# ---- dac_sample_sequencer ----
Fig. 1: dac_sample_sequencer, cell placement
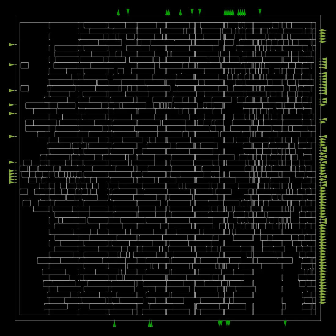

--- src/rtl/dac_sample_sequencer.sv ---
// AXI4-Lite write master that replays a small sample table into a DAC slave,
// one single-beat write per rate tick, with sticky DONE/UNDERRUN status.
module dac_sample_sequencer #(
  parameter int          DEPTH    = 16,
  parameter int          AW       = 4,
  parameter int          DIVW     = 16,
  parameter logic [31:0] DAC_ADDR = 32'hFFFFFFF1
) (
  input  logic            CLK,
  input  logic            RST,
  input  logic            EN,
  input  logic            LOOP,
  input  logic [DIVW-1:0] DIV,
  input  logic [AW-1:0]   LAST_IDX,
  input  logic            TBL_WE,
  input  logic [AW-1:0]   TBL_ADDR,
  input  logic [11:0]     TBL_DATA,
  output logic            AWVALID,
  input  logic            AWREADY,
  output logic [31:0]     AWADDR,
  output logic            WVALID,
  input  logic            WREADY,
  output logic [31:0]     WDATA,
  output logic [3:0]      WSTRB,
  input  logic            BVALID,
  output logic            BREADY,
  output logic            BUSY,
  output logic            DONE,
  output logic            UNDERRUN
);

  typedef enum logic [1:0] {IDLE, WAIT_TICK, SEND, RESP} state_t;

  state_t          state_q, state_d;
  logic [DIVW-1:0] cnt_q, cnt_d;
  logic [AW-1:0]   idx_q, idx_d;
  logic [AW-1:0]   last_q, last_d;
  logic            loop_q, loop_d;
  logic            en_prev_q;
  logic            abort_q, abort_d;
  logic            awvalid_q, awvalid_d;
  logic            wvalid_q, wvalid_d;
  logic            bready_q, bready_d;
  logic            done_q, done_d;
  logic            underrun_q, underrun_d;
  logic [31:0]     awaddr_q, awaddr_d;
  logic [11:0]     sample_q, sample_d;
  logic [3:0]      wstrb_q, wstrb_d;

  logic            active;
  logic            tick;
  logic            aw_ok;
  logic            w_ok;

  logic [11:0]     mem [DEPTH];

  // Table is deliberately not reset; a same-edge write and fetch sees the old word.
  always_ff @(posedge CLK) begin
    if (TBL_WE) begin
      mem[TBL_ADDR] <= TBL_DATA;
    end
  end

  always_comb begin
    active = EN && (state_q != IDLE);
    tick   = active && (cnt_q == DIV);
    cnt_d  = (!active || tick) ? '0 : cnt_q + 1'b1;
    aw_ok  = !awvalid_q || AWREADY;
    w_ok   = !wvalid_q || WREADY;
  end

  always_comb begin
    state_d    = state_q;
    idx_d      = idx_q;
    last_d     = last_q;
    loop_d     = loop_q;
    abort_d    = abort_q;
    awvalid_d  = awvalid_q;
    wvalid_d   = wvalid_q;
    bready_d   = bready_q;
    done_d     = done_q;
    underrun_d = underrun_q;
    awaddr_d   = awaddr_q;
    sample_d   = sample_q;
    wstrb_d    = wstrb_q;

    case (state_q)
      IDLE: begin
        if (EN && !en_prev_q) begin
          idx_d      = '0;
          last_d     = LAST_IDX;
          loop_d     = LOOP;
          done_d     = 1'b0;
          underrun_d = 1'b0;
          abort_d    = 1'b0;
          state_d    = WAIT_TICK;
        end
      end
      WAIT_TICK: begin
        if (!EN) begin
          state_d = IDLE;
        end else if (tick) begin
          awaddr_d  = DAC_ADDR;
          sample_d  = mem[idx_q];
          wstrb_d   = 4'hF;
          awvalid_d = 1'b1;
          wvalid_d  = 1'b1;
          state_d   = SEND;
        end
      end
      SEND: begin
        if (tick) underrun_d = 1'b1;
        if (!EN) abort_d = 1'b1;
        if (awvalid_q && AWREADY) awvalid_d = 1'b0;
        if (wvalid_q && WREADY) wvalid_d = 1'b0;
        if (aw_ok && w_ok) begin
          bready_d = 1'b1;
          state_d  = RESP;
        end
      end
      RESP: begin
        if (tick) underrun_d = 1'b1;
        if (!EN) abort_d = 1'b1;
        if (BVALID && bready_q) begin
          bready_d = 1'b0;
          // A run stopped by EN never reports DONE, even on its last sample.
          if (abort_q || !EN) begin
            state_d = IDLE;
          end else if (idx_q == last_q) begin
            if (loop_q) begin
              idx_d   = '0;
              state_d = WAIT_TICK;
            end else begin
              done_d  = 1'b1;
              state_d = IDLE;
            end
          end else begin
            idx_d   = idx_q + 1'b1;
            state_d = WAIT_TICK;
          end
        end
      end
      default: state_d = IDLE;
    endcase
  end

  always_ff @(posedge CLK or negedge RST) begin
    if (!RST) begin
      state_q    <= IDLE;
      cnt_q      <= '0;
      idx_q      <= '0;
      last_q     <= '0;
      loop_q     <= 1'b0;
      en_prev_q  <= 1'b0;
      abort_q    <= 1'b0;
      awvalid_q  <= 1'b0;
      wvalid_q   <= 1'b0;
      bready_q   <= 1'b0;
      done_q     <= 1'b0;
      underrun_q <= 1'b0;
      awaddr_q   <= '0;
      sample_q   <= '0;
      wstrb_q    <= '0;
    end else begin
      state_q    <= state_d;
      cnt_q      <= cnt_d;
      idx_q      <= idx_d;
      last_q     <= last_d;
      loop_q     <= loop_d;
      en_prev_q  <= EN;
      abort_q    <= abort_d;
      awvalid_q  <= awvalid_d;
      wvalid_q   <= wvalid_d;
      bready_q   <= bready_d;
      done_q     <= done_d;
      underrun_q <= underrun_d;
      awaddr_q   <= awaddr_d;
      sample_q   <= sample_d;
      wstrb_q    <= wstrb_d;
    end
  end

  assign AWVALID  = awvalid_q;
  assign AWADDR   = awaddr_q;
  assign WVALID   = wvalid_q;
  assign WDATA    = {20'b0, sample_q};
  assign WSTRB    = wstrb_q;
  assign BREADY   = bready_q;
  assign BUSY     = (state_q != IDLE);
  assign DONE     = done_q;
  assign UNDERRUN = underrun_q;

endmodule

--- config.mk ---
export PLATFORM = sky130hd
export DESIGN_NAME = dac_sample_sequencer
export DESIGN_NICKNAME = d
export VERILOG_FILES = /design/src/rtl/dac_sample_sequencer.sv
export SDC_FILE = /design/constraint.sdc
export NUM_CORES = 1
export LEC_CHECK = 0
export CAP_MARGIN = 20
export CORE_MARGIN = 2
export CORE_UTILIZATION = 50
export DETAILED_ROUTE_END_ITERATION = 8
export PLACE_DENSITY_LB_ADDON = 0.2
export SETUP_SLACK_MARGIN = 0.3
export SLEW_MARGIN = 15
export SYNTH_ARGS = -nofsm -noshare
export SYNTH_HDL_FRONTEND = slang
export SYNTH_SLANG_ARGS = --single-unit
--- constraint.sdc ---
create_clock -name CLK -period 1.88 [get_ports CLK]
set_input_delay 0.188 -clock CLK [delete_from_list [all_inputs] [get_ports CLK]]
set_output_delay 0.188 -clock CLK [all_outputs]
set_load 0.05 [all_outputs]
# ---- flash_read_arbiter ----
$ cat src/rtl/spi_flash_pkg.sv
// Shared encodings for the flash read arbiter: FSM states, port select and the error fill word.
package spi_flash_pkg;

    typedef enum logic [1:0] {
        ST_IDLE  = 2'd0,
        ST_ISSUE = 2'd1,
        ST_WAIT  = 2'd2
    } state_e;

    typedef logic port_sel_t;

    localparam port_sel_t PORT_IF = 1'b0;
    localparam port_sel_t PORT_D  = 1'b1;

    localparam int                    ERR_WORD_W = 16;
    localparam logic [ERR_WORD_W-1:0] ERR_WORD   = '1;

endpackage

$ cat src/rtl/fetch_line_buffer.sv
// One-entry fetch buffer: full-width address compare, load from the engine, flush.
// Flush has priority over a same-cycle load so a flushed line can never come back valid.
module fetch_line_buffer #(
    parameter int ADDR_W = 16,
    parameter int DATA_W = 16
) (
    input  logic              clk,
    input  logic              rst,
    input  logic              flush_i,
    input  logic              load_i,
    input  logic [ADDR_W-1:0] load_addr_i,
    input  logic [DATA_W-1:0] load_data_i,
    input  logic [ADDR_W-1:0] lookup_addr_i,
    output logic              hit_o,
    output logic [DATA_W-1:0] data_o
);

    logic              valid_q, valid_d;
    logic [ADDR_W-1:0] addr_q, addr_d;
    logic [DATA_W-1:0] data_q, data_d;

    always_comb begin
        valid_d = valid_q;
        addr_d  = addr_q;
        data_d  = data_q;
        if (load_i) begin
            valid_d = 1'b1;
            addr_d  = load_addr_i;
            data_d  = load_data_i;
        end
        if (flush_i) begin
            valid_d = 1'b0;
        end
    end

    always_ff @(posedge clk or posedge rst) begin
        if (rst) begin
            valid_q <= 1'b0;
            addr_q  <= '0;
            data_q  <= '0;
        end else begin
            valid_q <= valid_d;
            addr_q  <= addr_d;
            data_q  <= data_d;
        end
    end

    assign hit_o  = valid_q && (addr_q == lookup_addr_i);
    assign data_o = data_q;

endmodule

$ cat src/rtl/flash_read_arbiter.sv
// Shares one SPI flash read engine between instruction fetch and data load, with a
// one-entry fetch buffer, bounded data streaks while a fetch miss waits, and a read timeout.
module flash_read_arbiter
    import spi_flash_pkg::*;
#(
    parameter int ADDR_W          = 16,
    parameter int DATA_W          = 16,
    parameter int MAX_DATA_STREAK = 4,
    parameter int TIMEOUT_CYCLES  = 1024
) (
    input  logic              clk,
    input  logic              rst,
    input  logic              if_req_i,
    input  logic [ADDR_W-1:0] if_addr_i,
    output logic              if_ack_o,
    output logic [DATA_W-1:0] if_rdata_o,
    output logic              if_err_o,
    input  logic              d_req_i,
    input  logic [ADDR_W-1:0] d_addr_i,
    output logic              d_ack_o,
    output logic [DATA_W-1:0] d_rdata_o,
    output logic              d_err_o,
    input  logic              flush_i,
    output logic              eng_start_o,
    output logic [ADDR_W-1:0] eng_addr_o,
    input  logic              eng_busy_i,
    input  logic              eng_done_i,
    input  logic [DATA_W-1:0] eng_data_i
);

    localparam int STREAK_W = $clog2(MAX_DATA_STREAK + 1);
    localparam int CNT_W    = $clog2(TIMEOUT_CYCLES);
    localparam logic [DATA_W-1:0]   ERR_FILL   = {DATA_W{ERR_WORD[0]}};
    localparam logic [STREAK_W-1:0] STREAK_MAX = STREAK_W'(MAX_DATA_STREAK);
    localparam logic [CNT_W-1:0]    CNT_LAST   = CNT_W'(TIMEOUT_CYCLES - 1);

    state_e              state_q, state_d;
    port_sel_t           winner_q, winner_d;
    logic [ADDR_W-1:0]   eng_addr_q, eng_addr_d;
    logic [STREAK_W-1:0] streak_q, streak_d;
    logic [CNT_W-1:0]    tmo_q, tmo_d;
    logic                if_ack_q, if_ack_d, if_err_q, if_err_d;
    logic [DATA_W-1:0]   if_rdata_q, if_rdata_d;
    logic                d_ack_q, d_ack_d, d_err_q, d_err_d;
    logic [DATA_W-1:0]   d_rdata_q, d_rdata_d;

    logic              buf_hit;
    logic [DATA_W-1:0] buf_data;
    logic              buf_load;
    logic              fetch_owned;
    logic              fetch_hit, fetch_miss, data_pend;
    logic              arb_open, grant;
    port_sel_t         grant_port;
    logic              done_ok, timed_out, complete;

    fetch_line_buffer #(
        .ADDR_W (ADDR_W),
        .DATA_W (DATA_W)
    ) u_fetch_buf (
        .clk           (clk),
        .rst           (rst),
        .flush_i       (flush_i),
        .load_i        (buf_load),
        .load_addr_i   (eng_addr_q),
        .load_data_i   (eng_data_i),
        .lookup_addr_i (if_addr_i),
        .hit_o         (buf_hit),
        .data_o        (buf_data)
    );

    // A port whose ack is high is not sampled; the requester re-presents next cycle.
    assign fetch_owned = (state_q != ST_IDLE) && (winner_q == PORT_IF);
    assign fetch_hit   = if_req_i && !if_ack_q && buf_hit && !fetch_owned;
    assign fetch_miss  = if_req_i && !if_ack_q && !buf_hit && !fetch_owned;
    assign data_pend   = d_req_i && !d_ack_q;

    // Arbitrate only once the previous ack has landed, so a requester that keeps its
    // request up across the ack is seen as a competitor for the next grant.
    assign arb_open   = (state_q == ST_IDLE) && !eng_busy_i && !if_ack_q && !d_ack_q;
    assign grant      = arb_open && (fetch_miss || data_pend);
    assign grant_port = (data_pend && !(fetch_miss && (streak_q == STREAK_MAX))) ? PORT_D : PORT_IF;

    assign done_ok   = (state_q == ST_WAIT) && eng_done_i;
    assign timed_out = (state_q == ST_WAIT) && !eng_done_i && (tmo_q == CNT_LAST);
    assign complete  = done_ok || timed_out;
    assign buf_load  = done_ok && (winner_q == PORT_IF);

    always_ff @(posedge clk or posedge rst) begin
        if (rst) begin
            state_q <= ST_IDLE;
        end else begin
            state_q <= state_d;
        end
    end

    always_comb begin
        state_d = state_q;
        unique case (state_q)
            ST_IDLE:  if (grant) state_d = ST_ISSUE;
            ST_ISSUE: state_d = ST_WAIT;
            ST_WAIT:  if (complete) state_d = ST_IDLE;
            default:  state_d = ST_IDLE;
        endcase
    end

    always_comb begin
        eng_start_o = (state_q == ST_ISSUE);
    end

    always_comb begin
        winner_d   = winner_q;
        eng_addr_d = eng_addr_q;
        if (grant) begin
            winner_d   = grant_port;
            eng_addr_d = (grant_port == PORT_D) ? d_addr_i : if_addr_i;
        end

        tmo_d = '0;
        if ((state_q == ST_WAIT) && !complete) begin
            tmo_d = tmo_q + CNT_W'(1);
        end

        // Streak only counts data grants made while a fetch miss is waiting.
        streak_d = streak_q;
        if (grant && (grant_port == PORT_D) && (streak_q != STREAK_MAX)) begin
            streak_d = streak_q + STREAK_W'(1);
        end
        if ((grant && (grant_port == PORT_IF)) || fetch_hit ||
            ((state_q == ST_IDLE) && !fetch_miss)) begin
            streak_d = '0;
        end

        if_ack_d   = 1'b0;
        if_err_d   = 1'b0;
        if_rdata_d = if_rdata_q;
        d_ack_d    = 1'b0;
        d_err_d    = 1'b0;
        d_rdata_d  = d_rdata_q;
        if (fetch_hit) begin
            if_ack_d   = 1'b1;
            if_rdata_d = buf_data;
        end
        if (complete) begin
            if (winner_q == PORT_IF) begin
                if_ack_d   = 1'b1;
                if_err_d   = timed_out;
                if_rdata_d = timed_out ? ERR_FILL : eng_data_i;
            end else begin
                d_ack_d   = 1'b1;
                d_err_d   = timed_out;
                d_rdata_d = timed_out ? ERR_FILL : eng_data_i;
            end
        end
    end

    always_ff @(posedge clk or posedge rst) begin
        if (rst) begin
            winner_q   <= PORT_IF;
            eng_addr_q <= '0;
            streak_q   <= '0;
            tmo_q      <= '0;
            if_ack_q   <= 1'b0;
            if_err_q   <= 1'b0;
            if_rdata_q <= '0;
            d_ack_q    <= 1'b0;
            d_err_q    <= 1'b0;
            d_rdata_q  <= '0;
        end else begin
            winner_q   <= winner_d;
            eng_addr_q <= eng_addr_d;
            streak_q   <= streak_d;
            tmo_q      <= tmo_d;
            if_ack_q   <= if_ack_d;
            if_err_q   <= if_err_d;
            if_rdata_q <= if_rdata_d;
            d_ack_q    <= d_ack_d;
            d_err_q    <= d_err_d;
            d_rdata_q  <= d_rdata_d;
        end
    end

    assign if_ack_o   = if_ack_q;
    assign if_err_o   = if_err_q;
    assign if_rdata_o = if_rdata_q;
    assign d_ack_o    = d_ack_q;
    assign d_err_o    = d_err_q;
    assign d_rdata_o  = d_rdata_q;
    assign eng_addr_o = eng_addr_q;

endmodule

$ cat config.mk
export PLATFORM = sky130hd
export DESIGN_NAME = flash_read_arbiter
export DESIGN_NICKNAME = d
export VERILOG_FILES = /design/src/rtl/spi_flash_pkg.sv /design/src/rtl/fetch_line_buffer.sv /design/src/rtl/flash_read_arbiter.sv
export SDC_FILE = /design/constraint.sdc
export NUM_CORES = 1
export LEC_CHECK = 0
export CORE_UTILIZATION = 55
export DETAILED_ROUTE_END_ITERATION = 10
export PLACE_DENSITY = 0.85
export SLEW_MARGIN = 20
export SYNTH_ARGS = -nofsm -noshare
export SYNTH_HDL_FRONTEND = slang
export SYNTH_SLANG_ARGS = --single-unit
$ cat constraint.sdc
create_clock -name clk -period 5.6 [get_ports clk]
set_input_delay 0.56 -clock clk [delete_from_list [all_inputs] [get_ports clk]]
set_output_delay 0.56 -clock clk [all_outputs]
set_load 0.02 [all_outputs]
# ---- writeback_arbiter ----
==> config.mk <==
export PLATFORM = sky130hd
export DESIGN_NAME = writeback_arbiter
export DESIGN_NICKNAME = d
export VERILOG_FILES = /design/src/rtl/writeback_arbiter_pkg.sv /design/src/rtl/writeback_arbiter_fifo.sv /design/src/rtl/writeback_arbiter.sv
export SDC_FILE = /design/constraint.sdc
export NUM_CORES = 1
export LEC_CHECK = 0
export CORE_MARGIN = 2
export CORE_UTILIZATION = 45
export CTS_CLUSTER_DIAMETER = 80
export DETAILED_ROUTE_END_ITERATION = 10
export PLACE_DENSITY = 0.73
export SETUP_SLACK_MARGIN = 0.15
export SYNTH_ARGS = -nofsm -noshare
export SYNTH_HDL_FRONTEND = slang
export SYNTH_SLANG_ARGS = --single-unit
export TNS_END_PERCENT = 10
==> constraint.sdc <==
create_clock -name clk -period 9.73 [get_ports clk]
set_input_delay 2.919 -clock clk [delete_from_list [all_inputs] [get_ports clk]]
set_output_delay 2.919 -clock clk [all_outputs]
set_load 0.01 [all_outputs]
==> src/rtl/writeback_arbiter_pkg.sv <==
// Shared writeback types: data/register-address widths and the buffered
// long-op result entry. WORD and REG_ADDRESS_SPACE may be predefined by the
// build; otherwise a 32-bit word and 5-bit register address are used.
// No ports (package).

`ifndef WORD
`define WORD 32
`endif
`ifndef REG_ADDRESS_SPACE
`define REG_ADDRESS_SPACE 5
`endif

package writeback_arbiter_pkg;

    localparam int unsigned WORD_W     = `WORD;
    localparam int unsigned REG_ADDR_W = `REG_ADDRESS_SPACE;

    // One buffered long-latency result.
    typedef struct packed {
        logic [REG_ADDR_W-1:0] rd;
        logic [WORD_W-1:0]     data;
    } wb_entry_t;

endpackage

==> src/rtl/writeback_arbiter_fifo.sv <==
// wb_fifo: synchronous FIFO of wb_entry_t for long-latency results.
// Ports:
//   clk, rst_n     clock, synchronous active-low reset (discards contents)
//   push, push_entry  enqueue request and entry
//   pop            dequeue request (ignored when empty)
//   head_c         entry at the read pointer
//   empty_c/full_c status decoded from the registered occupancy count
// DEPTH must be a power of two (>= 2); pointers wrap naturally.

module wb_fifo
    import writeback_arbiter_pkg::*;
#(
    parameter int unsigned DEPTH = 4
) (
    input  logic      clk,
    input  logic      rst_n,
    input  logic      push,
    input  wb_entry_t push_entry,
    input  logic      pop,
    output wb_entry_t head_c,
    output logic      empty_c,
    output logic      full_c
);

    localparam int unsigned PTR_W = $clog2(DEPTH);
    localparam int unsigned CNT_W = PTR_W + 1;

    wb_entry_t        mem [DEPTH];
    logic [PTR_W-1:0] wr_ptr;
    logic [PTR_W-1:0] rd_ptr;
    logic [CNT_W-1:0] count;
    logic             do_push;
    logic             do_pop;

    assign empty_c = (count == '0);
    assign full_c  = (count == CNT_W'(DEPTH));
    assign head_c  = mem[rd_ptr];

    // A pop frees a slot in the same cycle, so push is allowed when full and popping.
    assign do_pop  = pop && !empty_c;
    assign do_push = push && (!full_c || do_pop);

    // Pointers and occupancy.
    always_ff @(posedge clk) begin
        if (!rst_n) begin
            wr_ptr <= '0;
            rd_ptr <= '0;
            count  <= '0;
        end else begin
            if (do_push) wr_ptr <= wr_ptr + PTR_W'(1);
            if (do_pop)  rd_ptr <= rd_ptr + PTR_W'(1);
            count <= count + CNT_W'(do_push) - CNT_W'(do_pop);
        end
    end

    // Storage; contents need no reset since occupancy gates every read.
    always_ff @(posedge clk) begin
        if (do_push) mem[wr_ptr] <= push_entry;
    end

endmodule

==> src/rtl/writeback_arbiter.sv <==
// writeback_arbiter: merges single-cycle ALU results (priority) and buffered
// long-latency results onto the register file's single write port, and keeps
// a busy scoreboard of registers with an outstanding long op.
// Ports:
//   clk, rst_n                       clock, synchronous active-low reset
//   alu_valid/alu_ready/alu_rd/alu_data   ALU result handshake
//   mem_valid/mem_ready/mem_rd/mem_data   long-op result handshake (into FIFO)
//   iss_valid/iss_rd                 long-op issue, marks rd busy
//   rs1_addr/rs2_addr                hazard query addresses
//   hazard1/hazard2                  combinational "not safe to read"
//   busy                             scoreboard vector
//   fwd1_*/fwd2_*                    pending-write bypass (zero unless bypass build)
//   wr_en/wr_addr/wr_data            registered register-file write
// Build option: define WB_BYPASS_EN to forward the pending write instead of
// reporting it as a hazard.

module writeback_arbiter
    import writeback_arbiter_pkg::*;
#(
    parameter int unsigned WIDTH        = WORD_W,
    parameter int unsigned ADDR_SPACE   = REG_ADDR_W,
    parameter int unsigned REG_AMOUNT   = 32,
    parameter int unsigned FIFO_DEPTH   = 4,
    parameter int unsigned STARVE_LIMIT = 8
) (
    input  logic                  clk,
    input  logic                  rst_n,
    input  logic                  alu_valid,
    output logic                  alu_ready,
    input  logic [ADDR_SPACE-1:0] alu_rd,
    input  logic [WIDTH-1:0]      alu_data,
    input  logic                  mem_valid,
    output logic                  mem_ready,
    input  logic [ADDR_SPACE-1:0] mem_rd,
    input  logic [WIDTH-1:0]      mem_data,
    input  logic                  iss_valid,
    input  logic [ADDR_SPACE-1:0] iss_rd,
    input  logic [ADDR_SPACE-1:0] rs1_addr,
    input  logic [ADDR_SPACE-1:0] rs2_addr,
    output logic                  hazard1,
    output logic                  hazard2,
    output logic [REG_AMOUNT-1:0] busy,
    output logic                  fwd1_valid,
    output logic [WIDTH-1:0]      fwd1_data,
    output logic                  fwd2_valid,
    output logic [WIDTH-1:0]      fwd2_data,
    output logic                  wr_en,
    output logic [ADDR_SPACE-1:0] wr_addr,
    output logic [WIDTH-1:0]      wr_data
);

    localparam int unsigned CNT_W = $clog2(STARVE_LIMIT + 1);

    wb_entry_t             mem_entry;
    wb_entry_t             head;
    logic                  fifo_empty;
    logic                  fifo_full;
    logic                  push;
    logic                  drain;
    logic                  force_drain;
    logic                  alu_win;
    logic [CNT_W-1:0]      starve_cnt;
    logic [REG_AMOUNT-1:0] busy_set;
    logic [REG_AMOUNT-1:0] busy_clr;
    logic                  pend1;
    logic                  pend2;

    // Arbitration: the counter only reaches the limit with the FIFO non-empty,
    // so a forced cycle always has an entry to drain.
    assign force_drain = (starve_cnt == CNT_W'(STARVE_LIMIT));
    assign alu_ready   = !force_drain;
    assign alu_win     = alu_valid && !force_drain;
    assign drain       = !fifo_empty && (force_drain || !alu_valid);

    // mem_ready depends on the registered count only.
    assign mem_ready   = !fifo_full;
    assign push        = mem_valid && mem_ready;

    always_comb begin
        mem_entry.rd   = REG_ADDR_W'(mem_rd);
        mem_entry.data = WORD_W'(mem_data);
    end

    wb_fifo #(
        .DEPTH (FIFO_DEPTH)
    ) u_fifo (
        .clk        (clk),
        .rst_n      (rst_n),
        .push       (push),
        .push_entry (mem_entry),
        .pop        (drain),
        .head_c     (head),
        .empty_c    (fifo_empty),
        .full_c     (fifo_full)
    );

    // Starvation counter: counts ALU wins that left a waiting FIFO entry behind.
    always_ff @(posedge clk) begin
        if (!rst_n) begin
            starve_cnt <= '0;
        end else if (drain) begin
            starve_cnt <= '0;
        end else if (alu_win && !fifo_empty) begin
            starve_cnt <= starve_cnt + CNT_W'(1);
        end
    end

    // Write port register; rd==0 results use their slot but never write.
    always_ff @(posedge clk) begin
        if (!rst_n) begin
            wr_en   <= 1'b0;
            wr_addr <= '0;
            wr_data <= '0;
        end else if (alu_win) begin
            wr_en   <= (alu_rd != '0);
            wr_addr <= alu_rd;
            wr_data <= alu_data;
        end else if (drain) begin
            wr_en   <= (head.rd != '0);
            wr_addr <= ADDR_SPACE'(head.rd);
            wr_data <= WIDTH'(head.data);
        end else begin
            wr_en   <= 1'b0;
        end
    end

    // Scoreboard set/clear masks; x0 is never tracked.
    always_comb begin
        busy_set = '0;
        busy_clr = '0;
        if (iss_valid && (iss_rd != '0)) busy_set[iss_rd] = 1'b1;
        if (drain && (head.rd != '0))    busy_clr[head.rd] = 1'b1;
    end

    // Set is applied after clear so a same-cycle reissue keeps the bit.
    always_ff @(posedge clk) begin
        if (!rst_n) begin
            busy <= '0;
        end else begin
            busy <= (busy & ~busy_clr) | busy_set;
        end
    end

    // Register-file write landing at the next edge.
    assign pend1 = wr_en && (wr_addr == rs1_addr) && (rs1_addr != '0);
    assign pend2 = wr_en && (wr_addr == rs2_addr) && (rs2_addr != '0);

`ifdef WB_BYPASS_EN
    assign hazard1    = (rs1_addr != '0) && busy[rs1_addr];
    assign hazard2    = (rs2_addr != '0) && busy[rs2_addr];
    assign fwd1_valid = pend1;
    assign fwd1_data  = wr_data;
    assign fwd2_valid = pend2;
    assign fwd2_data  = wr_data;
`else
    assign hazard1    = ((rs1_addr != '0) && busy[rs1_addr]) || pend1;
    assign hazard2    = ((rs2_addr != '0) && busy[rs2_addr]) || pend2;
    assign fwd1_valid = 1'b0;
    assign fwd1_data  = '0;
    assign fwd2_valid = 1'b0;
    assign fwd2_data  = '0;
`endif

endmodule

Fig. 2: writeback_arbiter, cell placement
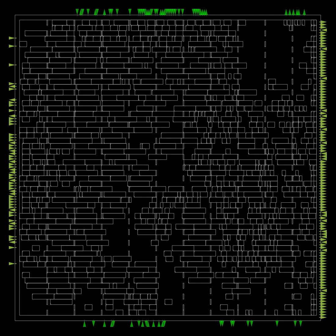
# rows: 55
area of the core: 22,500 µm²
fin util: 0.5629

Fig. 3: writeback_arbiter, register map, names as in the netlist
Drawn at 4 px/µm. Other sequential cells in the stronger grey, the rest of the logic in the fainter grey.
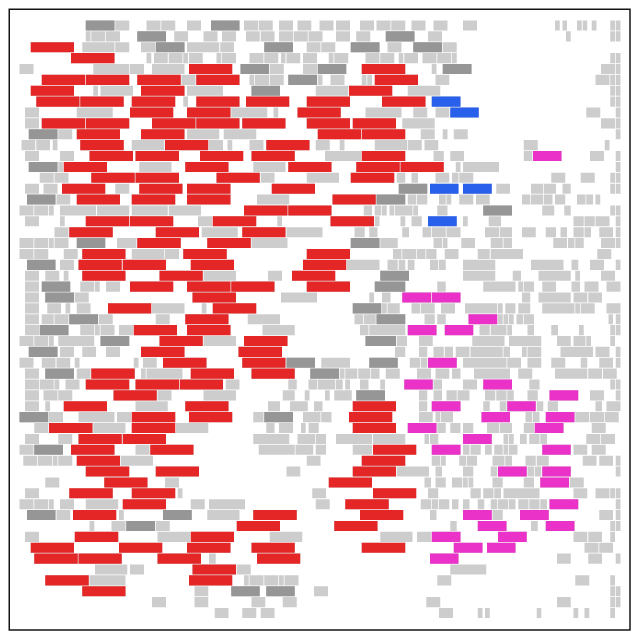
`u_fifo.mem` -> red  # flops 148
`wr_addr` -> blue  # flops 5
`busy` -> magenta  # flops 32
not coloured = 46

==> impl_metrics.toml, writeback_arbiter <==
# flow metrics
[pwr]
p_seq_frac = 0.432
pg_seq_mw = 1.22

[sta]
final.setup_skew_ns = 0.01339
worstMarginPinSlew_ns = 1.057
hold_viol = 0
period_used_share = 0.8741

[synth]
syn_area_per_cell_um2 = 14.30
yosys_cells = 716
yosys_area_um2 = 10240
synthAdderAreaFrac = 0.01173
ys_sh_aoi = 0.08702
yosysWarnings = 0
ys_seq_share = 0.5964
async_reset_ff_frac = 0

[placement]
portBuffers = 167

[setup_path]
critPathLaunchType = "input port"

[clock_network]
cts_resized = 0
clockRootBuffer = "clkbuf_16"
cts_sinks = 231

[layout]
layout_top_cells = "clkdlybuf4s50_1 (166), edfxtp_1 (148), dfxtp_1 (81)"
largest_class = "sequential cells"
reg_top3 = "u_fifo.mem (148), busy (32), wr_data (32)"
fin_cells = 1179

[grt]
use_met1 = 0.2568

[drt]
wl_met2_um = 10910
met3_length_um = 1698
num_vias = 6421

[status]
outcome = "completed"
-- writeback_arbiter: worst max path at each step --
stage | startpoint | end | slack, ns | depth (start not counted)
final | rs2_addr[0] | hazard2 | 1.22 | 6
after global routing | rs2_addr[0] | hazard2 | 1.11 | 6
after CTS | rs2_addr[0] | hazard2 | 1.23 | 6
after detailed placement | rs2_addr[0] | hazard2 | 1.24 | 6
after global placement | rs2_addr[0] | hazard2 | 1.26 | 6
after floorplan | rs2_addr[0] | hazard2 | 2.19 | 5
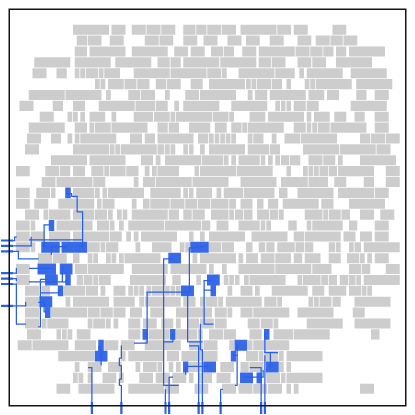
Fig. 4. Port wiring (flash_read_arbiter).
Drawn at 4 px/µm.
`if_addr_i` -> blue  # bits 16, direction input, end cells 32, buffers 16, wire 391 µm

Fig. 5: flash_read_arbiter, cell placement
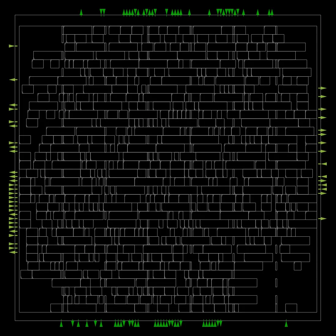
# Taps: 108
area of the core: 8891 µm²
post-route insts no fill: 711

==> impl_metrics.toml, flash_read_arbiter <==
# flow metrics
[worst_hold_path]
hold_depth = 2
min-delay-start = "u_fetch_buf.data_o[13]"

[synth]
ys_sh_simple = 0.1956
synth_flops = 101
common_cells = "nand2_1 (118), dfrtp_1 (101), inv_1 (36)"

[layout]
finish.net_count = 656
largest_class = "sequential cells"
layout-drive-gt1-share = 0.09619

[sta]
worstMarginPinSlew_ns = 1.086
period_used_share = 0.6542
layout_min_cycle_time_ns = 3.663

[status]
outcome = "completed"

[pwr]
power.leakage_nw = 2.852

[setup_path]
critPathKind = "in2reg"
crit_end = "eng_addr_o[13]"
critPathLaunchType = "input port"
crit_arrival_ns = 3.87

[clock_network]
cts-buffers-inserted = 9
cts_sinks = 101
cts_tree = "done"
clockRootBuffer = "clkbuf_8"

[grt]
gr-total-overflow = 0

[drt]
avgRoutedWirePerCell_um = 18.01
==> flash_read_arbiter: per-stage QoR <==
| step | hold WS, ns | area [µm²] |
|---|---|---|
| 3_3_place_gp | 0.4574 | 6208 |
| 6_report | 0.4894 | 6409 |
| 4_1_cts | 0.4904 | 6409 |
| 5_1_grt | 0.5174 | 6409 |
| 2_1_floorplan | 0.4464 | 5150 |
| 3_5_place_dp | 0.4646 | 6223 |
Fig. 6: dac_sample_sequencer, register map, names as in the netlist
Drawn at 4 px/µm. Other sequential cells in the stronger grey, the rest of the logic in the fainter grey.
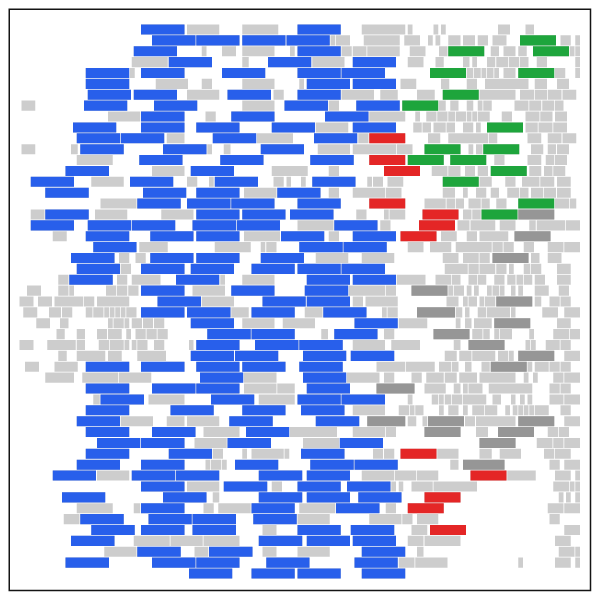
`cnt_q` -> green  # flops 16, where top right
`sample_q` -> red  # flops 12
`mem` -> blue  # flops 192
not coloured = 19

Notes on Fig. 1 above:
Seq/total area: 0.5440
FFs & Latches: 239
fin util: 0.6563
post-route insts no fill: 1,032

==> impl_metrics.toml, dac_sample_sequencer <==
# flow metrics
[status]
outcome = "finished with violations"
failed_checks = "setup timing"

[setup_path]
required_ns = 2.27
regToRegSetupSlack_ns = -0.11
r2r_cells = 6

[sta]
rsz0062_at_grt = "true"
fin_ws_ns = -0.1051
setup_viol = 13

[die]
io_pins = 118

[drt]
num_vias = 5583
ant_nets = 0
drt_wl_total_um = 20870

[layout]
regArea_um2 = 6949
inverters = 6
clkbuf_count = 27

[job]
max_cap_violations = 0

[pwr]
pg_comb_uw = 939
power_frac_comb = 0.078

[clock_network]
cts_sinks = 239

[synth]
synth.most_common_cell = "edfxtp_1"
async_reset_ff_frac = 0.1967
ys_seq_share = 0.6987

[grt]
grt_pass1_vias = 5592
## dac_sample_sequencer: logic make-up (layout without fill, tap and decap cells)
family	count (synthesis)	count (layout)	synth area share
DFF	239	239	0.6987
and+or+nand+nor	136	136	0.06360
buffers and inverters	82	232	0.05327
muxes	60	60	0.1224
AOI/OAI and AO/OA	41	41	0.02909
xor gates and xnor gates	34	34	0.02997
adders and majority gates	2	2	0.002518
other	1	23	0.0003775
## dac_sample_sequencer: layer usage
metal	wire length, µm	share of wire	global-route usage
met2	10430	0.50	0.3317
met3	1460	0.070	0.03396
met5	0	0	0
met4	242	0.012	0.04059
met1	8732	0.42	0.2767

# ---- button_debouncer ----
Fig. 7: button_debouncer, cell placement
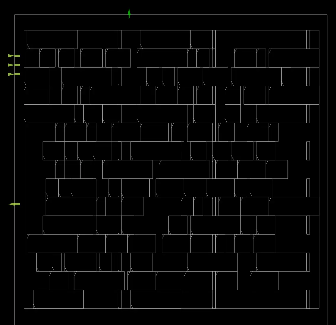

`src/rtl/debounce_defs.sv`:
```
// Shared definitions for the push-button input stage: debouncer FSM state
// encodings and constants used by the downstream rising_edge_detector.
package debounce_defs;

    localparam logic [1:0] STABLE_LOW  = 2'd0;
    localparam logic [1:0] WAIT_HIGH   = 2'd1;
    localparam logic [1:0] STABLE_HIGH = 2'd2;
    localparam logic [1:0] WAIT_LOW    = 2'd3;

    // Level the rising_edge_detector's history flop holds out of reset,
    // matching the debouncer's reset output so no spurious edge appears.
    localparam logic EDGE_DET_RESET_LEVEL = 1'b0;
    // Width in clock cycles of one rising_edge_detector output pulse.
    localparam int   EDGE_DET_PULSE_CYCLES = 1;

    // True while a candidate level change is being qualified.
    function automatic logic is_wait_state(input logic [1:0] state);
        return (state == WAIT_HIGH) || (state == WAIT_LOW);
    endfunction

endpackage

```
`src/rtl/synchronizer.sv`:
```
// Two-flop synchronizer for a single asynchronous level; reset value 0.
module synchronizer (
    input  logic clk,
    input  logic rst,
    input  logic d,
    output logic q
);

    logic meta_q, meta_d;
    logic sync_q, sync_d;

    // Next values simply shift the input one stage down the chain.
    always_comb begin
        meta_d = d;
        sync_d = meta_q;
    end

    // Both stages clear while the active-low synchronous reset is held.
    always_ff @(posedge clk) begin
        if (!rst) begin
            meta_q <= 1'b0;
            sync_q <= 1'b0;
        end else begin
            meta_q <= meta_d;
            sync_q <= sync_d;
        end
    end

    assign q = sync_q;

endmodule

```
`src/rtl/button_debouncer.sv`:
```
// Mechanical switch debouncer: a level change is accepted only after
// STABLE_CYCLES consecutive synchronized samples at the new level.
module button_debouncer
    import debounce_defs::*;
#(
    parameter int STABLE_CYCLES = 100000,
    parameter int CNT_WIDTH     = 17
) (
    input  logic clk,
    input  logic rst,
    input  logic raw_input,
    output logic debounced,
    output logic busy
);

    localparam logic [CNT_WIDTH-1:0] CNT_LAST = CNT_WIDTH'(STABLE_CYCLES - 1);
    localparam logic [CNT_WIDTH-1:0] CNT_ONE  = CNT_WIDTH'(1);

    logic                 sync_in;
    logic [1:0]           state_q, state_d;
    logic [CNT_WIDTH-1:0] cnt_q, cnt_d;
    logic                 debounced_q, debounced_d;
    logic                 busy_q, busy_d;

    synchronizer u_sync (
        .clk (clk),
        .rst (rst),
        .d   (raw_input),
        .q   (sync_in)
    );

    // FSM next state: any reversal during a WAIT state restarts from scratch.
    always_comb begin
        state_d     = state_q;
        cnt_d       = cnt_q;
        debounced_d = debounced_q;
        case (state_q)
            STABLE_LOW: begin
                if (sync_in) begin
                    state_d = WAIT_HIGH;
                    cnt_d   = CNT_ONE;
                end else begin
                    cnt_d = '0;
                end
            end
            WAIT_HIGH: begin
                if (!sync_in) begin
                    state_d = STABLE_LOW;
                    cnt_d   = '0;
                end else if (cnt_q == CNT_LAST) begin
                    state_d     = STABLE_HIGH;
                    debounced_d = 1'b1;
                    cnt_d       = '0;
                end else begin
                    cnt_d = cnt_q + CNT_ONE;
                end
            end
            STABLE_HIGH: begin
                if (!sync_in) begin
                    state_d = WAIT_LOW;
                    cnt_d   = CNT_ONE;
                end else begin
                    cnt_d = '0;
                end
            end
            WAIT_LOW: begin
                if (sync_in) begin
                    state_d = STABLE_HIGH;
                    cnt_d   = '0;
                end else if (cnt_q == CNT_LAST) begin
                    state_d     = STABLE_LOW;
                    debounced_d = 1'b0;
                    cnt_d       = '0;
                end else begin
                    cnt_d = cnt_q + CNT_ONE;
                end
            end
            default: begin
                state_d     = STABLE_LOW;
                cnt_d       = '0;
                debounced_d = 1'b0;
            end
        endcase
        busy_d = is_wait_state(state_d);
    end

    // State, counter and registered outputs, cleared by the active-low reset.
    always_ff @(posedge clk) begin
        if (!rst) begin
            state_q     <= STABLE_LOW;
            cnt_q       <= '0;
            debounced_q <= 1'b0;
            busy_q      <= 1'b0;
        end else begin
            state_q     <= state_d;
            cnt_q       <= cnt_d;
            debounced_q <= debounced_d;
            busy_q      <= busy_d;
        end
    end

    assign debounced = debounced_q;
    assign busy      = busy_q;

endmodule
```
`config.mk`:
```
export PLATFORM = sky130hd
export DESIGN_NAME = button_debouncer
export DESIGN_NICKNAME = d
export VERILOG_FILES = /design/src/rtl/debounce_defs.sv /design/src/rtl/synchronizer.sv /design/src/rtl/button_debouncer.sv
export SDC_FILE = /design/constraint.sdc
export NUM_CORES = 1
export LEC_CHECK = 0
export CAP_MARGIN = 20
export CORE_UTILIZATION = 57
export CTS_CLUSTER_SIZE = 40
export DETAILED_ROUTE_END_ITERATION = 8
export GPL_TIMING_DRIVEN = 0
export PLACE_DENSITY_LB_ADDON = 0.1
export SETUP_SLACK_MARGIN = 0.1
export SLEW_MARGIN = 20
export SYNTH_ARGS = -nofsm -noshare
export SYNTH_HDL_FRONTEND = slang
export SYNTH_SLANG_ARGS = --single-unit
```
`constraint.sdc`:
```
create_clock -name clk -period 2.5 [get_ports clk]
set_clock_uncertainty 0.15 [all_clocks]
set_input_delay 0.375 -clock clk [delete_from_list [all_inputs] [get_ports clk]]
set_output_delay 0.375 -clock clk [all_outputs]
set_load 0.01 [all_outputs]
```
# ---- freq_divider ----
### src/rtl/freq_divider_pkg.sv
// Shared width constants for the pulse-rate divider.
package freq_divider_pkg;

    localparam int unsigned BYTE_BITS = 8;

endpackage : freq_divider_pkg

### src/rtl/freq_divider.sv
// Programmable pulse-rate divider: one-clk strobe on out every div qualified ticks.
module freq_divider
    import freq_divider_pkg::*;
#(
    parameter int unsigned DIV_BITS = BYTE_BITS
) (
    input  logic                clk,
    input  logic                reset,
    input  logic                clk_en,
    input  logic                en,
    input  logic [DIV_BITS-1:0] div,
    output logic                out
);

    logic [DIV_BITS-1:0] cnt;

    // Counter and registered strobe; div-1 is only formed when div is non-zero.
    always_ff @(posedge clk or negedge reset) begin
        if (!reset) begin
            cnt <= '0;
            out <= 1'b0;
        end else if (!en) begin
            cnt <= '0;
            out <= 1'b0;
        end else if (!clk_en) begin
            out <= 1'b0;
        end else if (div == '0) begin
            cnt <= '0;
            out <= 1'b0;
        end else if (cnt >= (div - DIV_BITS'(1))) begin
            cnt <= '0;
            out <= 1'b1;
        end else begin
            cnt <= cnt + DIV_BITS'(1);
            out <= 1'b0;
        end
    end

endmodule : freq_divider

### config.mk
export PLATFORM = sky130hd
export DESIGN_NAME = freq_divider
export DESIGN_NICKNAME = d
export VERILOG_FILES = /design/src/rtl/freq_divider_pkg.sv /design/src/rtl/freq_divider.sv
export SDC_FILE = /design/constraint.sdc
export NUM_CORES = 1
export LEC_CHECK = 0
export CAP_MARGIN = 10
export CORE_MARGIN = 8
export CORE_UTILIZATION = 25
export CTS_CLUSTER_SIZE = 10
export DETAILED_ROUTE_END_ITERATION = 8
export GPL_TIMING_DRIVEN = 0
export PLACE_DENSITY = 0.53
export SYNTH_ARGS = -nofsm -noshare
export SYNTH_HDL_FRONTEND = slang
export SYNTH_SLANG_ARGS = --single-unit
### constraint.sdc
create_clock -name clk -period 2.2 [get_ports clk]
set_clock_uncertainty 0.2 [all_clocks]
set_input_delay 0.33 -clock clk [delete_from_list [all_inputs] [get_ports clk]]
set_output_delay 0.33 -clock clk [all_outputs]
set_load 0.05 [all_outputs]
Fig. 8: freq_divider, port wiring
Drawn at 6 px/µm.
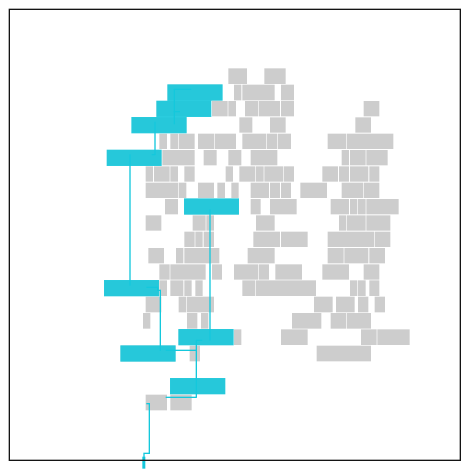
`reset` -> cyan  # bits 1, direction input, end cells 9, buffers 1, wire 103 µm

Fig. 9: freq_divider, M3 wires
Drawn at 4 px/µm.
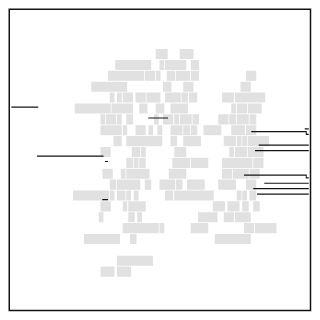
wire length on this layer = 123 µm
nets with wire on the layer = 11
main direction = horizontal

==> impl_metrics.toml, freq_divider <==
# flow metrics
[placement]
place_congestion = 0.7679
place_ws_ns = -0.9226

[layout]
regArea_um2 = 225.2
layout-drive-gt1-share = 0.3385
diodes = 0
inverters = 7

[pwr]
p_sw_frac = 0.2819
pg_clk_uw = 125
p_total_uw = 436.7
p_seq_frac = 0.404
power_frac_comb = 0.309
power.leakage_nw = 0.5309

[drt]
drt_iter0_drc = 22
ant_nets = 0

[setup_path]
slowest_delay_ns = 0.32
crit_end = "cnt[6]"
crit_path_end_kind = "flip-flop"

[sta]
setup_viol = 9
fin_ws_ns = -0.1451
fin_setup_tns_ns = -0.7335

[status]
outcome = "finished with violations"
failed_checks = "setup timing"

[clock_network]
clk_pin_slew_ns = 0.06
clockBufferDepth = 2

[worst_hold_path]
holdCritPathClass = "in2async"

[grt]
use_met1 = 0.09342

[synth]
syn_area_per_cell_um2 = 8.771
## freq_divider: cells in the final DEF (no fill, tap or decap), types with 3 or more instances in the layout
cell type,instances
dfrtp_1,9
o21ai_0,3
clkdlybuf4s50_1,5
nor2_1,5
nand2_1,14
clkbuf_4,3
ha_1,10
buf_4,15
nor3_1,4
buf_6,4
xnor2_1,4
nand3_1,5
inv_1,5
## freq_divider: cell families (layout without fill, tap and decap cells)
family	count (synthesis)	in the layout	synth area share
compound gates	19	19	0.1845
xor+xnor	6	6	0.06052
fa+ha+maj	11	11	0.1585
buf+inv	9	40	0.05620
flops	9	9	0.2594
simple gates	45	45	0.2810
Fig. 10: button_debouncer, routed metal, one colour a layer
Drawn at 8 px/µm. Only two layers are drawn.
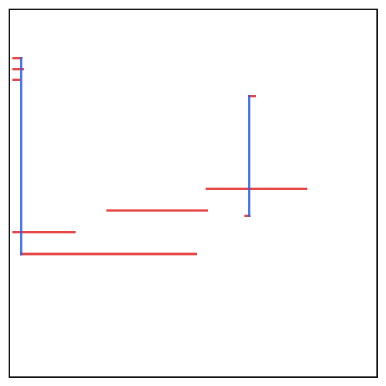
met3 -> red  # wire length 58.0 µm
met4 -> blue  # wire length 39.4 µm
Detailed Route WL: 1664 µm
DR WL/cell: 11.89 µm
GRT Util Overall: 0.1944
total number of vias: 740

Notes on Fig. 7 above:
area of the core: 1764 µm²
# rows: 15
# fillers: 163
post-route insts no fill: 140
Seq/total area: 0.3853

==> impl_metrics.toml, button_debouncer <==
# flow metrics
[status]
outcome = "completed"

[pwr]
pg_seq_uw = 371

[setup_path]
cp_slowest_cell = "dfxtp_1"
crit_end = "cnt_q[11]"

[clock_network]
cts_tree = "done"

[sta]
hold_ws_ns = 0.3002
fin_ws_ns = 0.4784

[drt]
top_layer = "met4"
met3_length_um = 57
wl_met1_um = 744

[layout]
finish.net_count = 120

[worst_hold_path]
hold_depth = 1
min-delay-start = "u_sync.meta_q"
holdCritPathClass = "reg2reg"

[synth]
yosys_area_um2 = 1094
synth_xor_xnor_area_share = 0.1201
ys_dominant_reg_cell = "dfxtp_1"

[grt]
use_met1 = 0.2063
==> button_debouncer: cell type report <==
| cell class | count | area [µm²] |
|---|---|---|
| well taps | 25 | 31.28 |
| repair buffers | 4 | 40.04 |
| clock buffers | 3 | 22.52 |
| fillers | 163 | 569.3 |
| clock inverters | 1 | 7.507 |
| multi-input cells | 75 | 559.3 |
| plain buffers | 6 | 62.56 |
| inverters | 3 | 11.26 |
| flip-flops and latches | 23 | 460.4 |

==> screenshots <==
Routed metal per tile.
shot_01.png
Drawn at 8 px/µm. 9 x 9 tiles, from dark blue (low) to red (high), scaled to the fullest tile. Values are wire area over tile area, all layers added.
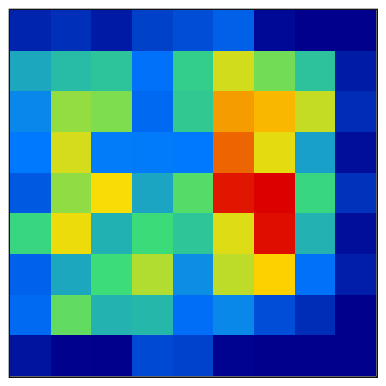
shot_02.png
Drawn at 4 px/µm. 15 x 15 tiles, from dark blue (low) to red (high), scaled to the fullest tile. Values are wire area over tile area, all layers added.
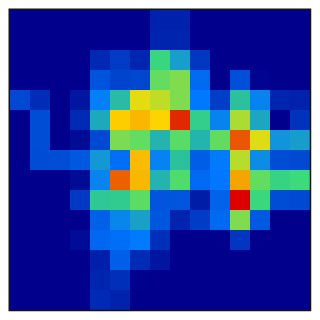
Of these, largest die: shot_02.png
| picture | from |
|---|---|
| shot_02.png | freq_divider |
| shot_01.png | button_debouncer |


# ---- cfg_reg_arbiter ----
Fig. 11: cfg_reg_arbiter, routed metal per tile
Drawn at 3 px/µm. 28 x 16 tiles, from dark blue (low) to red (high), scaled to the fullest tile. Values are wire area over tile area, all layers added.
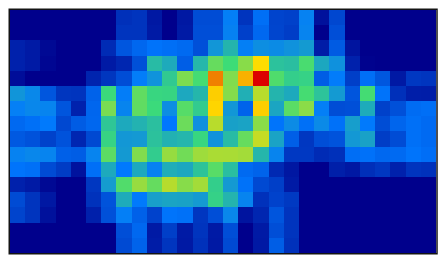

## src/rtl/cfg_reg_arbiter_pkg.sv

```systemverilog
// cfg_arb_pkg: shared constants for the configuration register arbiter.
// Contents:
//   CFG_NUM_REGS / CFG_ADDR_W / CFG_DATA_W : default bank geometry
//   ST_IDLE / ST_GRANT / ST_COMMIT         : FSM state encodings
//   REG_*                                  : register index names within the bank
package cfg_arb_pkg;

    localparam int CFG_NUM_REGS = 5;
    localparam int CFG_ADDR_W   = 7;
    localparam int CFG_DATA_W   = 8;

    localparam logic [1:0] ST_IDLE   = 2'd0;
    localparam logic [1:0] ST_GRANT  = 2'd1;
    localparam logic [1:0] ST_COMMIT = 2'd2;

    localparam int REG_OUT_EN_LO = 0;
    localparam int REG_OUT_EN_HI = 1;
    localparam int REG_PWM_EN_LO = 2;
    localparam int REG_PWM_EN_HI = 3;
    localparam int REG_PWM_DUTY  = 4;

endpackage

```

## src/rtl/cfg_reg_arbiter_rr_pick.sv

```systemverilog
// rr_pick: combinational rotating-priority picker.
// Ports:
//   req_i  in  NREQ   request vector
//   ptr_i  in  IDX_W  index with highest priority this round
//   win_o  out IDX_W  first set request scanning upward from ptr_i, wrapping
//   any_o  out 1      at least one request is set
module rr_pick #(
    parameter int NREQ  = 2,
    parameter int IDX_W = $clog2(NREQ)
) (
    input  logic [NREQ-1:0]  req_i,
    input  logic [IDX_W-1:0] ptr_i,
    output logic [IDX_W-1:0] win_o,
    output logic             any_o
);

    logic [IDX_W:0] s;

    assign any_o = |req_i;

    // Scan from lowest to highest priority so the last hit (closest to ptr_i) wins.
    always_comb begin
        win_o = '0;
        s     = '0;
        for (int i = NREQ - 1; i >= 0; i--) begin
            s = {1'b0, ptr_i} + (IDX_W + 1)'(i);
            if (s >= (IDX_W + 1)'(NREQ)) s = s - (IDX_W + 1)'(NREQ);
            if (req_i[s[IDX_W-1:0]]) win_o = s[IDX_W-1:0];
        end
    end

endmodule

```

## src/rtl/cfg_reg_arbiter.sv

```systemverilog
// cfg_reg_arbiter: round-robin write arbiter owning the PWM/IO configuration register bank.
// Ports:
//   clk, rst_n   clock and asynchronous active-low reset
//   req_valid    NREQ          per-requester write request
//   req_addr     NREQ*ADDR_W   packed addresses, requester i at [i*ADDR_W +: ADDR_W]
//   req_data     NREQ*DATA_W   packed write data, same packing
//   req_ready    NREQ          one-cycle acknowledge to the granted requester
//   req_err      1             pulses with req_ready when the address is out of range
//   regs_o       NUM_REGS*DATA_W register bank, reg k at [k*DATA_W +: DATA_W]
//   wr_strobe    NUM_REGS      pulses on the register updated this cycle
//   busy         1             high while a write is in GRANT or COMMIT
//   err_count    8             saturating rejected-write count
// Build option: define CFG_ARB_ERRCNT_EN to build the error counter; otherwise err_count is 0.
module cfg_reg_arbiter
    import cfg_arb_pkg::*;
#(
    parameter int NREQ     = 2,
    parameter int ADDR_W   = CFG_ADDR_W,
    parameter int DATA_W   = CFG_DATA_W,
    parameter int NUM_REGS = CFG_NUM_REGS
) (
    input  logic                       clk,
    input  logic                       rst_n,
    input  logic [NREQ-1:0]            req_valid,
    input  logic [NREQ*ADDR_W-1:0]     req_addr,
    input  logic [NREQ*DATA_W-1:0]     req_data,
    output logic [NREQ-1:0]            req_ready,
    output logic                       req_err,
    output logic [NUM_REGS*DATA_W-1:0] regs_o,
    output logic [NUM_REGS-1:0]        wr_strobe,
    output logic                       busy,
    output logic [7:0]                 err_count
);

    localparam int IDX_W = $clog2(NREQ);

    logic [1:0]                 state_q, state_d;
    logic [IDX_W-1:0]           win_q, win_d, ptr_q, ptr_d, pick;
    logic [ADDR_W-1:0]          addr_q, addr_d;
    logic [DATA_W-1:0]          data_q, data_d;
    logic [NUM_REGS*DATA_W-1:0] regs_q, regs_d;
    logic [NUM_REGS-1:0]        strobe_q, strobe_d;
    logic [NREQ-1:0]            ready_q, ready_d, pick_req;
    logic                       err_q, err_d, any;

    // In COMMIT the requester being acked still shows its old valid; hide it from arbitration.
    assign pick_req = (state_q == ST_COMMIT) ? (req_valid & ~(NREQ'(1) << win_q)) : req_valid;

    rr_pick #(.NREQ(NREQ), .IDX_W(IDX_W)) u_pick (
        .req_i (pick_req),
        .ptr_i (ptr_q),
        .win_o (pick),
        .any_o (any)
    );

    // Leaving GRANT performs the commit so its effects are visible throughout COMMIT.
    always_comb begin
        state_d  = state_q;
        win_d    = win_q;
        addr_d   = addr_q;
        data_d   = data_q;
        ptr_d    = ptr_q;
        regs_d   = regs_q;
        ready_d  = '0;
        strobe_d = '0;
        err_d    = 1'b0;
        if (state_q == ST_GRANT) begin
            state_d = ST_COMMIT;
            ready_d = NREQ'(1) << win_q;
            ptr_d   = (win_q == IDX_W'(NREQ - 1)) ? '0 : win_q + 1'b1;
            err_d   = addr_q >= ADDR_W'(NUM_REGS);
            for (int k = 0; k < NUM_REGS; k++) begin
                if (addr_q == ADDR_W'(k)) begin
                    regs_d[k*DATA_W +: DATA_W] = data_q;
                    strobe_d[k]                = 1'b1;
                end
            end
        end else if (any) begin
            state_d = ST_GRANT;
            win_d   = pick;
            addr_d  = req_addr[pick*ADDR_W +: ADDR_W];
            data_d  = req_data[pick*DATA_W +: DATA_W];
        end else begin
            state_d = ST_IDLE;
        end
    end

    always_ff @(posedge clk or negedge rst_n) begin
        if (!rst_n) begin
            state_q  <= ST_IDLE;
            win_q    <= '0;
            addr_q   <= '0;
            data_q   <= '0;
            ptr_q    <= '0;
            regs_q   <= '0;
            strobe_q <= '0;
            ready_q  <= '0;
            err_q    <= 1'b0;
        end else begin
            state_q  <= state_d;
            win_q    <= win_d;
            addr_q   <= addr_d;
            data_q   <= data_d;
            ptr_q    <= ptr_d;
            regs_q   <= regs_d;
            strobe_q <= strobe_d;
            ready_q  <= ready_d;
            err_q    <= err_d;
        end
    end

    assign req_ready = ready_q;
    assign req_err   = err_q;
    assign regs_o    = regs_q;
    assign wr_strobe = strobe_q;
    assign busy      = state_q != ST_IDLE;

`ifdef CFG_ARB_ERRCNT_EN
    logic [7:0] errcnt_q;

    always_ff @(posedge clk or negedge rst_n) begin
        if (!rst_n) errcnt_q <= '0;
        else if (err_d && errcnt_q != 8'hFF) errcnt_q <= errcnt_q + 8'd1;
    end

    assign err_count = errcnt_q;
`else
    assign err_count = 8'h00;
`endif

endmodule

```

## config.mk

```make
export PLATFORM = sky130hd
export DESIGN_NAME = cfg_reg_arbiter
export DESIGN_NICKNAME = d
export VERILOG_FILES = /design/src/rtl/cfg_reg_arbiter_pkg.sv /design/src/rtl/cfg_reg_arbiter_rr_pick.sv /design/src/rtl/cfg_reg_arbiter.sv
export SDC_FILE = /design/constraint.sdc
export NUM_CORES = 1
export LEC_CHECK = 0
export ABC_AREA = 1
export CAP_MARGIN = 20
export CORE_ASPECT_RATIO = 0.5
export CORE_MARGIN = 10
export CORE_UTILIZATION = 40
export CTS_BUF_LIST = sky130_fd_sc_hd__clkbuf_8 sky130_fd_sc_hd__clkbuf_16
export DETAILED_ROUTE_END_ITERATION = 8
export PLACE_DENSITY = 0.81
export SLEW_MARGIN = 15
export SYNTH_ARGS = -nofsm -noshare
export SYNTH_HDL_FRONTEND = slang
export SYNTH_SLANG_ARGS = --single-unit
```

## constraint.sdc

```tcl
create_clock -name clk -period 3.5 [get_ports clk]
set_input_delay 0.35 -clock clk [delete_from_list [all_inputs] [get_ports clk]]
set_output_delay 0.35 -clock clk [all_outputs]
set_load 0.01 [all_outputs]
```

# ---- wishbone_classic_master ----
**src/rtl/wishbone_classic_master.sv**
```systemverilog
// Single-outstanding Wishbone classic bus master: a command/response stream
// pair in front of one cyc/stb cycle, terminated by ack, err or a cycle timeout.
module wishbone_classic_master #(
  parameter int unsigned ADDRESS_WIDTH = 32,
  parameter int unsigned BUS_WIDTH     = 4,
  parameter int unsigned TIMEOUT       = 256
) (
  input  logic                       clk,
  input  logic                       rst,
  input  logic                       s_cmd_valid,
  output logic                       s_cmd_ready,
  input  logic                       s_cmd_we,
  input  logic [ADDRESS_WIDTH-1:0]   s_cmd_addr,
  input  logic [BUS_WIDTH*8-1:0]     s_cmd_data,
  input  logic [BUS_WIDTH-1:0]       s_cmd_sel,
  output logic                       m_rsp_valid,
  input  logic                       m_rsp_ready,
  output logic [BUS_WIDTH*8-1:0]     m_rsp_data,
  output logic                       m_rsp_err,
  output logic                       m_rsp_timeout,
  output logic                       m_wb_cyc,
  output logic                       m_wb_stb,
  output logic                       m_wb_we,
  output logic [ADDRESS_WIDTH-1:0]   m_wb_addr,
  output logic [BUS_WIDTH*8-1:0]     m_wb_data_o,
  output logic [BUS_WIDTH-1:0]       m_wb_sel,
  input  logic                       m_wb_ack,
  input  logic                       m_wb_err,
  input  logic [BUS_WIDTH*8-1:0]     m_wb_data_i
);

  localparam int unsigned DW = BUS_WIDTH * 8;
  localparam int unsigned CW = 16;

  typedef enum logic [1:0] {IDLE, BUS, RESP} state_t;

  state_t                   state, state_nxt;
  logic [CW-1:0]            cnt, cnt_nxt;
  logic                     cmd_ready_nxt;
  logic                     rsp_valid_nxt, rsp_err_nxt, rsp_timeout_nxt;
  logic [DW-1:0]            rsp_data_nxt;
  logic                     cyc_nxt, stb_nxt, we_nxt;
  logic [ADDRESS_WIDTH-1:0] addr_nxt;
  logic [DW-1:0]            data_o_nxt;
  logic [BUS_WIDTH-1:0]     sel_nxt;

  // State and every output register
  always_ff @(posedge clk) begin
    if (rst) begin
      state         <= IDLE;
      cnt           <= '0;
      s_cmd_ready   <= 1'b0;
      m_rsp_valid   <= 1'b0;
      m_rsp_data    <= '0;
      m_rsp_err     <= 1'b0;
      m_rsp_timeout <= 1'b0;
      m_wb_cyc      <= 1'b0;
      m_wb_stb      <= 1'b0;
      m_wb_we       <= 1'b0;
      m_wb_addr     <= '0;
      m_wb_data_o   <= '0;
      m_wb_sel      <= '0;
    end else begin
      state         <= state_nxt;
      cnt           <= cnt_nxt;
      s_cmd_ready   <= cmd_ready_nxt;
      m_rsp_valid   <= rsp_valid_nxt;
      m_rsp_data    <= rsp_data_nxt;
      m_rsp_err     <= rsp_err_nxt;
      m_rsp_timeout <= rsp_timeout_nxt;
      m_wb_cyc      <= cyc_nxt;
      m_wb_stb      <= stb_nxt;
      m_wb_we       <= we_nxt;
      m_wb_addr     <= addr_nxt;
      m_wb_data_o   <= data_o_nxt;
      m_wb_sel      <= sel_nxt;
    end
  end

  // Next-state and next-output logic
  always_comb begin
    state_nxt       = state;
    cnt_nxt         = cnt;
    cmd_ready_nxt   = s_cmd_ready;
    rsp_valid_nxt   = m_rsp_valid;
    rsp_data_nxt    = m_rsp_data;
    rsp_err_nxt     = m_rsp_err;
    rsp_timeout_nxt = m_rsp_timeout;
    cyc_nxt         = m_wb_cyc;
    stb_nxt         = m_wb_stb;
    we_nxt          = m_wb_we;
    addr_nxt        = m_wb_addr;
    data_o_nxt      = m_wb_data_o;
    sel_nxt         = m_wb_sel;

    case (state)
      IDLE: begin
        cmd_ready_nxt = 1'b1;
        if (s_cmd_valid && s_cmd_ready) begin
          state_nxt     = BUS;
          cnt_nxt       = '0;
          cmd_ready_nxt = 1'b0;
          cyc_nxt       = 1'b1;
          stb_nxt       = 1'b1;
          we_nxt        = s_cmd_we;
          addr_nxt      = s_cmd_addr;
          data_o_nxt    = s_cmd_data;
          sel_nxt       = s_cmd_sel;
        end
      end

      BUS: begin
        cmd_ready_nxt = 1'b0;
        // Slave termination outranks the timeout, even in the final cycle
        if (m_wb_ack || m_wb_err) begin
          state_nxt       = RESP;
          cyc_nxt         = 1'b0;
          stb_nxt         = 1'b0;
          we_nxt          = 1'b0;
          rsp_valid_nxt   = 1'b1;
          rsp_err_nxt     = m_wb_err;
          rsp_timeout_nxt = 1'b0;
          rsp_data_nxt    = (!m_wb_err && !m_wb_we) ? m_wb_data_i : '0;
        end else if (cnt == CW'(TIMEOUT - 1)) begin
          state_nxt       = RESP;
          cyc_nxt         = 1'b0;
          stb_nxt         = 1'b0;
          we_nxt          = 1'b0;
          rsp_valid_nxt   = 1'b1;
          rsp_err_nxt     = 1'b1;
          rsp_timeout_nxt = 1'b1;
          rsp_data_nxt    = '0;
        end else begin
          cnt_nxt = cnt + CW'(1);
        end
      end

      RESP: begin
        cmd_ready_nxt = 1'b0;
        if (m_rsp_valid && m_rsp_ready) begin
          state_nxt     = IDLE;
          rsp_valid_nxt = 1'b0;
          cmd_ready_nxt = 1'b1;
        end
      end

      default: state_nxt = IDLE;
    endcase
  end

endmodule

```
**config.mk**
```make
export PLATFORM = sky130hd
export DESIGN_NAME = wishbone_classic_master
export DESIGN_NICKNAME = d
export VERILOG_FILES = /design/src/rtl/wishbone_classic_master.sv
export SDC_FILE = /design/constraint.sdc
export NUM_CORES = 1
export LEC_CHECK = 0
export CELL_PAD_IN_SITES_DETAIL_PLACEMENT = 0
export CELL_PAD_IN_SITES_GLOBAL_PLACEMENT = 1
export CORE_MARGIN = 2
export CORE_UTILIZATION = 27
export CTS_CLUSTER_SIZE = 24
export DETAILED_ROUTE_END_ITERATION = 10
export PLACE_DENSITY = 0.79
export SLEW_MARGIN = 20
export SYNTH_ARGS = -nofsm -noshare
export SYNTH_HDL_FRONTEND = slang
export SYNTH_SLANG_ARGS = --single-unit
```
**constraint.sdc**
```tcl
create_clock -name clk -period 2.1 [get_ports clk]
set_clock_uncertainty 0.15 [all_clocks]
set_input_delay 0.525 -clock clk [delete_from_list [all_inputs] [get_ports clk]]
set_output_delay 0.525 -clock clk [all_outputs]
set_load 0.02 [all_outputs]
```
# ---- conv_maxabs_collect ----
### src/rtl/conv_maxabs_collect.sv
// conv_maxabs_collect: serial-to-parallel collector ahead of the int8 requantizer.
// Packs up to LANES signed accumulator values into a bank and tracks the group's
// maximum absolute value. It then pulses conv_finish and holds the bank and
// max_abs frozen for HOLD_CYCLES cycles while the producer is back-pressured.
//
// Optional build macro: CONV_MAXABS_SATCNT_EN adds a 16-bit saturating counter
// (sat_cnt) of accepted most-negative values.
module conv_maxabs_collect #(
  parameter int unsigned LANES       = 16,
  parameter int unsigned DATA_W      = 32,
  parameter int unsigned HOLD_CYCLES = 2
) (
  input  logic                    clk,
  input  logic                    rst_n,
  input  logic                    in_valid,
  input  logic [DATA_W-1:0]       in_data,
  input  logic                    in_last,
  output logic                    in_ready,
  output logic [LANES*DATA_W-1:0] q_flat,
  output logic [DATA_W-1:0]       max_abs,
`ifdef CONV_MAXABS_SATCNT_EN
  output logic [15:0]             sat_cnt,
`endif
  output logic                    conv_finish
);

  localparam int unsigned CntW  = (LANES > 1) ? $clog2(LANES) : 1;
  localparam int unsigned HoldW = (HOLD_CYCLES > 1) ? $clog2(HOLD_CYCLES) : 1;
  localparam int unsigned MagW  = DATA_W - 1;

  localparam logic [CntW-1:0]   LastLane = CntW'(LANES - 1);
  localparam logic [HoldW-1:0]  LastHold = HoldW'(HOLD_CYCLES - 1);
  localparam logic [DATA_W-1:0] MinNeg   = {1'b1, {MagW{1'b0}}};

  typedef enum logic [1:0] {
    StCollect,
    StPulse,
    StHold
  } state_e;

  state_e                  state_q, state_d;
  logic [CntW-1:0]         cnt_q, cnt_d;
  logic [HoldW-1:0]        hold_q, hold_d;
  logic [LANES*DATA_W-1:0] bank_q, bank_d;
  logic [MagW-1:0]         run_max_q, run_max_d;
  logic [DATA_W-1:0]       max_abs_q, max_abs_d;

  logic              accept;
  logic [DATA_W-1:0] neg_data;
  logic [MagW-1:0]   in_mag;
  logic [MagW-1:0]   grp_max;

  assign in_ready    = (state_q == StCollect);
  assign conv_finish = (state_q == StPulse);
  assign accept      = in_valid && in_ready;
  assign q_flat      = bank_q;
  assign max_abs     = max_abs_q;

  // Magnitude of the incoming value; the most-negative code saturates to all-ones.
  always_comb begin
    neg_data = -in_data;
    in_mag   = in_data[MagW-1:0];
    if (in_data[DATA_W-1]) begin
      if (in_data == MinNeg) begin
        in_mag = '1;
      end else begin
        in_mag = neg_data[MagW-1:0];
      end
    end
    grp_max = (in_mag > run_max_q) ? in_mag : run_max_q;
  end

  // Next-state: collect lanes, pulse once, then hold outputs before clearing.
  always_comb begin
    state_d   = state_q;
    cnt_d     = cnt_q;
    hold_d    = hold_q;
    bank_d    = bank_q;
    run_max_d = run_max_q;
    max_abs_d = max_abs_q;
    unique case (state_q)
      StCollect: begin
        if (accept) begin
          bank_d[cnt_q*DATA_W +: DATA_W] = in_data;
          cnt_d     = cnt_q + 1'b1;
          run_max_d = grp_max;
          if ((cnt_q == LastLane) || in_last) begin
            state_d = StPulse;
            // Floor at 1 so the requantizer never divides by zero.
            max_abs_d = (grp_max == '0) ? DATA_W'(1) : {1'b0, grp_max};
          end
        end
      end
      StPulse: begin
        state_d = StHold;
        hold_d  = '0;
      end
      StHold: begin
        if (hold_q == LastHold) begin
          state_d   = StCollect;
          hold_d    = '0;
          cnt_d     = '0;
          bank_d    = '0;
          run_max_d = '0;
        end else begin
          hold_d = hold_q + 1'b1;
        end
      end
      default: begin
        state_d = StCollect;
      end
    endcase
  end

  // State and datapath registers; reset discards any partial group.
  always_ff @(posedge clk or negedge rst_n) begin
    if (!rst_n) begin
      state_q   <= StCollect;
      cnt_q     <= '0;
      hold_q    <= '0;
      bank_q    <= '0;
      run_max_q <= '0;
      max_abs_q <= DATA_W'(1);
    end else begin
      state_q   <= state_d;
      cnt_q     <= cnt_d;
      hold_q    <= hold_d;
      bank_q    <= bank_d;
      run_max_q <= run_max_d;
      max_abs_q <= max_abs_d;
    end
  end

`ifdef CONV_MAXABS_SATCNT_EN
  logic [15:0] sat_cnt_q;

  // Count accepted most-negative values, sticking at the top code.
  always_ff @(posedge clk or negedge rst_n) begin
    if (!rst_n) begin
      sat_cnt_q <= '0;
    end else if (accept && (in_data == MinNeg) && (sat_cnt_q != 16'hFFFF)) begin
      sat_cnt_q <= sat_cnt_q + 16'd1;
    end
  end

  assign sat_cnt = sat_cnt_q;
`endif

endmodule
### config.mk
export PLATFORM = sky130hd
export DESIGN_NAME = conv_maxabs_collect
export DESIGN_NICKNAME = d
export VERILOG_FILES = /design/src/rtl/conv_maxabs_collect.sv
export SDC_FILE = /design/constraint.sdc
export NUM_CORES = 1
export LEC_CHECK = 0
export CAP_MARGIN = 20
export CORE_MARGIN = 2
export CORE_UTILIZATION = 44
export DETAILED_ROUTE_END_ITERATION = 10
export GPL_TIMING_DRIVEN = 0
export PLACE_DENSITY = 0.72
export SKIP_LAST_GASP = 1
export SLEW_MARGIN = 25
export SYNTH_ARGS = -nofsm -noshare
export SYNTH_HDL_FRONTEND = slang
export SYNTH_SLANG_ARGS = --single-unit
export TNS_END_PERCENT = 5
### constraint.sdc
create_clock -name clk -period 7.4 [get_ports clk]
set_input_delay 1.48 -clock clk [delete_from_list [all_inputs] [get_ports clk]]
set_output_delay 1.48 -clock clk [all_outputs]
set_load 0.01 [all_outputs]
# ---- i2c_byte_master ----
**src/rtl/i2c_byte_master.sv**
```systemverilog
// i2c_byte_master: single-byte I2C bus generator.
//
// Each byte taken from a valid/ready handshake is sent as a START (skipped
// when the bus is still owned from the previous byte), 8 data bits MSB
// first, an ACK slot and an optional STOP. scl_o/sda_o drive open-drain
// pads: 1 releases the line, 0 pulls it low.
//
// Ports:
//   clk       system clock
//   rst_n     synchronous active-low reset
//   tx_valid  a byte is offered
//   tx_ready  the block can accept a byte (IDLE and HOLD only)
//   tx_data   byte to send, MSB first
//   tx_stop   issue STOP after this byte (latched with tx_data)
//   sda_i     synchronised SDA line level, sampled in the ACK slot
//   scl_o     SCL drive (1 = release)
//   sda_o     SDA drive (1 = release)
//   busy      high in every state except IDLE
//   ack_valid one-cycle pulse after the ACK slot has been sampled
//   ack_nack  last sampled ACK level (0 = ACK, 1 = NACK)
//
// DIV is the number of clocks per SCL quarter period and must be >= 1.

module i2c_byte_master #(
  parameter int DIV = 4
) (
  input  logic       clk,
  input  logic       rst_n,
  input  logic       tx_valid,
  output logic       tx_ready,
  input  logic [7:0] tx_data,
  input  logic       tx_stop,
  input  logic       sda_i,
  output logic       scl_o,
  output logic       sda_o,
  output logic       busy,
  output logic       ack_valid,
  output logic       ack_nack
);

  localparam int              QW   = (DIV > 1) ? $clog2(DIV) : 1;
  localparam logic [QW-1:0]   QMAX = QW'(DIV - 1);

  typedef enum logic [2:0] {
    S_IDLE,
    S_START,
    S_BIT,
    S_ACK,
    S_STOP,
    S_HOLD
  } state_t;

  state_t        state;
  logic [QW-1:0] q;        // clocks within the current quarter
  logic [1:0]    phase;    // quarter within the current bit/slot
  logic [2:0]    bit_idx;  // data bit currently on SDA
  logic [7:0]    data;
  logic          stop;

  logic tick;
  logic accept;

  assign tick   = (q == QMAX);
  assign accept = tx_valid && tx_ready;

  always_ff @(posedge clk) begin
    // NOTE: state registers are written only with non-blocking assignments;
    // where a branch assigns a register twice, the later assignment wins,
    // which is used below to override the default counter/pulse updates.
    if (!rst_n) begin
      // NOTE: every register, including the data/stop latch, is reset so
      // nothing in the datapath powers up as X.
      state     <= S_IDLE;
      q         <= '0;
      phase     <= '0;
      bit_idx   <= '0;
      data      <= '0;
      stop      <= 1'b0;
      tx_ready  <= 1'b0;
      scl_o     <= 1'b1;
      sda_o     <= 1'b1;
      busy      <= 1'b0;
      ack_valid <= 1'b0;
      ack_nack  <= 1'b0;
    end else begin
      ack_valid <= 1'b0;
      // Every state change happens on a tick, so wrapping q here also
      // clears it on state entry.
      q <= tick ? '0 : q + 1'b1;

      case (state)
        S_IDLE: begin
          q        <= '0;
          scl_o    <= 1'b1;
          sda_o    <= 1'b1;
          tx_ready <= 1'b1;
          if (accept) begin
            data     <= tx_data;
            stop     <= tx_stop;
            tx_ready <= 1'b0;
            busy     <= 1'b1;
            sda_o    <= 1'b0;        // START: SDA falls while SCL is high
            phase    <= '0;
            state    <= S_START;
          end
        end

        S_START: begin
          if (tick) begin
            phase <= phase + 2'd1;
            if (phase == 2'd1) begin
              phase   <= '0;
              bit_idx <= 3'd7;
              scl_o   <= 1'b0;
              sda_o   <= data[7];
              state   <= S_BIT;
            end
          end
        end

        S_BIT: begin
          if (tick) begin
            phase <= phase + 2'd1;   // wraps 3 -> 0 into the next bit
            case (phase)
              2'd1: scl_o <= 1'b1;
              2'd3: begin
                // SDA only moves together with the falling SCL edge.
                scl_o <= 1'b0;
                if (bit_idx == 3'd0) begin
                  sda_o <= 1'b1;     // release SDA for the target's ACK
                  state <= S_ACK;
                end else begin
                  bit_idx <= bit_idx - 3'd1;
                  sda_o   <= data[bit_idx - 3'd1];
                end
              end
              default: ;
            endcase
          end
        end

        S_ACK: begin
          if (tick) begin
            phase <= phase + 2'd1;
            case (phase)
              2'd1: scl_o <= 1'b1;
              2'd2: begin
                ack_nack  <= sda_i;
                ack_valid <= 1'b1;
              end
              2'd3: begin
                // A NACK does not abort; the latched stop flag decides.
                scl_o <= 1'b0;
                sda_o <= 1'b0;
                if (stop) begin
                  state <= S_STOP;
                end else begin
                  tx_ready <= 1'b1;
                  state    <= S_HOLD;
                end
              end
              default: ;
            endcase
          end
        end

        S_STOP: begin
          if (tick) begin
            phase <= phase + 2'd1;
            case (phase)
              2'd1: scl_o <= 1'b1;
              2'd2: sda_o <= 1'b1;   // STOP: SDA rises while SCL is high
              2'd3: begin
                tx_ready <= 1'b1;
                busy     <= 1'b0;
                state    <= S_IDLE;
              end
              default: ;
            endcase
          end
        end

        S_HOLD: begin
          // Bus stays owned with SCL stretched low until the next byte.
          q        <= '0;
          scl_o    <= 1'b0;
          sda_o    <= 1'b0;
          tx_ready <= 1'b1;
          if (accept) begin
            data     <= tx_data;
            stop     <= tx_stop;
            tx_ready <= 1'b0;
            sda_o    <= tx_data[7];  // no repeated START, straight to bit 7
            bit_idx  <= 3'd7;
            phase    <= '0;
            state    <= S_BIT;
          end
        end

        default: state <= S_IDLE;
      endcase
    end
  end

endmodule

```
**config.mk**
```make
export PLATFORM = sky130hd
export DESIGN_NAME = i2c_byte_master
export DESIGN_NICKNAME = d
export VERILOG_FILES = /design/src/rtl/i2c_byte_master.sv
export SDC_FILE = /design/constraint.sdc
export NUM_CORES = 1
export LEC_CHECK = 0
export CAP_MARGIN = 20
export CELL_PAD_IN_SITES_DETAIL_PLACEMENT = 0
export CELL_PAD_IN_SITES_GLOBAL_PLACEMENT = 1
export CORE_MARGIN = 4
export CORE_UTILIZATION = 26
export DETAILED_ROUTE_END_ITERATION = 6
export PLACE_DENSITY = 0.6
export SLEW_MARGIN = 25
export SYNTH_ARGS = -nofsm -noshare
export SYNTH_HDL_FRONTEND = slang
export SYNTH_SLANG_ARGS = --single-unit
export TNS_END_PERCENT = 1
```
**constraint.sdc**
```tcl
create_clock -name clk -period 1.85 [get_ports clk]
set_input_delay 0.185 -clock clk [delete_from_list [all_inputs] [get_ports clk]]
set_output_delay 0.185 -clock clk [all_outputs]
set_load 0.02 [all_outputs]
```
Fig. 12: wishbone_classic_master, cell placement
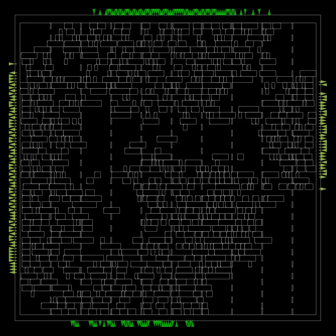
post-route insts no fill: 1,073
area of the core: 18,020 µm²
Seq/total area: 0.2930
FFs & Latches: 124
# fillers: 1,782

Fig. 13: wishbone_classic_master, register map, names as in the netlist
Drawn at 4 px/µm. Other sequential cells in the stronger grey, the rest of the logic in the fainter grey.
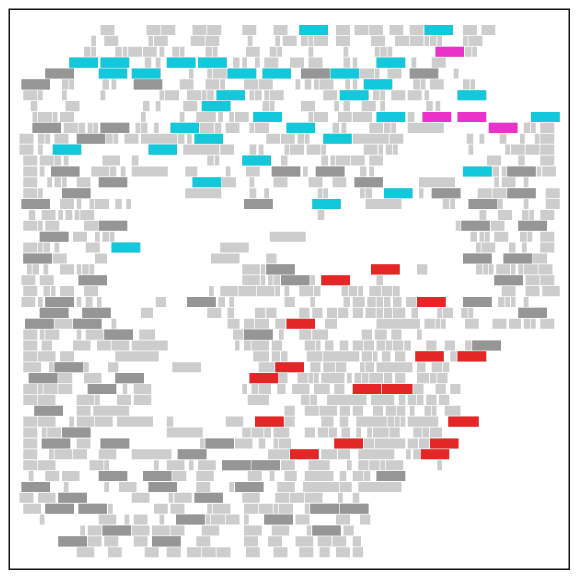
`m_wb_sel` -> magenta  # flops 4, where top right
`cnt` -> red  # flops 16
`m_wb_data_o` -> cyan  # flops 32
not coloured = 72

==> impl_metrics.toml, wishbone_classic_master <==
# flow metrics
[drt]
drt_wl_total_um = 15180
first_pass_iters = 4
met3_length_um = 1207

[setup_path]
required_ns = 2.27
path_common_cell = "buf_6"
crit_path_end_kind = "flip-flop"

[layout]
signal_buffers = 272
clkbuf_count = 21
largest_class = "non-clock buffers"

[pwr]
power.leakage_nw = 3.223

[synth]
syn_nets = 696
synthTopLogicFamily = "AND-OR/OR-AND gates"

[grt]
top_usage_layer = "met2"
grt_use_met2 = 0.2425

[status]
outcome = "finished with violations"
failed_checks = "setup timing"

[sta]
setup_viol = 31
fin_ws_ns = -0.04323

[clock_network]
cts_sinks = 124
insertion_delay_ns = 0.41

[die]
tap_cells = 229
## wishbone_classic_master: synthesized netlist by cell type, drive strengths merged
master,number
or3,1
nor2,52
o21ai,10
a211o,1
a31oi,4
a41oi,7
nand4b,1
and4,1
or4,3
buf,9
and3,3
nor4,6
a21boi,1
a211oi,1
o21a,1
dfxtp,124
nand2,150
nand4,6
clkbuf,34
nor2b,1
o22ai,1
mux2i,3
nor3,5
nor4b,1
a21oi,81
o32ai,1
a221oi,1
o41ai,2
a311oi,4
o31ai,4
ha,6
nand3,11
inv,6
nand3b,1
a22oi,33
nand2b,4
a21o,1
or2,1
and2,1
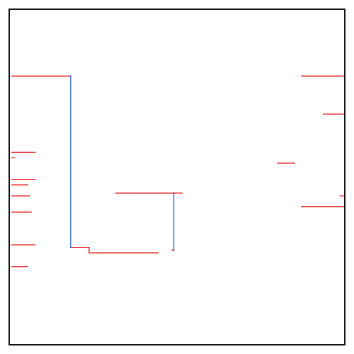
Fig. 14. Routed metal, one colour a layer (i2c_byte_master).
Drawn at 4 px/µm. Only two layers are drawn.
met3 -> red  # wire length 120 µm
met4 -> blue  # wire length 57.1 µm

==> impl_metrics.toml, i2c_byte_master <==
# flow metrics
[pwr]
ir_drop_mv = 0.3372
p_seq_frac = 0.334
p_total_mw = 2.179
p_sw_frac = 0.3776

[setup_path]
crit_path_cell_trace = "buf_4 -> inv_2 -> nor2_1 -> a2111oi_4 -> nor3_1 -> a311oi_1"
critPathKind = "reg2reg"
path_delay_family = "AND-OR/OR-AND gates"

[placement]
detailed_place_hpwl_um = 2801
portBuffers = 18
place_area_um2 = 1810

[clock_network]
cts_resized = 3
clk_pin_slew_ns = 0.10

[synth]
async_reset_ff_frac = 0
syn_nets = 184

[sta]
fin_setup_tns_ns = 0
rsz0062_at_grt = "true"
slew_headroom = 0.7232

[die]
rows = 27
core_area_um2 = 5507

[layout]
layout_top_cells = "dfxtp_1 (23), nor2_1 (20), clkdlybuf4s50_1 (18), buf_4 (18), mux2i_1 (17)"

[grt]
met3_usage = 0.02962

[drt]
drc = 0
drt_wl_total_um = 3569
top_layer = "met4"
vias_per_cell = 4.672
avgRoutedWirePerCell_um = 13.47

[status]
outcome = "completed"
==> i2c_byte_master: power by group through the flow <==
stage,sequential (mW),combinational (mW),clock [mW]
global placement,0.738,1.02,0
CTS,0.729,1.10,0.361
floorplan,0.744,0.780,0
detailed placement,0.742,1.05,0
finish,0.729,1.10,0.348
global route,0.745,1.23,0.383
==> i2c_byte_master: cell type report <==
type / count / share of cell area
Multi-Input combinational cell: 116 / 0.4692
Clock buffer: 3 / 0.02187
Timing Repair Buffer: 36 / 0.1670
Sequential cell: 25 / 0.2664
Tap cell: 72 / 0.04771
Clock inverter: 1 / 0.003976
Inverter: 12 / 0.02386
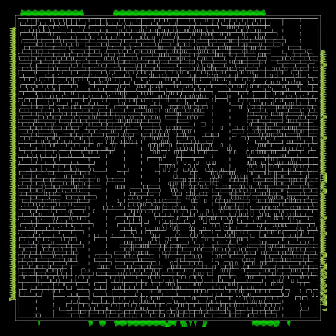
Fig. 15. Cell placement (conv_maxabs_collect).
# fillers: 4,529
post-route insts no fill: 3,607

==> impl_metrics.toml, conv_maxabs_collect <==
# flow metrics
[drt]
drc = 0

[pwr]
p_per_area_nw_per_um2 = 394.3
p_clk_frac = 0.248
power_frac_comb = 0.393

[worst_hold_path]
min-delay-start = "q_flat[259]"

[status]
outcome = "completed"

[sta]
layout_min_cycle_time_ns = 6.947
final.setup_skew_ns = 0.02026

[layout]
area_growth_pct = 36.56
clock_area_frac = 0.06363
sh_comb_area = 0.2628
finish.net_count = 2922
regArea_um2 = 14540

[job]
max_cap_violations = 0

[grt]
grt_antenna_before_repair = 7

[setup_path]
regToRegSetupSlack_ns = 3.03

[synth]
yosysWarnings = 0
conv_maxabs_collect: sequential cells by signal (all words and copies together), names as in the netlist:
register   cells
cnt_q          4
hold_q         1
max_abs       31
q_flat       512
run_max_q     31
state_q        2
conv_maxabs_collect: cells by family after synthesis:
logic type / synth area share
AOI/OAI and AO/OA: 0.2090
xor gates and xnor gates: 0.001440
adders and majority gates: 0.02057
buffers and inverters: 0.04483
DFF: 0.5975
muxes: 0.01548
other: 0.0001541
and+or+nand+nor: 0.1110
Fig. 16: cfg_reg_arbiter, routed metal, one colour a layer
Drawn at 3 px/µm. Only two layers are drawn.
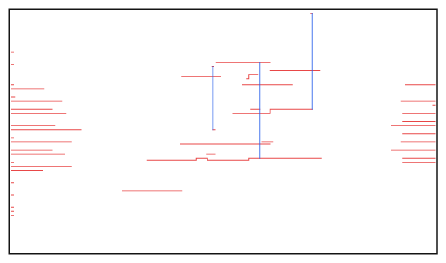
met3 -> red  # wire length 520 µm
met4 -> blue  # wire length 85.0 µm
DR WL/cell: 14.16 µm
Detailed Route WL: 7280 µm
GRT Util Overall: 0.1310
total number of vias: 2,366

Notes on Fig. 11 above:
nearly empty tiles = 27%
tiles over half the peak = 10%
densest ninth of the die = middle
mean over tiles = 0.10
emptiest ninth of the die = bottom right
fullest tile = 0.51

==> impl_metrics.toml, cfg_reg_arbiter <==
# flow metrics
[sta]
period_used_share = 0.4869
setup_viol = 0
slew_headroom = 0.4736

[pwr]
power_switching_mw = 1.198
pg_seq_mw = 1.24

[layout]
final.fill_count = 649
inverters = 52
clock_area_frac = 0.06398
layout_top_cells = "nand2_1 (95), clkdlybuf4s50_1 (81), dfrtp_1 (67)"
finish.instance_area_um2 = 4068

[drt]
ant_nets = 0
drc = 0

[clock_network]
cts_setup_buffers = 0
cts-buffers-inserted = 9
cts_sinks = 67
cts_hold_buf = 0

[setup_path]
cp_slowest_cell = "clkdlybuf4s50_1"
crit_path_cell_trace = "inv_2 -> nand2_1 -> clkdlybuf4s50_1"
crit_arrival_ns = 1.35
regToRegSetupSlack_ns = 1.98

[job]
warning_count = 26

[die]
rows = 22
fp_util = 0.4086
core_area_um2 = 7295

[synth]
yosysWarnings = 0
synthTopLogicFamily = "simple AND/OR/NAND/NOR gates"
synth_flops = 67
yosys-top-cells-area = "dfrtp_1 (56%), nand2_1 (12%), inv_1 (5.5%)"

[status]
outcome = "completed"
## cfg_reg_arbiter: metal layers
metal,vias up,global-route usage,share of wire
met5,-,0,0
met4,0,0.03854,0.012
met3,7,0.05413,0.071
met2,64,0.2122,0.49
met1,1112,0.1586,0.43
li1,1183,-,-
## cfg_reg_arbiter: state kept, by name (all words and copies together), names as in the netlist
signal	flops
addr_q	7
req_ready	2
data_q	8
regs_o	40
state_q	2
req_err	1
ptr_q	1
win_q	1
wr_strobe	5

# ---- dmem_arbiter ----
Fig. 17: dmem_arbiter, cell placement
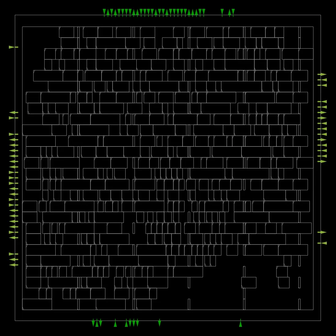

===== src/rtl/dmem_arbiter.sv =====
// -----------------------------------------------------------------------------
// dmem_arbiter
//
// Shares a single-port DataMem between the processor core (port 0, "c_") and
// the host loader (port 1, "h_"). Ownership is round-robin. An owner may make
// at most MAX_BURST consecutive transfers while the other port is waiting.
//
// A port owns the memory while its grant is high. A transfer happens in any
// cycle where the owner's req is high. The memory-side signals are driven
// combinationally from the owner's request fields. Read data returns to the
// requesting port one cycle after the transfer, as a registered one-cycle pulse.
//
// Parameters
//   AW         DataMem address width
//   DW         DataMem data width
//   MAX_BURST  consecutive transfers per ownership while the other port waits
//
// Ports
//   Clk, Reset                         clock, synchronous active-high reset
//   c_req/c_we/c_addr/c_wdata          core request fields
//   c_gnt/c_rvalid/c_rdata             core grant and registered read response
//   h_req/h_we/h_addr/h_wdata          host loader request fields
//   h_gnt/h_rvalid/h_rdata             host grant and registered read response
//   h_lock                             (MEMARB_LOCK_EN only) host burst lock
//   mem_addr/mem_re/mem_we/mem_wdata   DataMem controls
//   mem_rdata                          DataMem read data, combinational from mem_addr
//
// Build option
//   MEMARB_LOCK_EN  adds the h_lock input. While the host owns the memory and
//                   h_lock is high, the burst limit is ignored for the host.
// -----------------------------------------------------------------------------
module dmem_arbiter #(
   parameter int AW        = 8,
   parameter int DW        = 8,
   parameter int MAX_BURST = 4
) (
   input  logic          Clk,
   input  logic          Reset,
   // core port
   input  logic          c_req,
   input  logic          c_we,
   input  logic [AW-1:0] c_addr,
   input  logic [DW-1:0] c_wdata,
   output logic          c_gnt,
   output logic          c_rvalid,
   output logic [DW-1:0] c_rdata,
   // host loader port
   input  logic          h_req,
   input  logic          h_we,
   input  logic [AW-1:0] h_addr,
   input  logic [DW-1:0] h_wdata,
`ifdef MEMARB_LOCK_EN
   input  logic          h_lock,
`endif
   output logic          h_gnt,
   output logic          h_rvalid,
   output logic [DW-1:0] h_rdata,
   // DataMem side
   output logic [AW-1:0] mem_addr,
   output logic          mem_re,
   output logic          mem_we,
   output logic [DW-1:0] mem_wdata,
   input  logic [DW-1:0] mem_rdata
);

   localparam logic [1:0] IDLE  = 2'd0;
   localparam logic [1:0] OWN_C = 2'd1;
   localparam logic [1:0] OWN_H = 2'd2;

   // The burst counter needs at least one bit, even when MAX_BURST == 1.
   localparam int            BW        = (MAX_BURST > 1) ? $clog2(MAX_BURST) : 1;
   localparam logic [BW-1:0] BCNT_LAST = BW'(MAX_BURST - 1);

   logic [1:0]    state, state_nxt;
   logic [BW-1:0] bcnt, bcnt_nxt;
   logic          last_owner, last_owner_nxt;   // 0 = core, 1 = host

   logic          xfer_c, xfer_h, xfer;
   logic          sel_we;
   logic [AW-1:0] sel_addr;
   logic [DW-1:0] sel_wdata;
   logic [AW-1:0] hold_addr;
   logic [DW-1:0] hold_wdata;
   logic          burst_done;
   logic          host_locked;

   // ---------------------------------------------------------------------------
   // Transfer detection and memory-side muxing
   // ---------------------------------------------------------------------------
   assign c_gnt  = (state == OWN_C);
   assign h_gnt  = (state == OWN_H);

   assign xfer_c = c_gnt & c_req;
   assign xfer_h = h_gnt & h_req;
   assign xfer   = xfer_c | xfer_h;

   assign sel_we    = xfer_h ? h_we    : c_we;
   assign sel_addr  = xfer_h ? h_addr  : c_addr;
   assign sel_wdata = xfer_h ? h_wdata : c_wdata;

   assign mem_re    = xfer & ~sel_we;
   assign mem_we    = xfer &  sel_we;
   // Between transfers the bus keeps the last transfer's address/data, so the
   // memory inputs do not toggle while nobody is using them.
   assign mem_addr  = xfer ? sel_addr  : hold_addr;
   assign mem_wdata = xfer ? sel_wdata : hold_wdata;

   assign burst_done = (bcnt == BCNT_LAST);

`ifdef MEMARB_LOCK_EN
   assign host_locked = h_gnt & h_lock;
`else
   assign host_locked = 1'b0;
`endif

   // ---------------------------------------------------------------------------
   // Ownership next-state logic
   // ---------------------------------------------------------------------------
   // NOTE: every signal assigned in this block gets a default value first. Any
   // path that skipped an assignment would otherwise infer a latch.
   always_comb begin
      state_nxt      = state;
      bcnt_nxt       = bcnt;
      last_owner_nxt = last_owner;

      case (state)
         IDLE: begin
            // On contention, the port that did not own the memory last time wins.
            if (c_req && (!h_req || last_owner)) begin
               state_nxt      = OWN_C;
               bcnt_nxt       = '0;
               last_owner_nxt = 1'b0;
            end else if (h_req) begin
               state_nxt      = OWN_H;
               bcnt_nxt       = '0;
               last_owner_nxt = 1'b1;
            end
         end

         OWN_C: begin
            if (!c_req) begin
               if (h_req) begin
                  state_nxt      = OWN_H;
                  bcnt_nxt       = '0;
                  last_owner_nxt = 1'b1;
               end else begin
                  state_nxt      = IDLE;
               end
            end else if (burst_done && h_req) begin
               state_nxt      = OWN_H;
               bcnt_nxt       = '0;
               last_owner_nxt = 1'b1;
            end else if (!burst_done) begin
               bcnt_nxt = bcnt + 1'b1;
            end
         end

         OWN_H: begin
            if (!h_req) begin
               if (c_req) begin
                  state_nxt      = OWN_C;
                  bcnt_nxt       = '0;
                  last_owner_nxt = 1'b0;
               end else begin
                  state_nxt      = IDLE;
               end
            end else if (burst_done && c_req && !host_locked) begin
               state_nxt      = OWN_C;
               bcnt_nxt       = '0;
               last_owner_nxt = 1'b0;
            end else if (!burst_done) begin
               // Under lock the counter still saturates. When the lock drops,
               // the core is admitted at the next host transfer.
               bcnt_nxt = bcnt + 1'b1;
            end
         end

         default: state_nxt = IDLE;
      endcase
   end

   // ---------------------------------------------------------------------------
   // State registers
   // ---------------------------------------------------------------------------
   // NOTE: sequential state uses non-blocking assignments. Every register then
   // samples its pre-edge value, whatever the order of the statements.
   always_ff @(posedge Clk) begin
      if (Reset) begin
         state      <= IDLE;
         bcnt       <= '0;
         last_owner <= 1'b1;      // core wins the first contention after reset
      end else begin
         state      <= state_nxt;
         bcnt       <= bcnt_nxt;
         last_owner <= last_owner_nxt;
      end
   end

   // Held bus values and registered read responses. A read that is in flight
   // during Reset is dropped, because the reset branch takes priority.
   always_ff @(posedge Clk) begin
      if (Reset) begin
         hold_addr  <= '0;
         hold_wdata <= '0;
         c_rvalid   <= 1'b0;
         h_rvalid   <= 1'b0;
         c_rdata    <= '0;
         h_rdata    <= '0;
      end else begin
         if (xfer) begin
            hold_addr  <= sel_addr;
            hold_wdata <= sel_wdata;
         end
         c_rvalid <= xfer_c & ~c_we;
         h_rvalid <= xfer_h & ~h_we;
         if (xfer_c && !c_we) c_rdata <= mem_rdata;
         if (xfer_h && !h_we) h_rdata <= mem_rdata;
      end
   end

endmodule


===== config.mk =====
export PLATFORM = sky130hd
export DESIGN_NAME = dmem_arbiter
export DESIGN_NICKNAME = d
export VERILOG_FILES = /design/src/rtl/dmem_arbiter.sv
export SDC_FILE = /design/constraint.sdc
export NUM_CORES = 1
export LEC_CHECK = 0
export ABC_AREA = 1
export CORE_MARGIN = 1.5
export CORE_UTILIZATION = 35
export DETAILED_ROUTE_END_ITERATION = 12
export MAX_ROUTING_LAYER = met4
export PLACE_DENSITY = 0.69
export SYNTH_ARGS = -nofsm -noshare
export SYNTH_HDL_FRONTEND = slang
export SYNTH_SLANG_ARGS = --single-unit

===== constraint.sdc =====
create_clock -name Clk -period 1.6 [get_ports Clk]
set_input_delay 0.24 -clock Clk [delete_from_list [all_inputs] [get_ports Clk]]
set_output_delay 0.24 -clock Clk [all_outputs]
set_load 0.02 [all_outputs]

# ---- serial_tx ----
--- src/rtl/serial_tx.sv ---
// -----------------------------------------------------------------------------
// serial_tx
//
// Purpose:
//   Serial transmitter. Accepts one parallel word over a valid/ready handshake
//   and shifts it out on a single line as
//     start (0) | DATA_W data bits, LSB first | [even parity] | STOP_BITS stop (1)
//   Every bit is held for CLK_DIV clocks. The line idles high and is driven
//   straight from a flop, so it cannot glitch.
//
// Parameters:
//   CLK_DIV   clocks per serial bit, 2..255
//   DATA_W    data bits per frame, 5..8
//   PARITY_EN 1 = append an even-parity bit after the data bits
//   STOP_BITS 1 or 2
//
// Ports:
//   clk        in   system clock, rising edge
//   rst        in   asynchronous active-high reset
//   tx_data    in   [DATA_W] word to send, sampled only on the handshake edge
//   tx_valid   in   tx_data is valid
//   tx_ready   out  block can take a word (state == IDLE)
//   sdata_out  out  serial line, registered, idles high
//   tx_done    out  one-cycle pulse in the first IDLE cycle after the last stop bit
//   state      out  [2] FSM state: IDLE=0, START=1, DATA=2, STOP=3
//
// Timing:
//   A word accepted at edge k re-enters IDLE at edge k+F, where
//   F = (1 + DATA_W + PARITY_EN + STOP_BITS) * CLK_DIV. The next word can be
//   accepted at edge k+F+1. The line therefore stays high for one extra clock
//   between back-to-back frames.
// -----------------------------------------------------------------------------
module serial_tx #(
    parameter int CLK_DIV   = 16,
    parameter int DATA_W    = 8,
    parameter int PARITY_EN = 0,
    parameter int STOP_BITS = 1
) (
    input  logic              clk,
    input  logic              rst,
    input  logic [DATA_W-1:0] tx_data,
    input  logic              tx_valid,
    output logic              tx_ready,
    output logic              sdata_out,
    output logic              tx_done,
    output logic [1:0]        state
);

    // FSM encoding
    localparam logic [1:0] ST_IDLE  = 2'd0;
    localparam logic [1:0] ST_START = 2'd1;
    localparam logic [1:0] ST_DATA  = 2'd2;
    localparam logic [1:0] ST_STOP  = 2'd3;

    // Baud counter runs 0..CLK_DIV-1. A bit ends when the counter is at CLK_DIV-1.
    localparam int                BAUD_W    = $clog2(CLK_DIV);
    localparam logic [BAUD_W-1:0] BAUD_LAST = BAUD_W'(CLK_DIV - 1);
    localparam logic [BAUD_W-1:0] BAUD_ZERO = BAUD_W'(0);
    localparam logic [BAUD_W-1:0] BAUD_ONE  = BAUD_W'(1);

    // The bit counter indexes data bits in DATA. When parity is enabled, the
    // value DATA_W selects the parity slot. In STOP it indexes stop bits.
    localparam logic [3:0] BIT_ZERO  = 4'd0;
    localparam logic [3:0] BIT_ONE   = 4'd1;
    localparam logic [3:0] DATA_LAST = 4'(DATA_W - 1);
    localparam logic [3:0] STOP_LAST = 4'(STOP_BITS - 1);
    localparam logic       PAR_ON    = (PARITY_EN != 0);

    // Even parity: the XOR of all data bits, so that ones(data) + parity is even.
    function automatic logic even_parity(input logic [DATA_W-1:0] d);
        return ^d;
    endfunction

    logic [1:0]        state_q,  state_d;
    logic [BAUD_W-1:0] baud_q,   baud_d;
    logic [3:0]        bit_q,    bit_d;
    logic [DATA_W-1:0] shift_q,  shift_d;
    logic              parity_q, parity_d;
    logic              sdata_q,  sdata_d;
    logic              done_q,   done_d;
    logic              bit_end_s;

    assign bit_end_s = (baud_q == BAUD_LAST);

    // Next-state and next-output decode for the frame sequencer
    always_comb begin
        state_d  = state_q;
        baud_d   = baud_q;
        bit_d    = bit_q;
        shift_d  = shift_q;
        parity_d = parity_q;
        sdata_d  = sdata_q;
        done_d   = 1'b0;

        case (state_q)
            ST_IDLE: begin
                baud_d  = BAUD_ZERO;
                bit_d   = BIT_ZERO;
                sdata_d = 1'b1;
                if (tx_valid) begin
                    // Handshake: latch the word and its parity now, because
                    // tx_data is ignored for the rest of the frame.
                    state_d  = ST_START;
                    shift_d  = tx_data;
                    parity_d = even_parity(tx_data);
                    sdata_d  = 1'b0;
                end else begin
                    state_d = ST_IDLE;
                end
            end

            ST_START: begin
                if (bit_end_s) begin
                    baud_d  = BAUD_ZERO;
                    bit_d   = BIT_ZERO;
                    state_d = ST_DATA;
                    sdata_d = shift_q[0];
                end else begin
                    baud_d = baud_q + BAUD_ONE;
                end
            end

            ST_DATA: begin
                if (bit_end_s) begin
                    baud_d  = BAUD_ZERO;
                    shift_d = {1'b0, shift_q[DATA_W-1:1]};
                    if (bit_q < DATA_LAST) begin
                        // shift_q[1] becomes the new shift_d[0].
                        bit_d   = bit_q + BIT_ONE;
                        sdata_d = shift_q[1];
                    end else if (PAR_ON && (bit_q == DATA_LAST)) begin
                        bit_d   = bit_q + BIT_ONE;
                        sdata_d = parity_q;
                    end else begin
                        // The last data bit (or the parity slot) has finished.
                        bit_d   = BIT_ZERO;
                        state_d = ST_STOP;
                        sdata_d = 1'b1;
                    end
                end else begin
                    baud_d = baud_q + BAUD_ONE;
                end
            end

            ST_STOP: begin
                sdata_d = 1'b1;
                if (bit_end_s) begin
                    baud_d = BAUD_ZERO;
                    if (bit_q == STOP_LAST) begin
                        bit_d   = BIT_ZERO;
                        state_d = ST_IDLE;
                        done_d  = 1'b1;
                    end else begin
                        bit_d = bit_q + BIT_ONE;
                    end
                end else begin
                    baud_d = baud_q + BAUD_ONE;
                end
            end

            default: begin
                // Recover from an illegal encoding with the line released.
                state_d = ST_IDLE;
                baud_d  = BAUD_ZERO;
                bit_d   = BIT_ZERO;
                sdata_d = 1'b1;
            end
        endcase
    end

    // State, counters, shift register and registered line/done outputs
    always_ff @(posedge clk or posedge rst) begin
        if (rst) begin
            state_q  <= ST_IDLE;
            baud_q   <= BAUD_ZERO;
            bit_q    <= BIT_ZERO;
            shift_q  <= {DATA_W{1'b0}};
            parity_q <= 1'b0;
            sdata_q  <= 1'b1;
            done_q   <= 1'b0;
        end else begin
            state_q  <= state_d;
            baud_q   <= baud_d;
            bit_q    <= bit_d;
            shift_q  <= shift_d;
            parity_q <= parity_d;
            sdata_q  <= sdata_d;
            done_q   <= done_d;
        end
    end

    assign tx_ready  = (state_q == ST_IDLE);
    assign sdata_out = sdata_q;
    assign tx_done   = done_q;
    assign state     = state_q;

endmodule

--- config.mk ---
export PLATFORM = sky130hd
export DESIGN_NAME = serial_tx
export DESIGN_NICKNAME = d
export VERILOG_FILES = /design/src/rtl/serial_tx.sv
export SDC_FILE = /design/constraint.sdc
export NUM_CORES = 1
export LEC_CHECK = 0
export CORE_MARGIN = 2
export CORE_UTILIZATION = 40
export DETAILED_ROUTE_END_ITERATION = 7
export GPL_TIMING_DRIVEN = 0
export PLACE_DENSITY = 0.68
export REMOVE_ABC_BUFFERS = 1
export SYNTH_ARGS = -nofsm -noshare
export SYNTH_HDL_FRONTEND = slang
export SYNTH_SLANG_ARGS = --single-unit
--- constraint.sdc ---
create_clock -name clk -period 1.9 [get_ports clk]
set_input_delay 0.285 -clock clk [delete_from_list [all_inputs] [get_ports clk]]
set_output_delay 0.285 -clock clk [all_outputs]
set_load 0.03 [all_outputs]
# ---- core_writeback_arbiter ----
File: config.mk
export PLATFORM = sky130hd
export DESIGN_NAME = core_writeback_arbiter
export DESIGN_NICKNAME = d
export VERILOG_FILES = /design/src/rtl/core_writeback_arbiter.sv
export SDC_FILE = /design/constraint.sdc
export NUM_CORES = 1
export LEC_CHECK = 0
export CORE_MARGIN = 5
export CORE_UTILIZATION = 25
export CTS_CLUSTER_SIZE = 20
export DETAILED_ROUTE_END_ITERATION = 6
export PLACE_DENSITY = 0.48
export SLEW_MARGIN = 20
export SYNTH_ARGS = -nofsm -noshare
export SYNTH_HDL_FRONTEND = slang
export SYNTH_SLANG_ARGS = --single-unit
File: constraint.sdc
create_clock -name clk -period 5.1 [get_ports clk]
set_input_delay 1.53 -clock clk [delete_from_list [all_inputs] [get_ports clk]]
set_output_delay 1.53 -clock clk [all_outputs]
set_load 0.05 [all_outputs]
File: src/rtl/core_writeback_arbiter.sv
// core_writeback_arbiter: shares the two register-file write ports among ALU A/B, multiplier and load/store results.
// Define CORE_WB_REFILL_EN to let a holding buffer accept a new result in the cycle it is granted.
module core_writeback_arbiter #(
    parameter int STARVE_LIMIT = 4,
    parameter int REG_W        = 5,
    parameter int DATA_W       = 32
) (
    input  logic                    clk,
    input  logic                    rst,
    input  logic                    alu_a_valid,
    input  logic [REG_W-1:0]        alu_a_rd,
    input  logic [DATA_W-1:0]       alu_a_value,
    input  logic                    alu_b_valid,
    input  logic [REG_W-1:0]        alu_b_rd,
    input  logic [DATA_W-1:0]       alu_b_value,
    input  logic                    mul_valid,
    input  logic [REG_W-1:0]        mul_rd,
    input  logic [DATA_W-1:0]       mul_value,
    output logic                    mul_ready,
    input  logic                    ldst_valid,
    input  logic [REG_W-1:0]        ldst_rd,
    input  logic [DATA_W-1:0]       ldst_value,
    output logic                    ldst_ready,
    output logic                    wr_en_a,
    output logic [REG_W-1:0]        wr_r_a,
    output logic [DATA_W-1:0]       wr_value_a,
    output logic                    wr_en_b,
    output logic [REG_W-1:0]        wr_r_b,
    output logic [DATA_W-1:0]       wr_value_b,
    output logic [(1<<REG_W)-1:0]   pending_mask,
    output logic                    wb_stall
);
    localparam int AGE_W = $clog2(STARVE_LIMIT + 1);
    localparam int NREG  = 1 << REG_W;

    typedef struct packed {
        logic              en;
        logic [REG_W-1:0]  rd;
        logic [DATA_W-1:0] value;
    } wr_t;

    // buffer index 0 is the multiplier, 1 is load/store
    logic [1:0]        off_valid, full, full_next, grant, ready, cap, used;
    logic [REG_W-1:0]  off_rd [2], buf_rd [2], rd_next [2];
    logic [DATA_W-1:0] off_value [2], buf_value [2];
    logic [AGE_W-1:0]  age [2], age_next [2];
    logic              rr, rr_next, a_use, stall_next;
    logic [NREG-1:0]   pend_next;
    wr_t               s_a, s_b, s_mul, s_ldst, port_a, port_b;

    assign off_valid    = {ldst_valid, mul_valid};
    assign off_rd[0]    = mul_rd;
    assign off_rd[1]    = ldst_rd;
    assign off_value[0] = mul_value;
    assign off_value[1] = ldst_value;

`ifdef CORE_WB_REFILL_EN
    assign ready = ~full | grant;
`else
    assign ready = ~full;
`endif
    assign mul_ready  = ready[0];
    assign ldst_ready = ready[1];
    assign cap        = off_valid & ready;

    // same-rd ALU pair: only the younger B result is written
    assign a_use = alu_a_valid && !(alu_b_valid && alu_a_rd == alu_b_rd);
    assign used  = 2'(a_use) + 2'(alu_b_valid);

    always_comb begin
        grant   = 2'b00;
        rr_next = rr;
        if (used == 2'd0)
            grant = full;
        else if (used == 2'd1) begin
            grant   = full == 2'b11 ? (rr ? 2'b10 : 2'b01) : full;
            rr_next = full == 2'b11 ? !rr : rr;
        end
    end

    for (genvar g = 0; g < 2; g++) begin : g_buf
        assign full_next[g] = cap[g] || (full[g] && !grant[g]);
        assign rd_next[g]   = cap[g] ? off_rd[g] : buf_rd[g];
        assign age_next[g]  = cap[g] ? '0
                            : (full[g] && !grant[g] && age[g] != '1) ? age[g] + 1'b1 : age[g];
    end

    always_comb begin
        pend_next  = '0;
        stall_next = 1'b0;
        for (int i = 0; i < 2; i++) begin
            if (full_next[i])
                pend_next[rd_next[i]] = 1'b1;
            // a granted entry stays pending through its write cycle
            if (grant[i])
                pend_next[buf_rd[i]] = 1'b1;
            stall_next = stall_next || (full_next[i] && age_next[i] >= AGE_W'(STARVE_LIMIT));
        end
    end

    assign s_a    = {a_use, alu_a_rd, alu_a_value};
    assign s_b    = {alu_b_valid, alu_b_rd, alu_b_value};
    assign s_mul  = {grant[0], buf_rd[0], buf_value[0]};
    assign s_ldst = {grant[1], buf_rd[1], buf_value[1]};
    assign port_a = s_a.en ? s_a : s_b.en ? s_b : s_mul.en ? s_mul : s_ldst;
    assign port_b = s_a.en ? (s_b.en ? s_b : s_mul.en ? s_mul : s_ldst)
                  : s_b.en ? (s_mul.en ? s_mul : s_ldst)
                  : s_mul.en ? s_ldst : '0;

    always_ff @(posedge clk) begin
        if (rst) begin
            full         <= '0;
            rr           <= 1'b0;
            wb_stall     <= 1'b0;
            pending_mask <= '0;
            {wr_en_a, wr_r_a, wr_value_a} <= '0;
            {wr_en_b, wr_r_b, wr_value_b} <= '0;
            for (int i = 0; i < 2; i++) begin
                age[i]       <= '0;
                buf_rd[i]    <= '0;
                buf_value[i] <= '0;
            end
        end else begin
            full         <= full_next;
            rr           <= rr_next;
            wb_stall     <= stall_next;
            pending_mask <= pend_next;
            {wr_en_a, wr_r_a, wr_value_a} <= port_a;
            {wr_en_b, wr_r_b, wr_value_b} <= port_b;
            for (int i = 0; i < 2; i++) begin
                age[i] <= age_next[i];
                if (cap[i]) begin
                    buf_rd[i]    <= off_rd[i];
                    buf_value[i] <= off_value[i];
                end
            end
        end
    end
endmodule


==> notes/layouts.md <==
Pictures saved along the way, in no particular order.

Register map, names as in the netlist.
Plate I
Drawn at 10 px/µm. Other sequential cells in the stronger grey, the rest of the logic in the fainter grey.
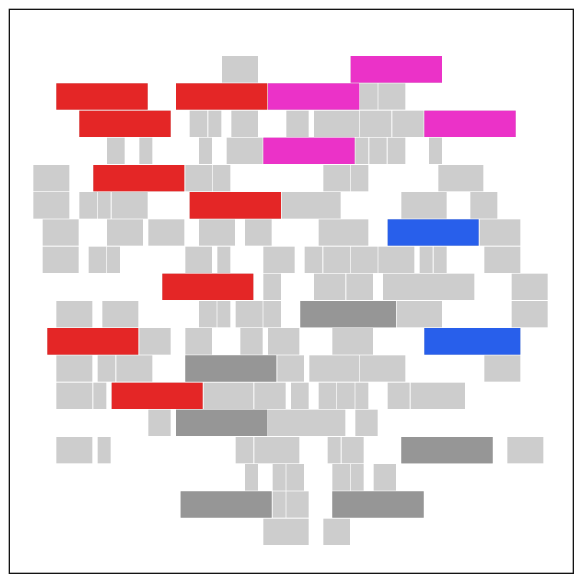
Plate II
Drawn at 3 px/µm. Other sequential cells in the stronger grey, the rest of the logic in the fainter grey.
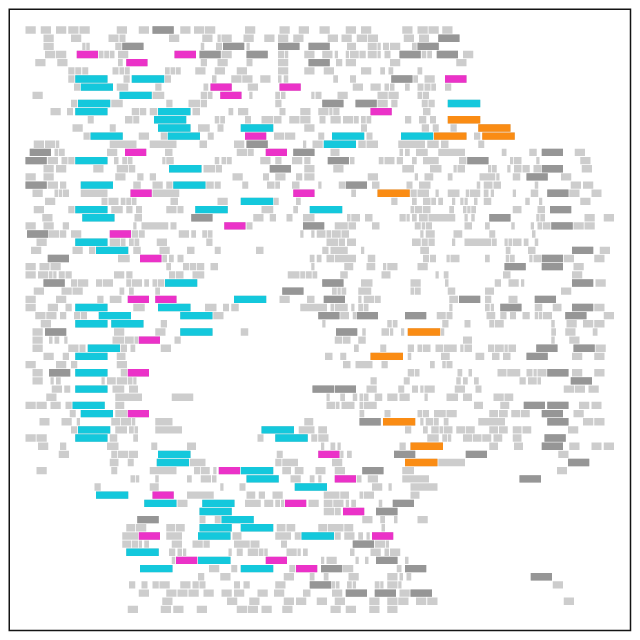
Plate III
Drawn at 8 px/µm. Other sequential cells in the stronger grey, the rest of the logic in the fainter grey.
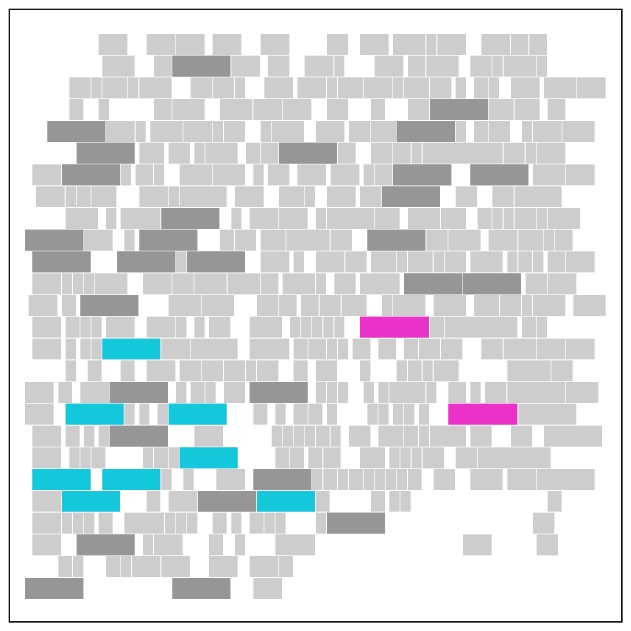
| from | picture |
|---|---|
| serial_tx | Plate I |
| core_writeback_arbiter | Plate II |
| dmem_arbiter | Plate III |
Of these, largest die: Plate II

Fig. 18: serial_tx, port wiring
Drawn at 8 px/µm.
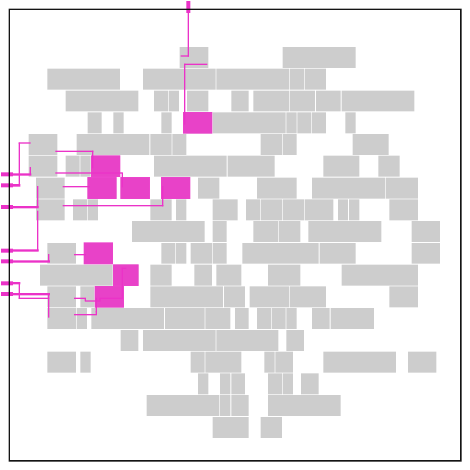
`tx_data` -> magenta  # bits 8, direction input, end cells 8, buffers 8, wire 111 µm

==> impl_metrics.toml, serial_tx <==
# flow metrics
[layout]
seq_share = 0.3651
inverters = 8
finish.instance_area_um2 = 1378
signal_buffers = 23
clkbuf_count = 4
mi_logic_area_um2 = 559.3

[drt]
top_layer = "met3"

[setup_path]
crit_path_end_kind = "primary output"
path_delay_family = "flip-flops"
rr_startpoint = "state[0]"
r2r_end = "state[1]"
r2r_cells = 6
critPathBufInv = 2
crit_end = "tx_ready"

[clock_network]
clockBufferDepth = 2
cts-buffers-inserted = 3
cts_setup_buffers = 1

[sta]
fin_setup_tns_ns = 0
period_used_share = 0.9674
worstMarginPinSlew_ns = 0.7742

[status]
outcome = "completed"

[pwr]
power.leakage_nw = 0.6101

[synth]
yosys_area_um2 = 1092
syn_area_per_cell_um2 = 10.60

[grt]
grt_pass1_wl_um = 3401
top_usage_layer = "met2"
[serial_tx: logic make-up (layout without fill, tap and decap cells)]
group	count (synthesis)	count (layout)	share of synthesized area
muxes	10	10	0.09622
xor gates and xnor gates	1	1	0.008020
DFF	20	20	0.4593
AOI/OAI and AO/OA	29	29	0.1787
adders and majority gates	7	7	0.08018
and+or+nand+nor	24	24	0.1272
buffers and inverters	12	35	0.05040
[serial_tx: report_power, final]
part	internal (mW)	switching, mW	total (mW)
Clock	0.117	0.137	0.254
Sequential	0.602	0.117	0.719
Combinational	0.704	0.713	1.42
Total	1.42	0.967	2.39
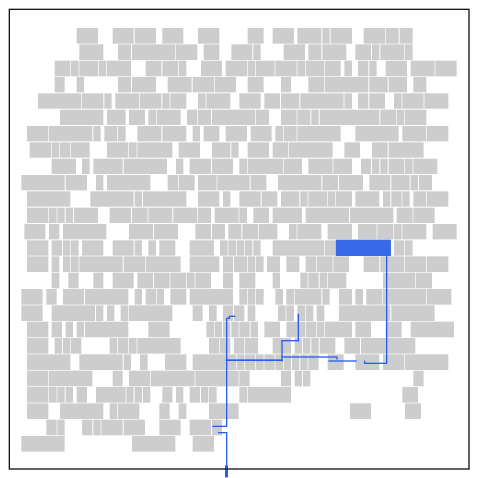
Fig. 19. Port wiring (dmem_arbiter).
Drawn at 6 px/µm.
`c_gnt` -> blue  # bits 1, direction output, end cells 1, buffers 2, wire 85.3 µm

Notes on Fig. 17 above:
FFs & Latches: 39
Seq/total area: 0.2139
# Taps: 70
# fillers: 419
post-route insts no fill: 495

==> impl_metrics.toml, dmem_arbiter <==
# flow metrics
[status]
failed_checks = "setup timing"
outcome = "finished with violations"

[grt]
gr-total-overflow = 0
grt_pass1_vias = 2279
grt_antenna_before_repair = 0
track_usage = 0.2365

[setup_path]
r2r_cells = 13
path_delay_family = "buffers and inverters"
critPathKind = "reg2out"

[pwr]
power_leader = "combinational cells"
pg_clk_uw = 646
power.leakage_nw = 1.655

[synth]
synth_top_area_share = 0.4143
synthCells = 281

[die]
io_pins = 84

[sta]
fin_ws_ns = -0.2632
hold_viol = 0
setup_viol = 23
slew_headroom = 0.6968
layout_min_cycle_time_ns = 1.863

[layout]
sh_comb_area = 0.3338
largest_class = "non-clock buffers"

[job]
max_cap_violations = 0

[worst_hold_path]
min_to = "hold_wdata[5]"

[clock_network]
cts_sinks = 39
-- dmem_arbiter: worst register-to-register path, stage by stage, from the launching register on --
cell,delay [ns]
dfxtp_4,0.35
inv_4,0.06
ha_4,0.16
nand2_8,0.07
buf_12,0.17
inv_8,0.08
nor2_2,0.04
nor2_1,0.07
o21ai_1,0.09
buf_4,0.14
buf_6,0.10
buf_6,0.10
buf_6,0.10
a21oi_2,0.11
-- dmem_arbiter: repair_timing --
action,in CTS,in global routing
hold buffers,0,0
pin swaps,10,14
gates cloned,5,0
setup buffers,14,6
resized,169,39
endpoints found under the setup margin,39,27
Fig. 20: core_writeback_arbiter, cell placement
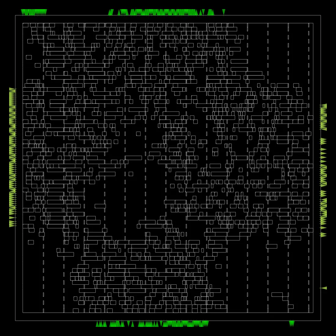
area of the core: 38,470 µm²
# Taps: 518

Fig. 21: core_writeback_arbiter, port wiring
Drawn at 2 px/µm.
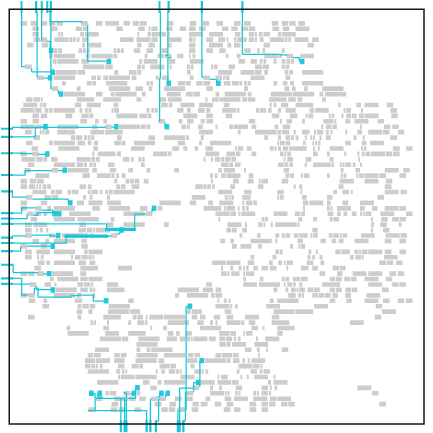
`ldst_value` -> cyan  # bits 32, direction input, end cells 32, buffers 32, wire 1,100 µm
port bufs: 264
I/O Pins: 265

==> impl_metrics.toml, core_writeback_arbiter <==
# flow metrics
[synth]
yosys_cells = 998
common_cells = "dfxtp_1 (118), nand2_1 (92), and2_1 (77)"
yosysWarnings = 0
synth_xor_xnor_area_share = 0.007251
synthAdderAreaFrac = 0.006474
ys_seq_share = 0.4744

[sta]
fmax_mhz = 227.5
layout_min_cycle_time_ns = 4.395

[placement]
detailed_place_hpwl_um = 28240
placed_cells = 1716

[pwr]
p_total_mw = 4.070
pg_clk_mw = 1.35
pg_seq_mw = 1.78

[grt]
grt_pass1_wl_um = 57850
grt_pass1_vias = 8808
grt_max_degree = 79

[setup_path]
startpoint = "alu_a_rd[2]"
critPathKind = "in2reg"

[drt]
drt_iter0_drc = 473
num_vias = 8775

[worst_hold_path]
holdCritPathClass = "reg2reg"

[die]
rows = 72

[status]
outcome = "completed"

[layout]
regArea_um2 = 4584
sh_comb_area = 0.3497
seq_share = 0.3427

[clock_network]
cts_hold_buf = 0
-- core_writeback_arbiter: sequential cells by signal, summed over array words and instances, names as in the netlist --
name	flops
wr_r_b	5
wr_value_b	32
wb_stall	1
full	2
buf_value	64
wr_r_a	5
age	6
wr_en_a	1
wr_en_b	1
wr_value_a	32
pending_mask	32
buf_rd	10
rr	1
-- core_writeback_arbiter: layer usage --
metal / track usage / routed length [µm] / vias up
li1: - / - / 4179
met1: 0.2446 / 17670 / 4257
met2: 0.2955 / 18640 / 297
met3: 0.04077 / 2328 / 38
met4: 0.04301 / 628 / 4
met5: 0 / 34 / -


==> layout pictures side by side <==
Routed metal, one colour a layer.
picture 1
Drawn at 6 px/µm. Only two layers are drawn.
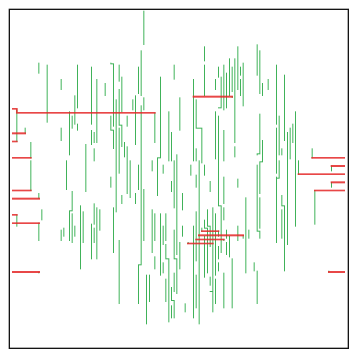
picture 2
Drawn at 2 px/µm. Only two layers are drawn.
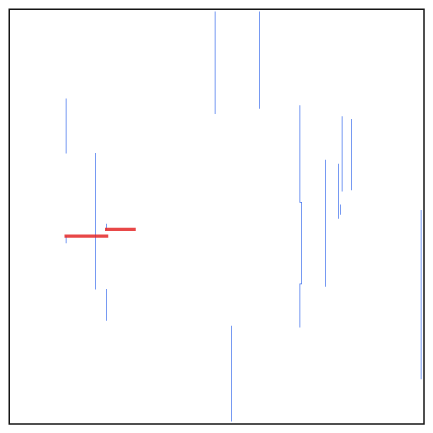
picture 3
Drawn at 2 px/µm. Only two layers are drawn.
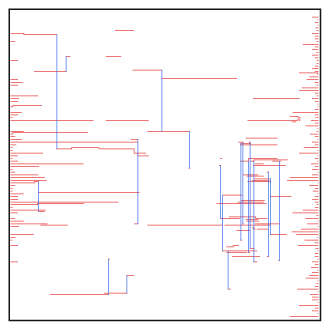
picture 4
Drawn at 4 px/µm. Only two layers are drawn.
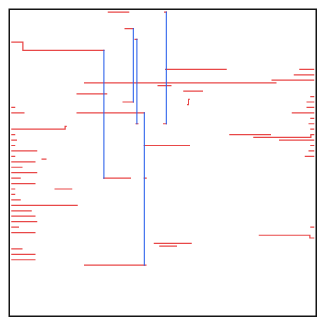
picture 5
Drawn at 4 px/µm. Only two layers are drawn.
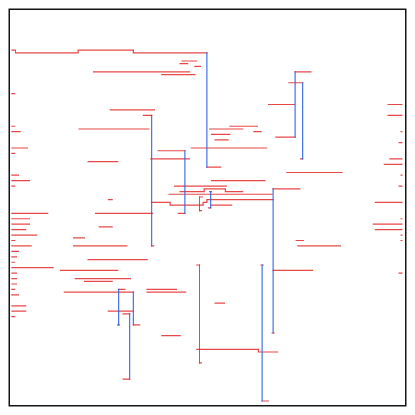
picture 6
Drawn at 1.5 px/µm. Only two layers are drawn.
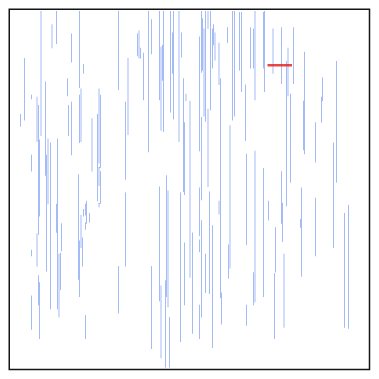
- most wire: picture 6
- core_writeback_arbiter = picture 2
- writeback_arbiter = picture 3
- dmem_arbiter = picture 4
- flash_read_arbiter = picture 5
- serial_tx = picture 1
- conv_maxabs_collect = picture 6

Key to picture 2:
met5 -> red  # wire length 34.0 µm
met4 -> blue  # wire length 629 µm


## Gallery

Register map, names as in the netlist.
panel A
Drawn at 6 px/µm. Other sequential cells in the stronger grey, the rest of the logic in the fainter grey.
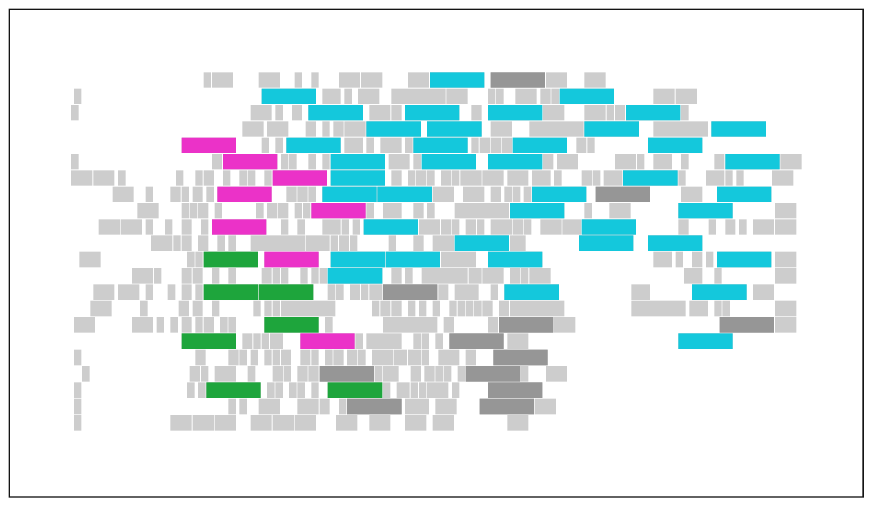
panel B
Drawn at 6 px/µm. Other sequential cells in the stronger grey, the rest of the logic in the fainter grey.
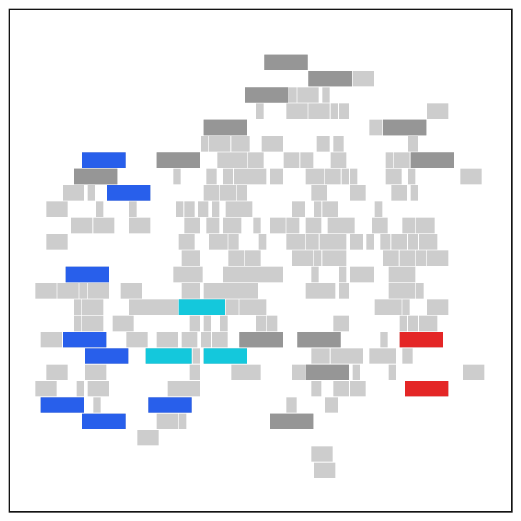
panel C
Drawn at 2 px/µm. Other sequential cells in the stronger grey, the rest of the logic in the fainter grey.
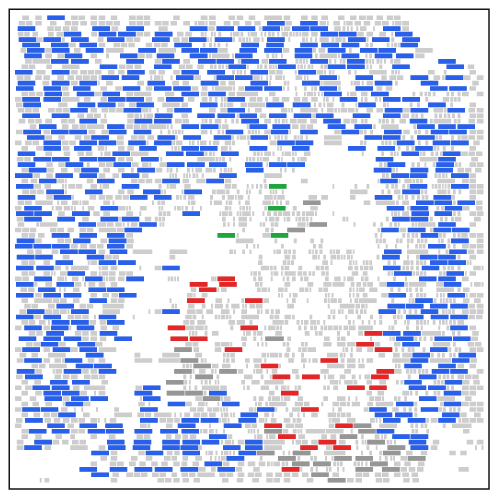
panel D
Drawn at 6 px/µm. Other sequential cells in the stronger grey, the rest of the logic in the fainter grey.
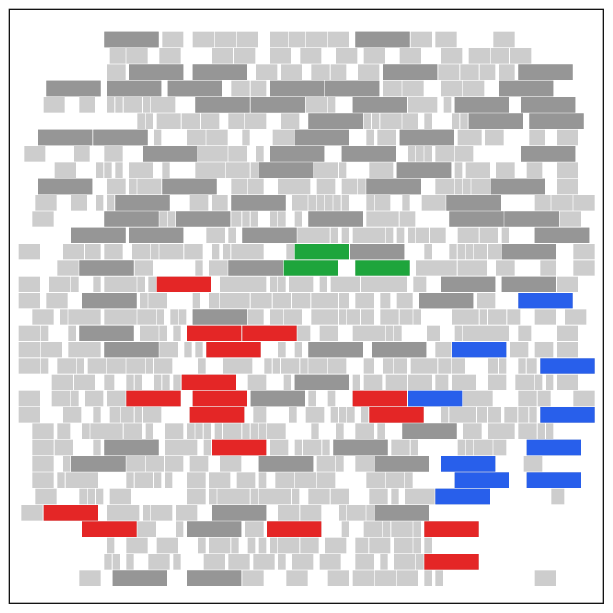
panel E
Drawn at 12 px/µm. Other sequential cells in the stronger grey, the rest of the logic in the fainter grey.
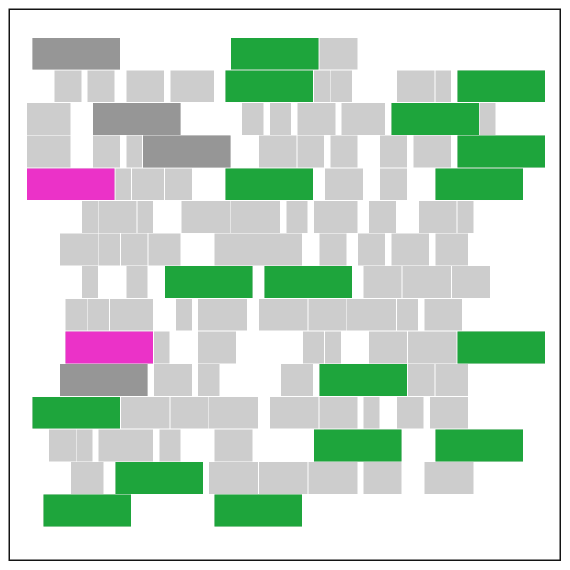
button_debouncer: panel E
flash_read_arbiter: panel D
conv_maxabs_collect: panel C
i2c_byte_master: panel B
cfg_reg_arbiter: panel A

No activity file was given, so power comes from the tool's default toggle rates.
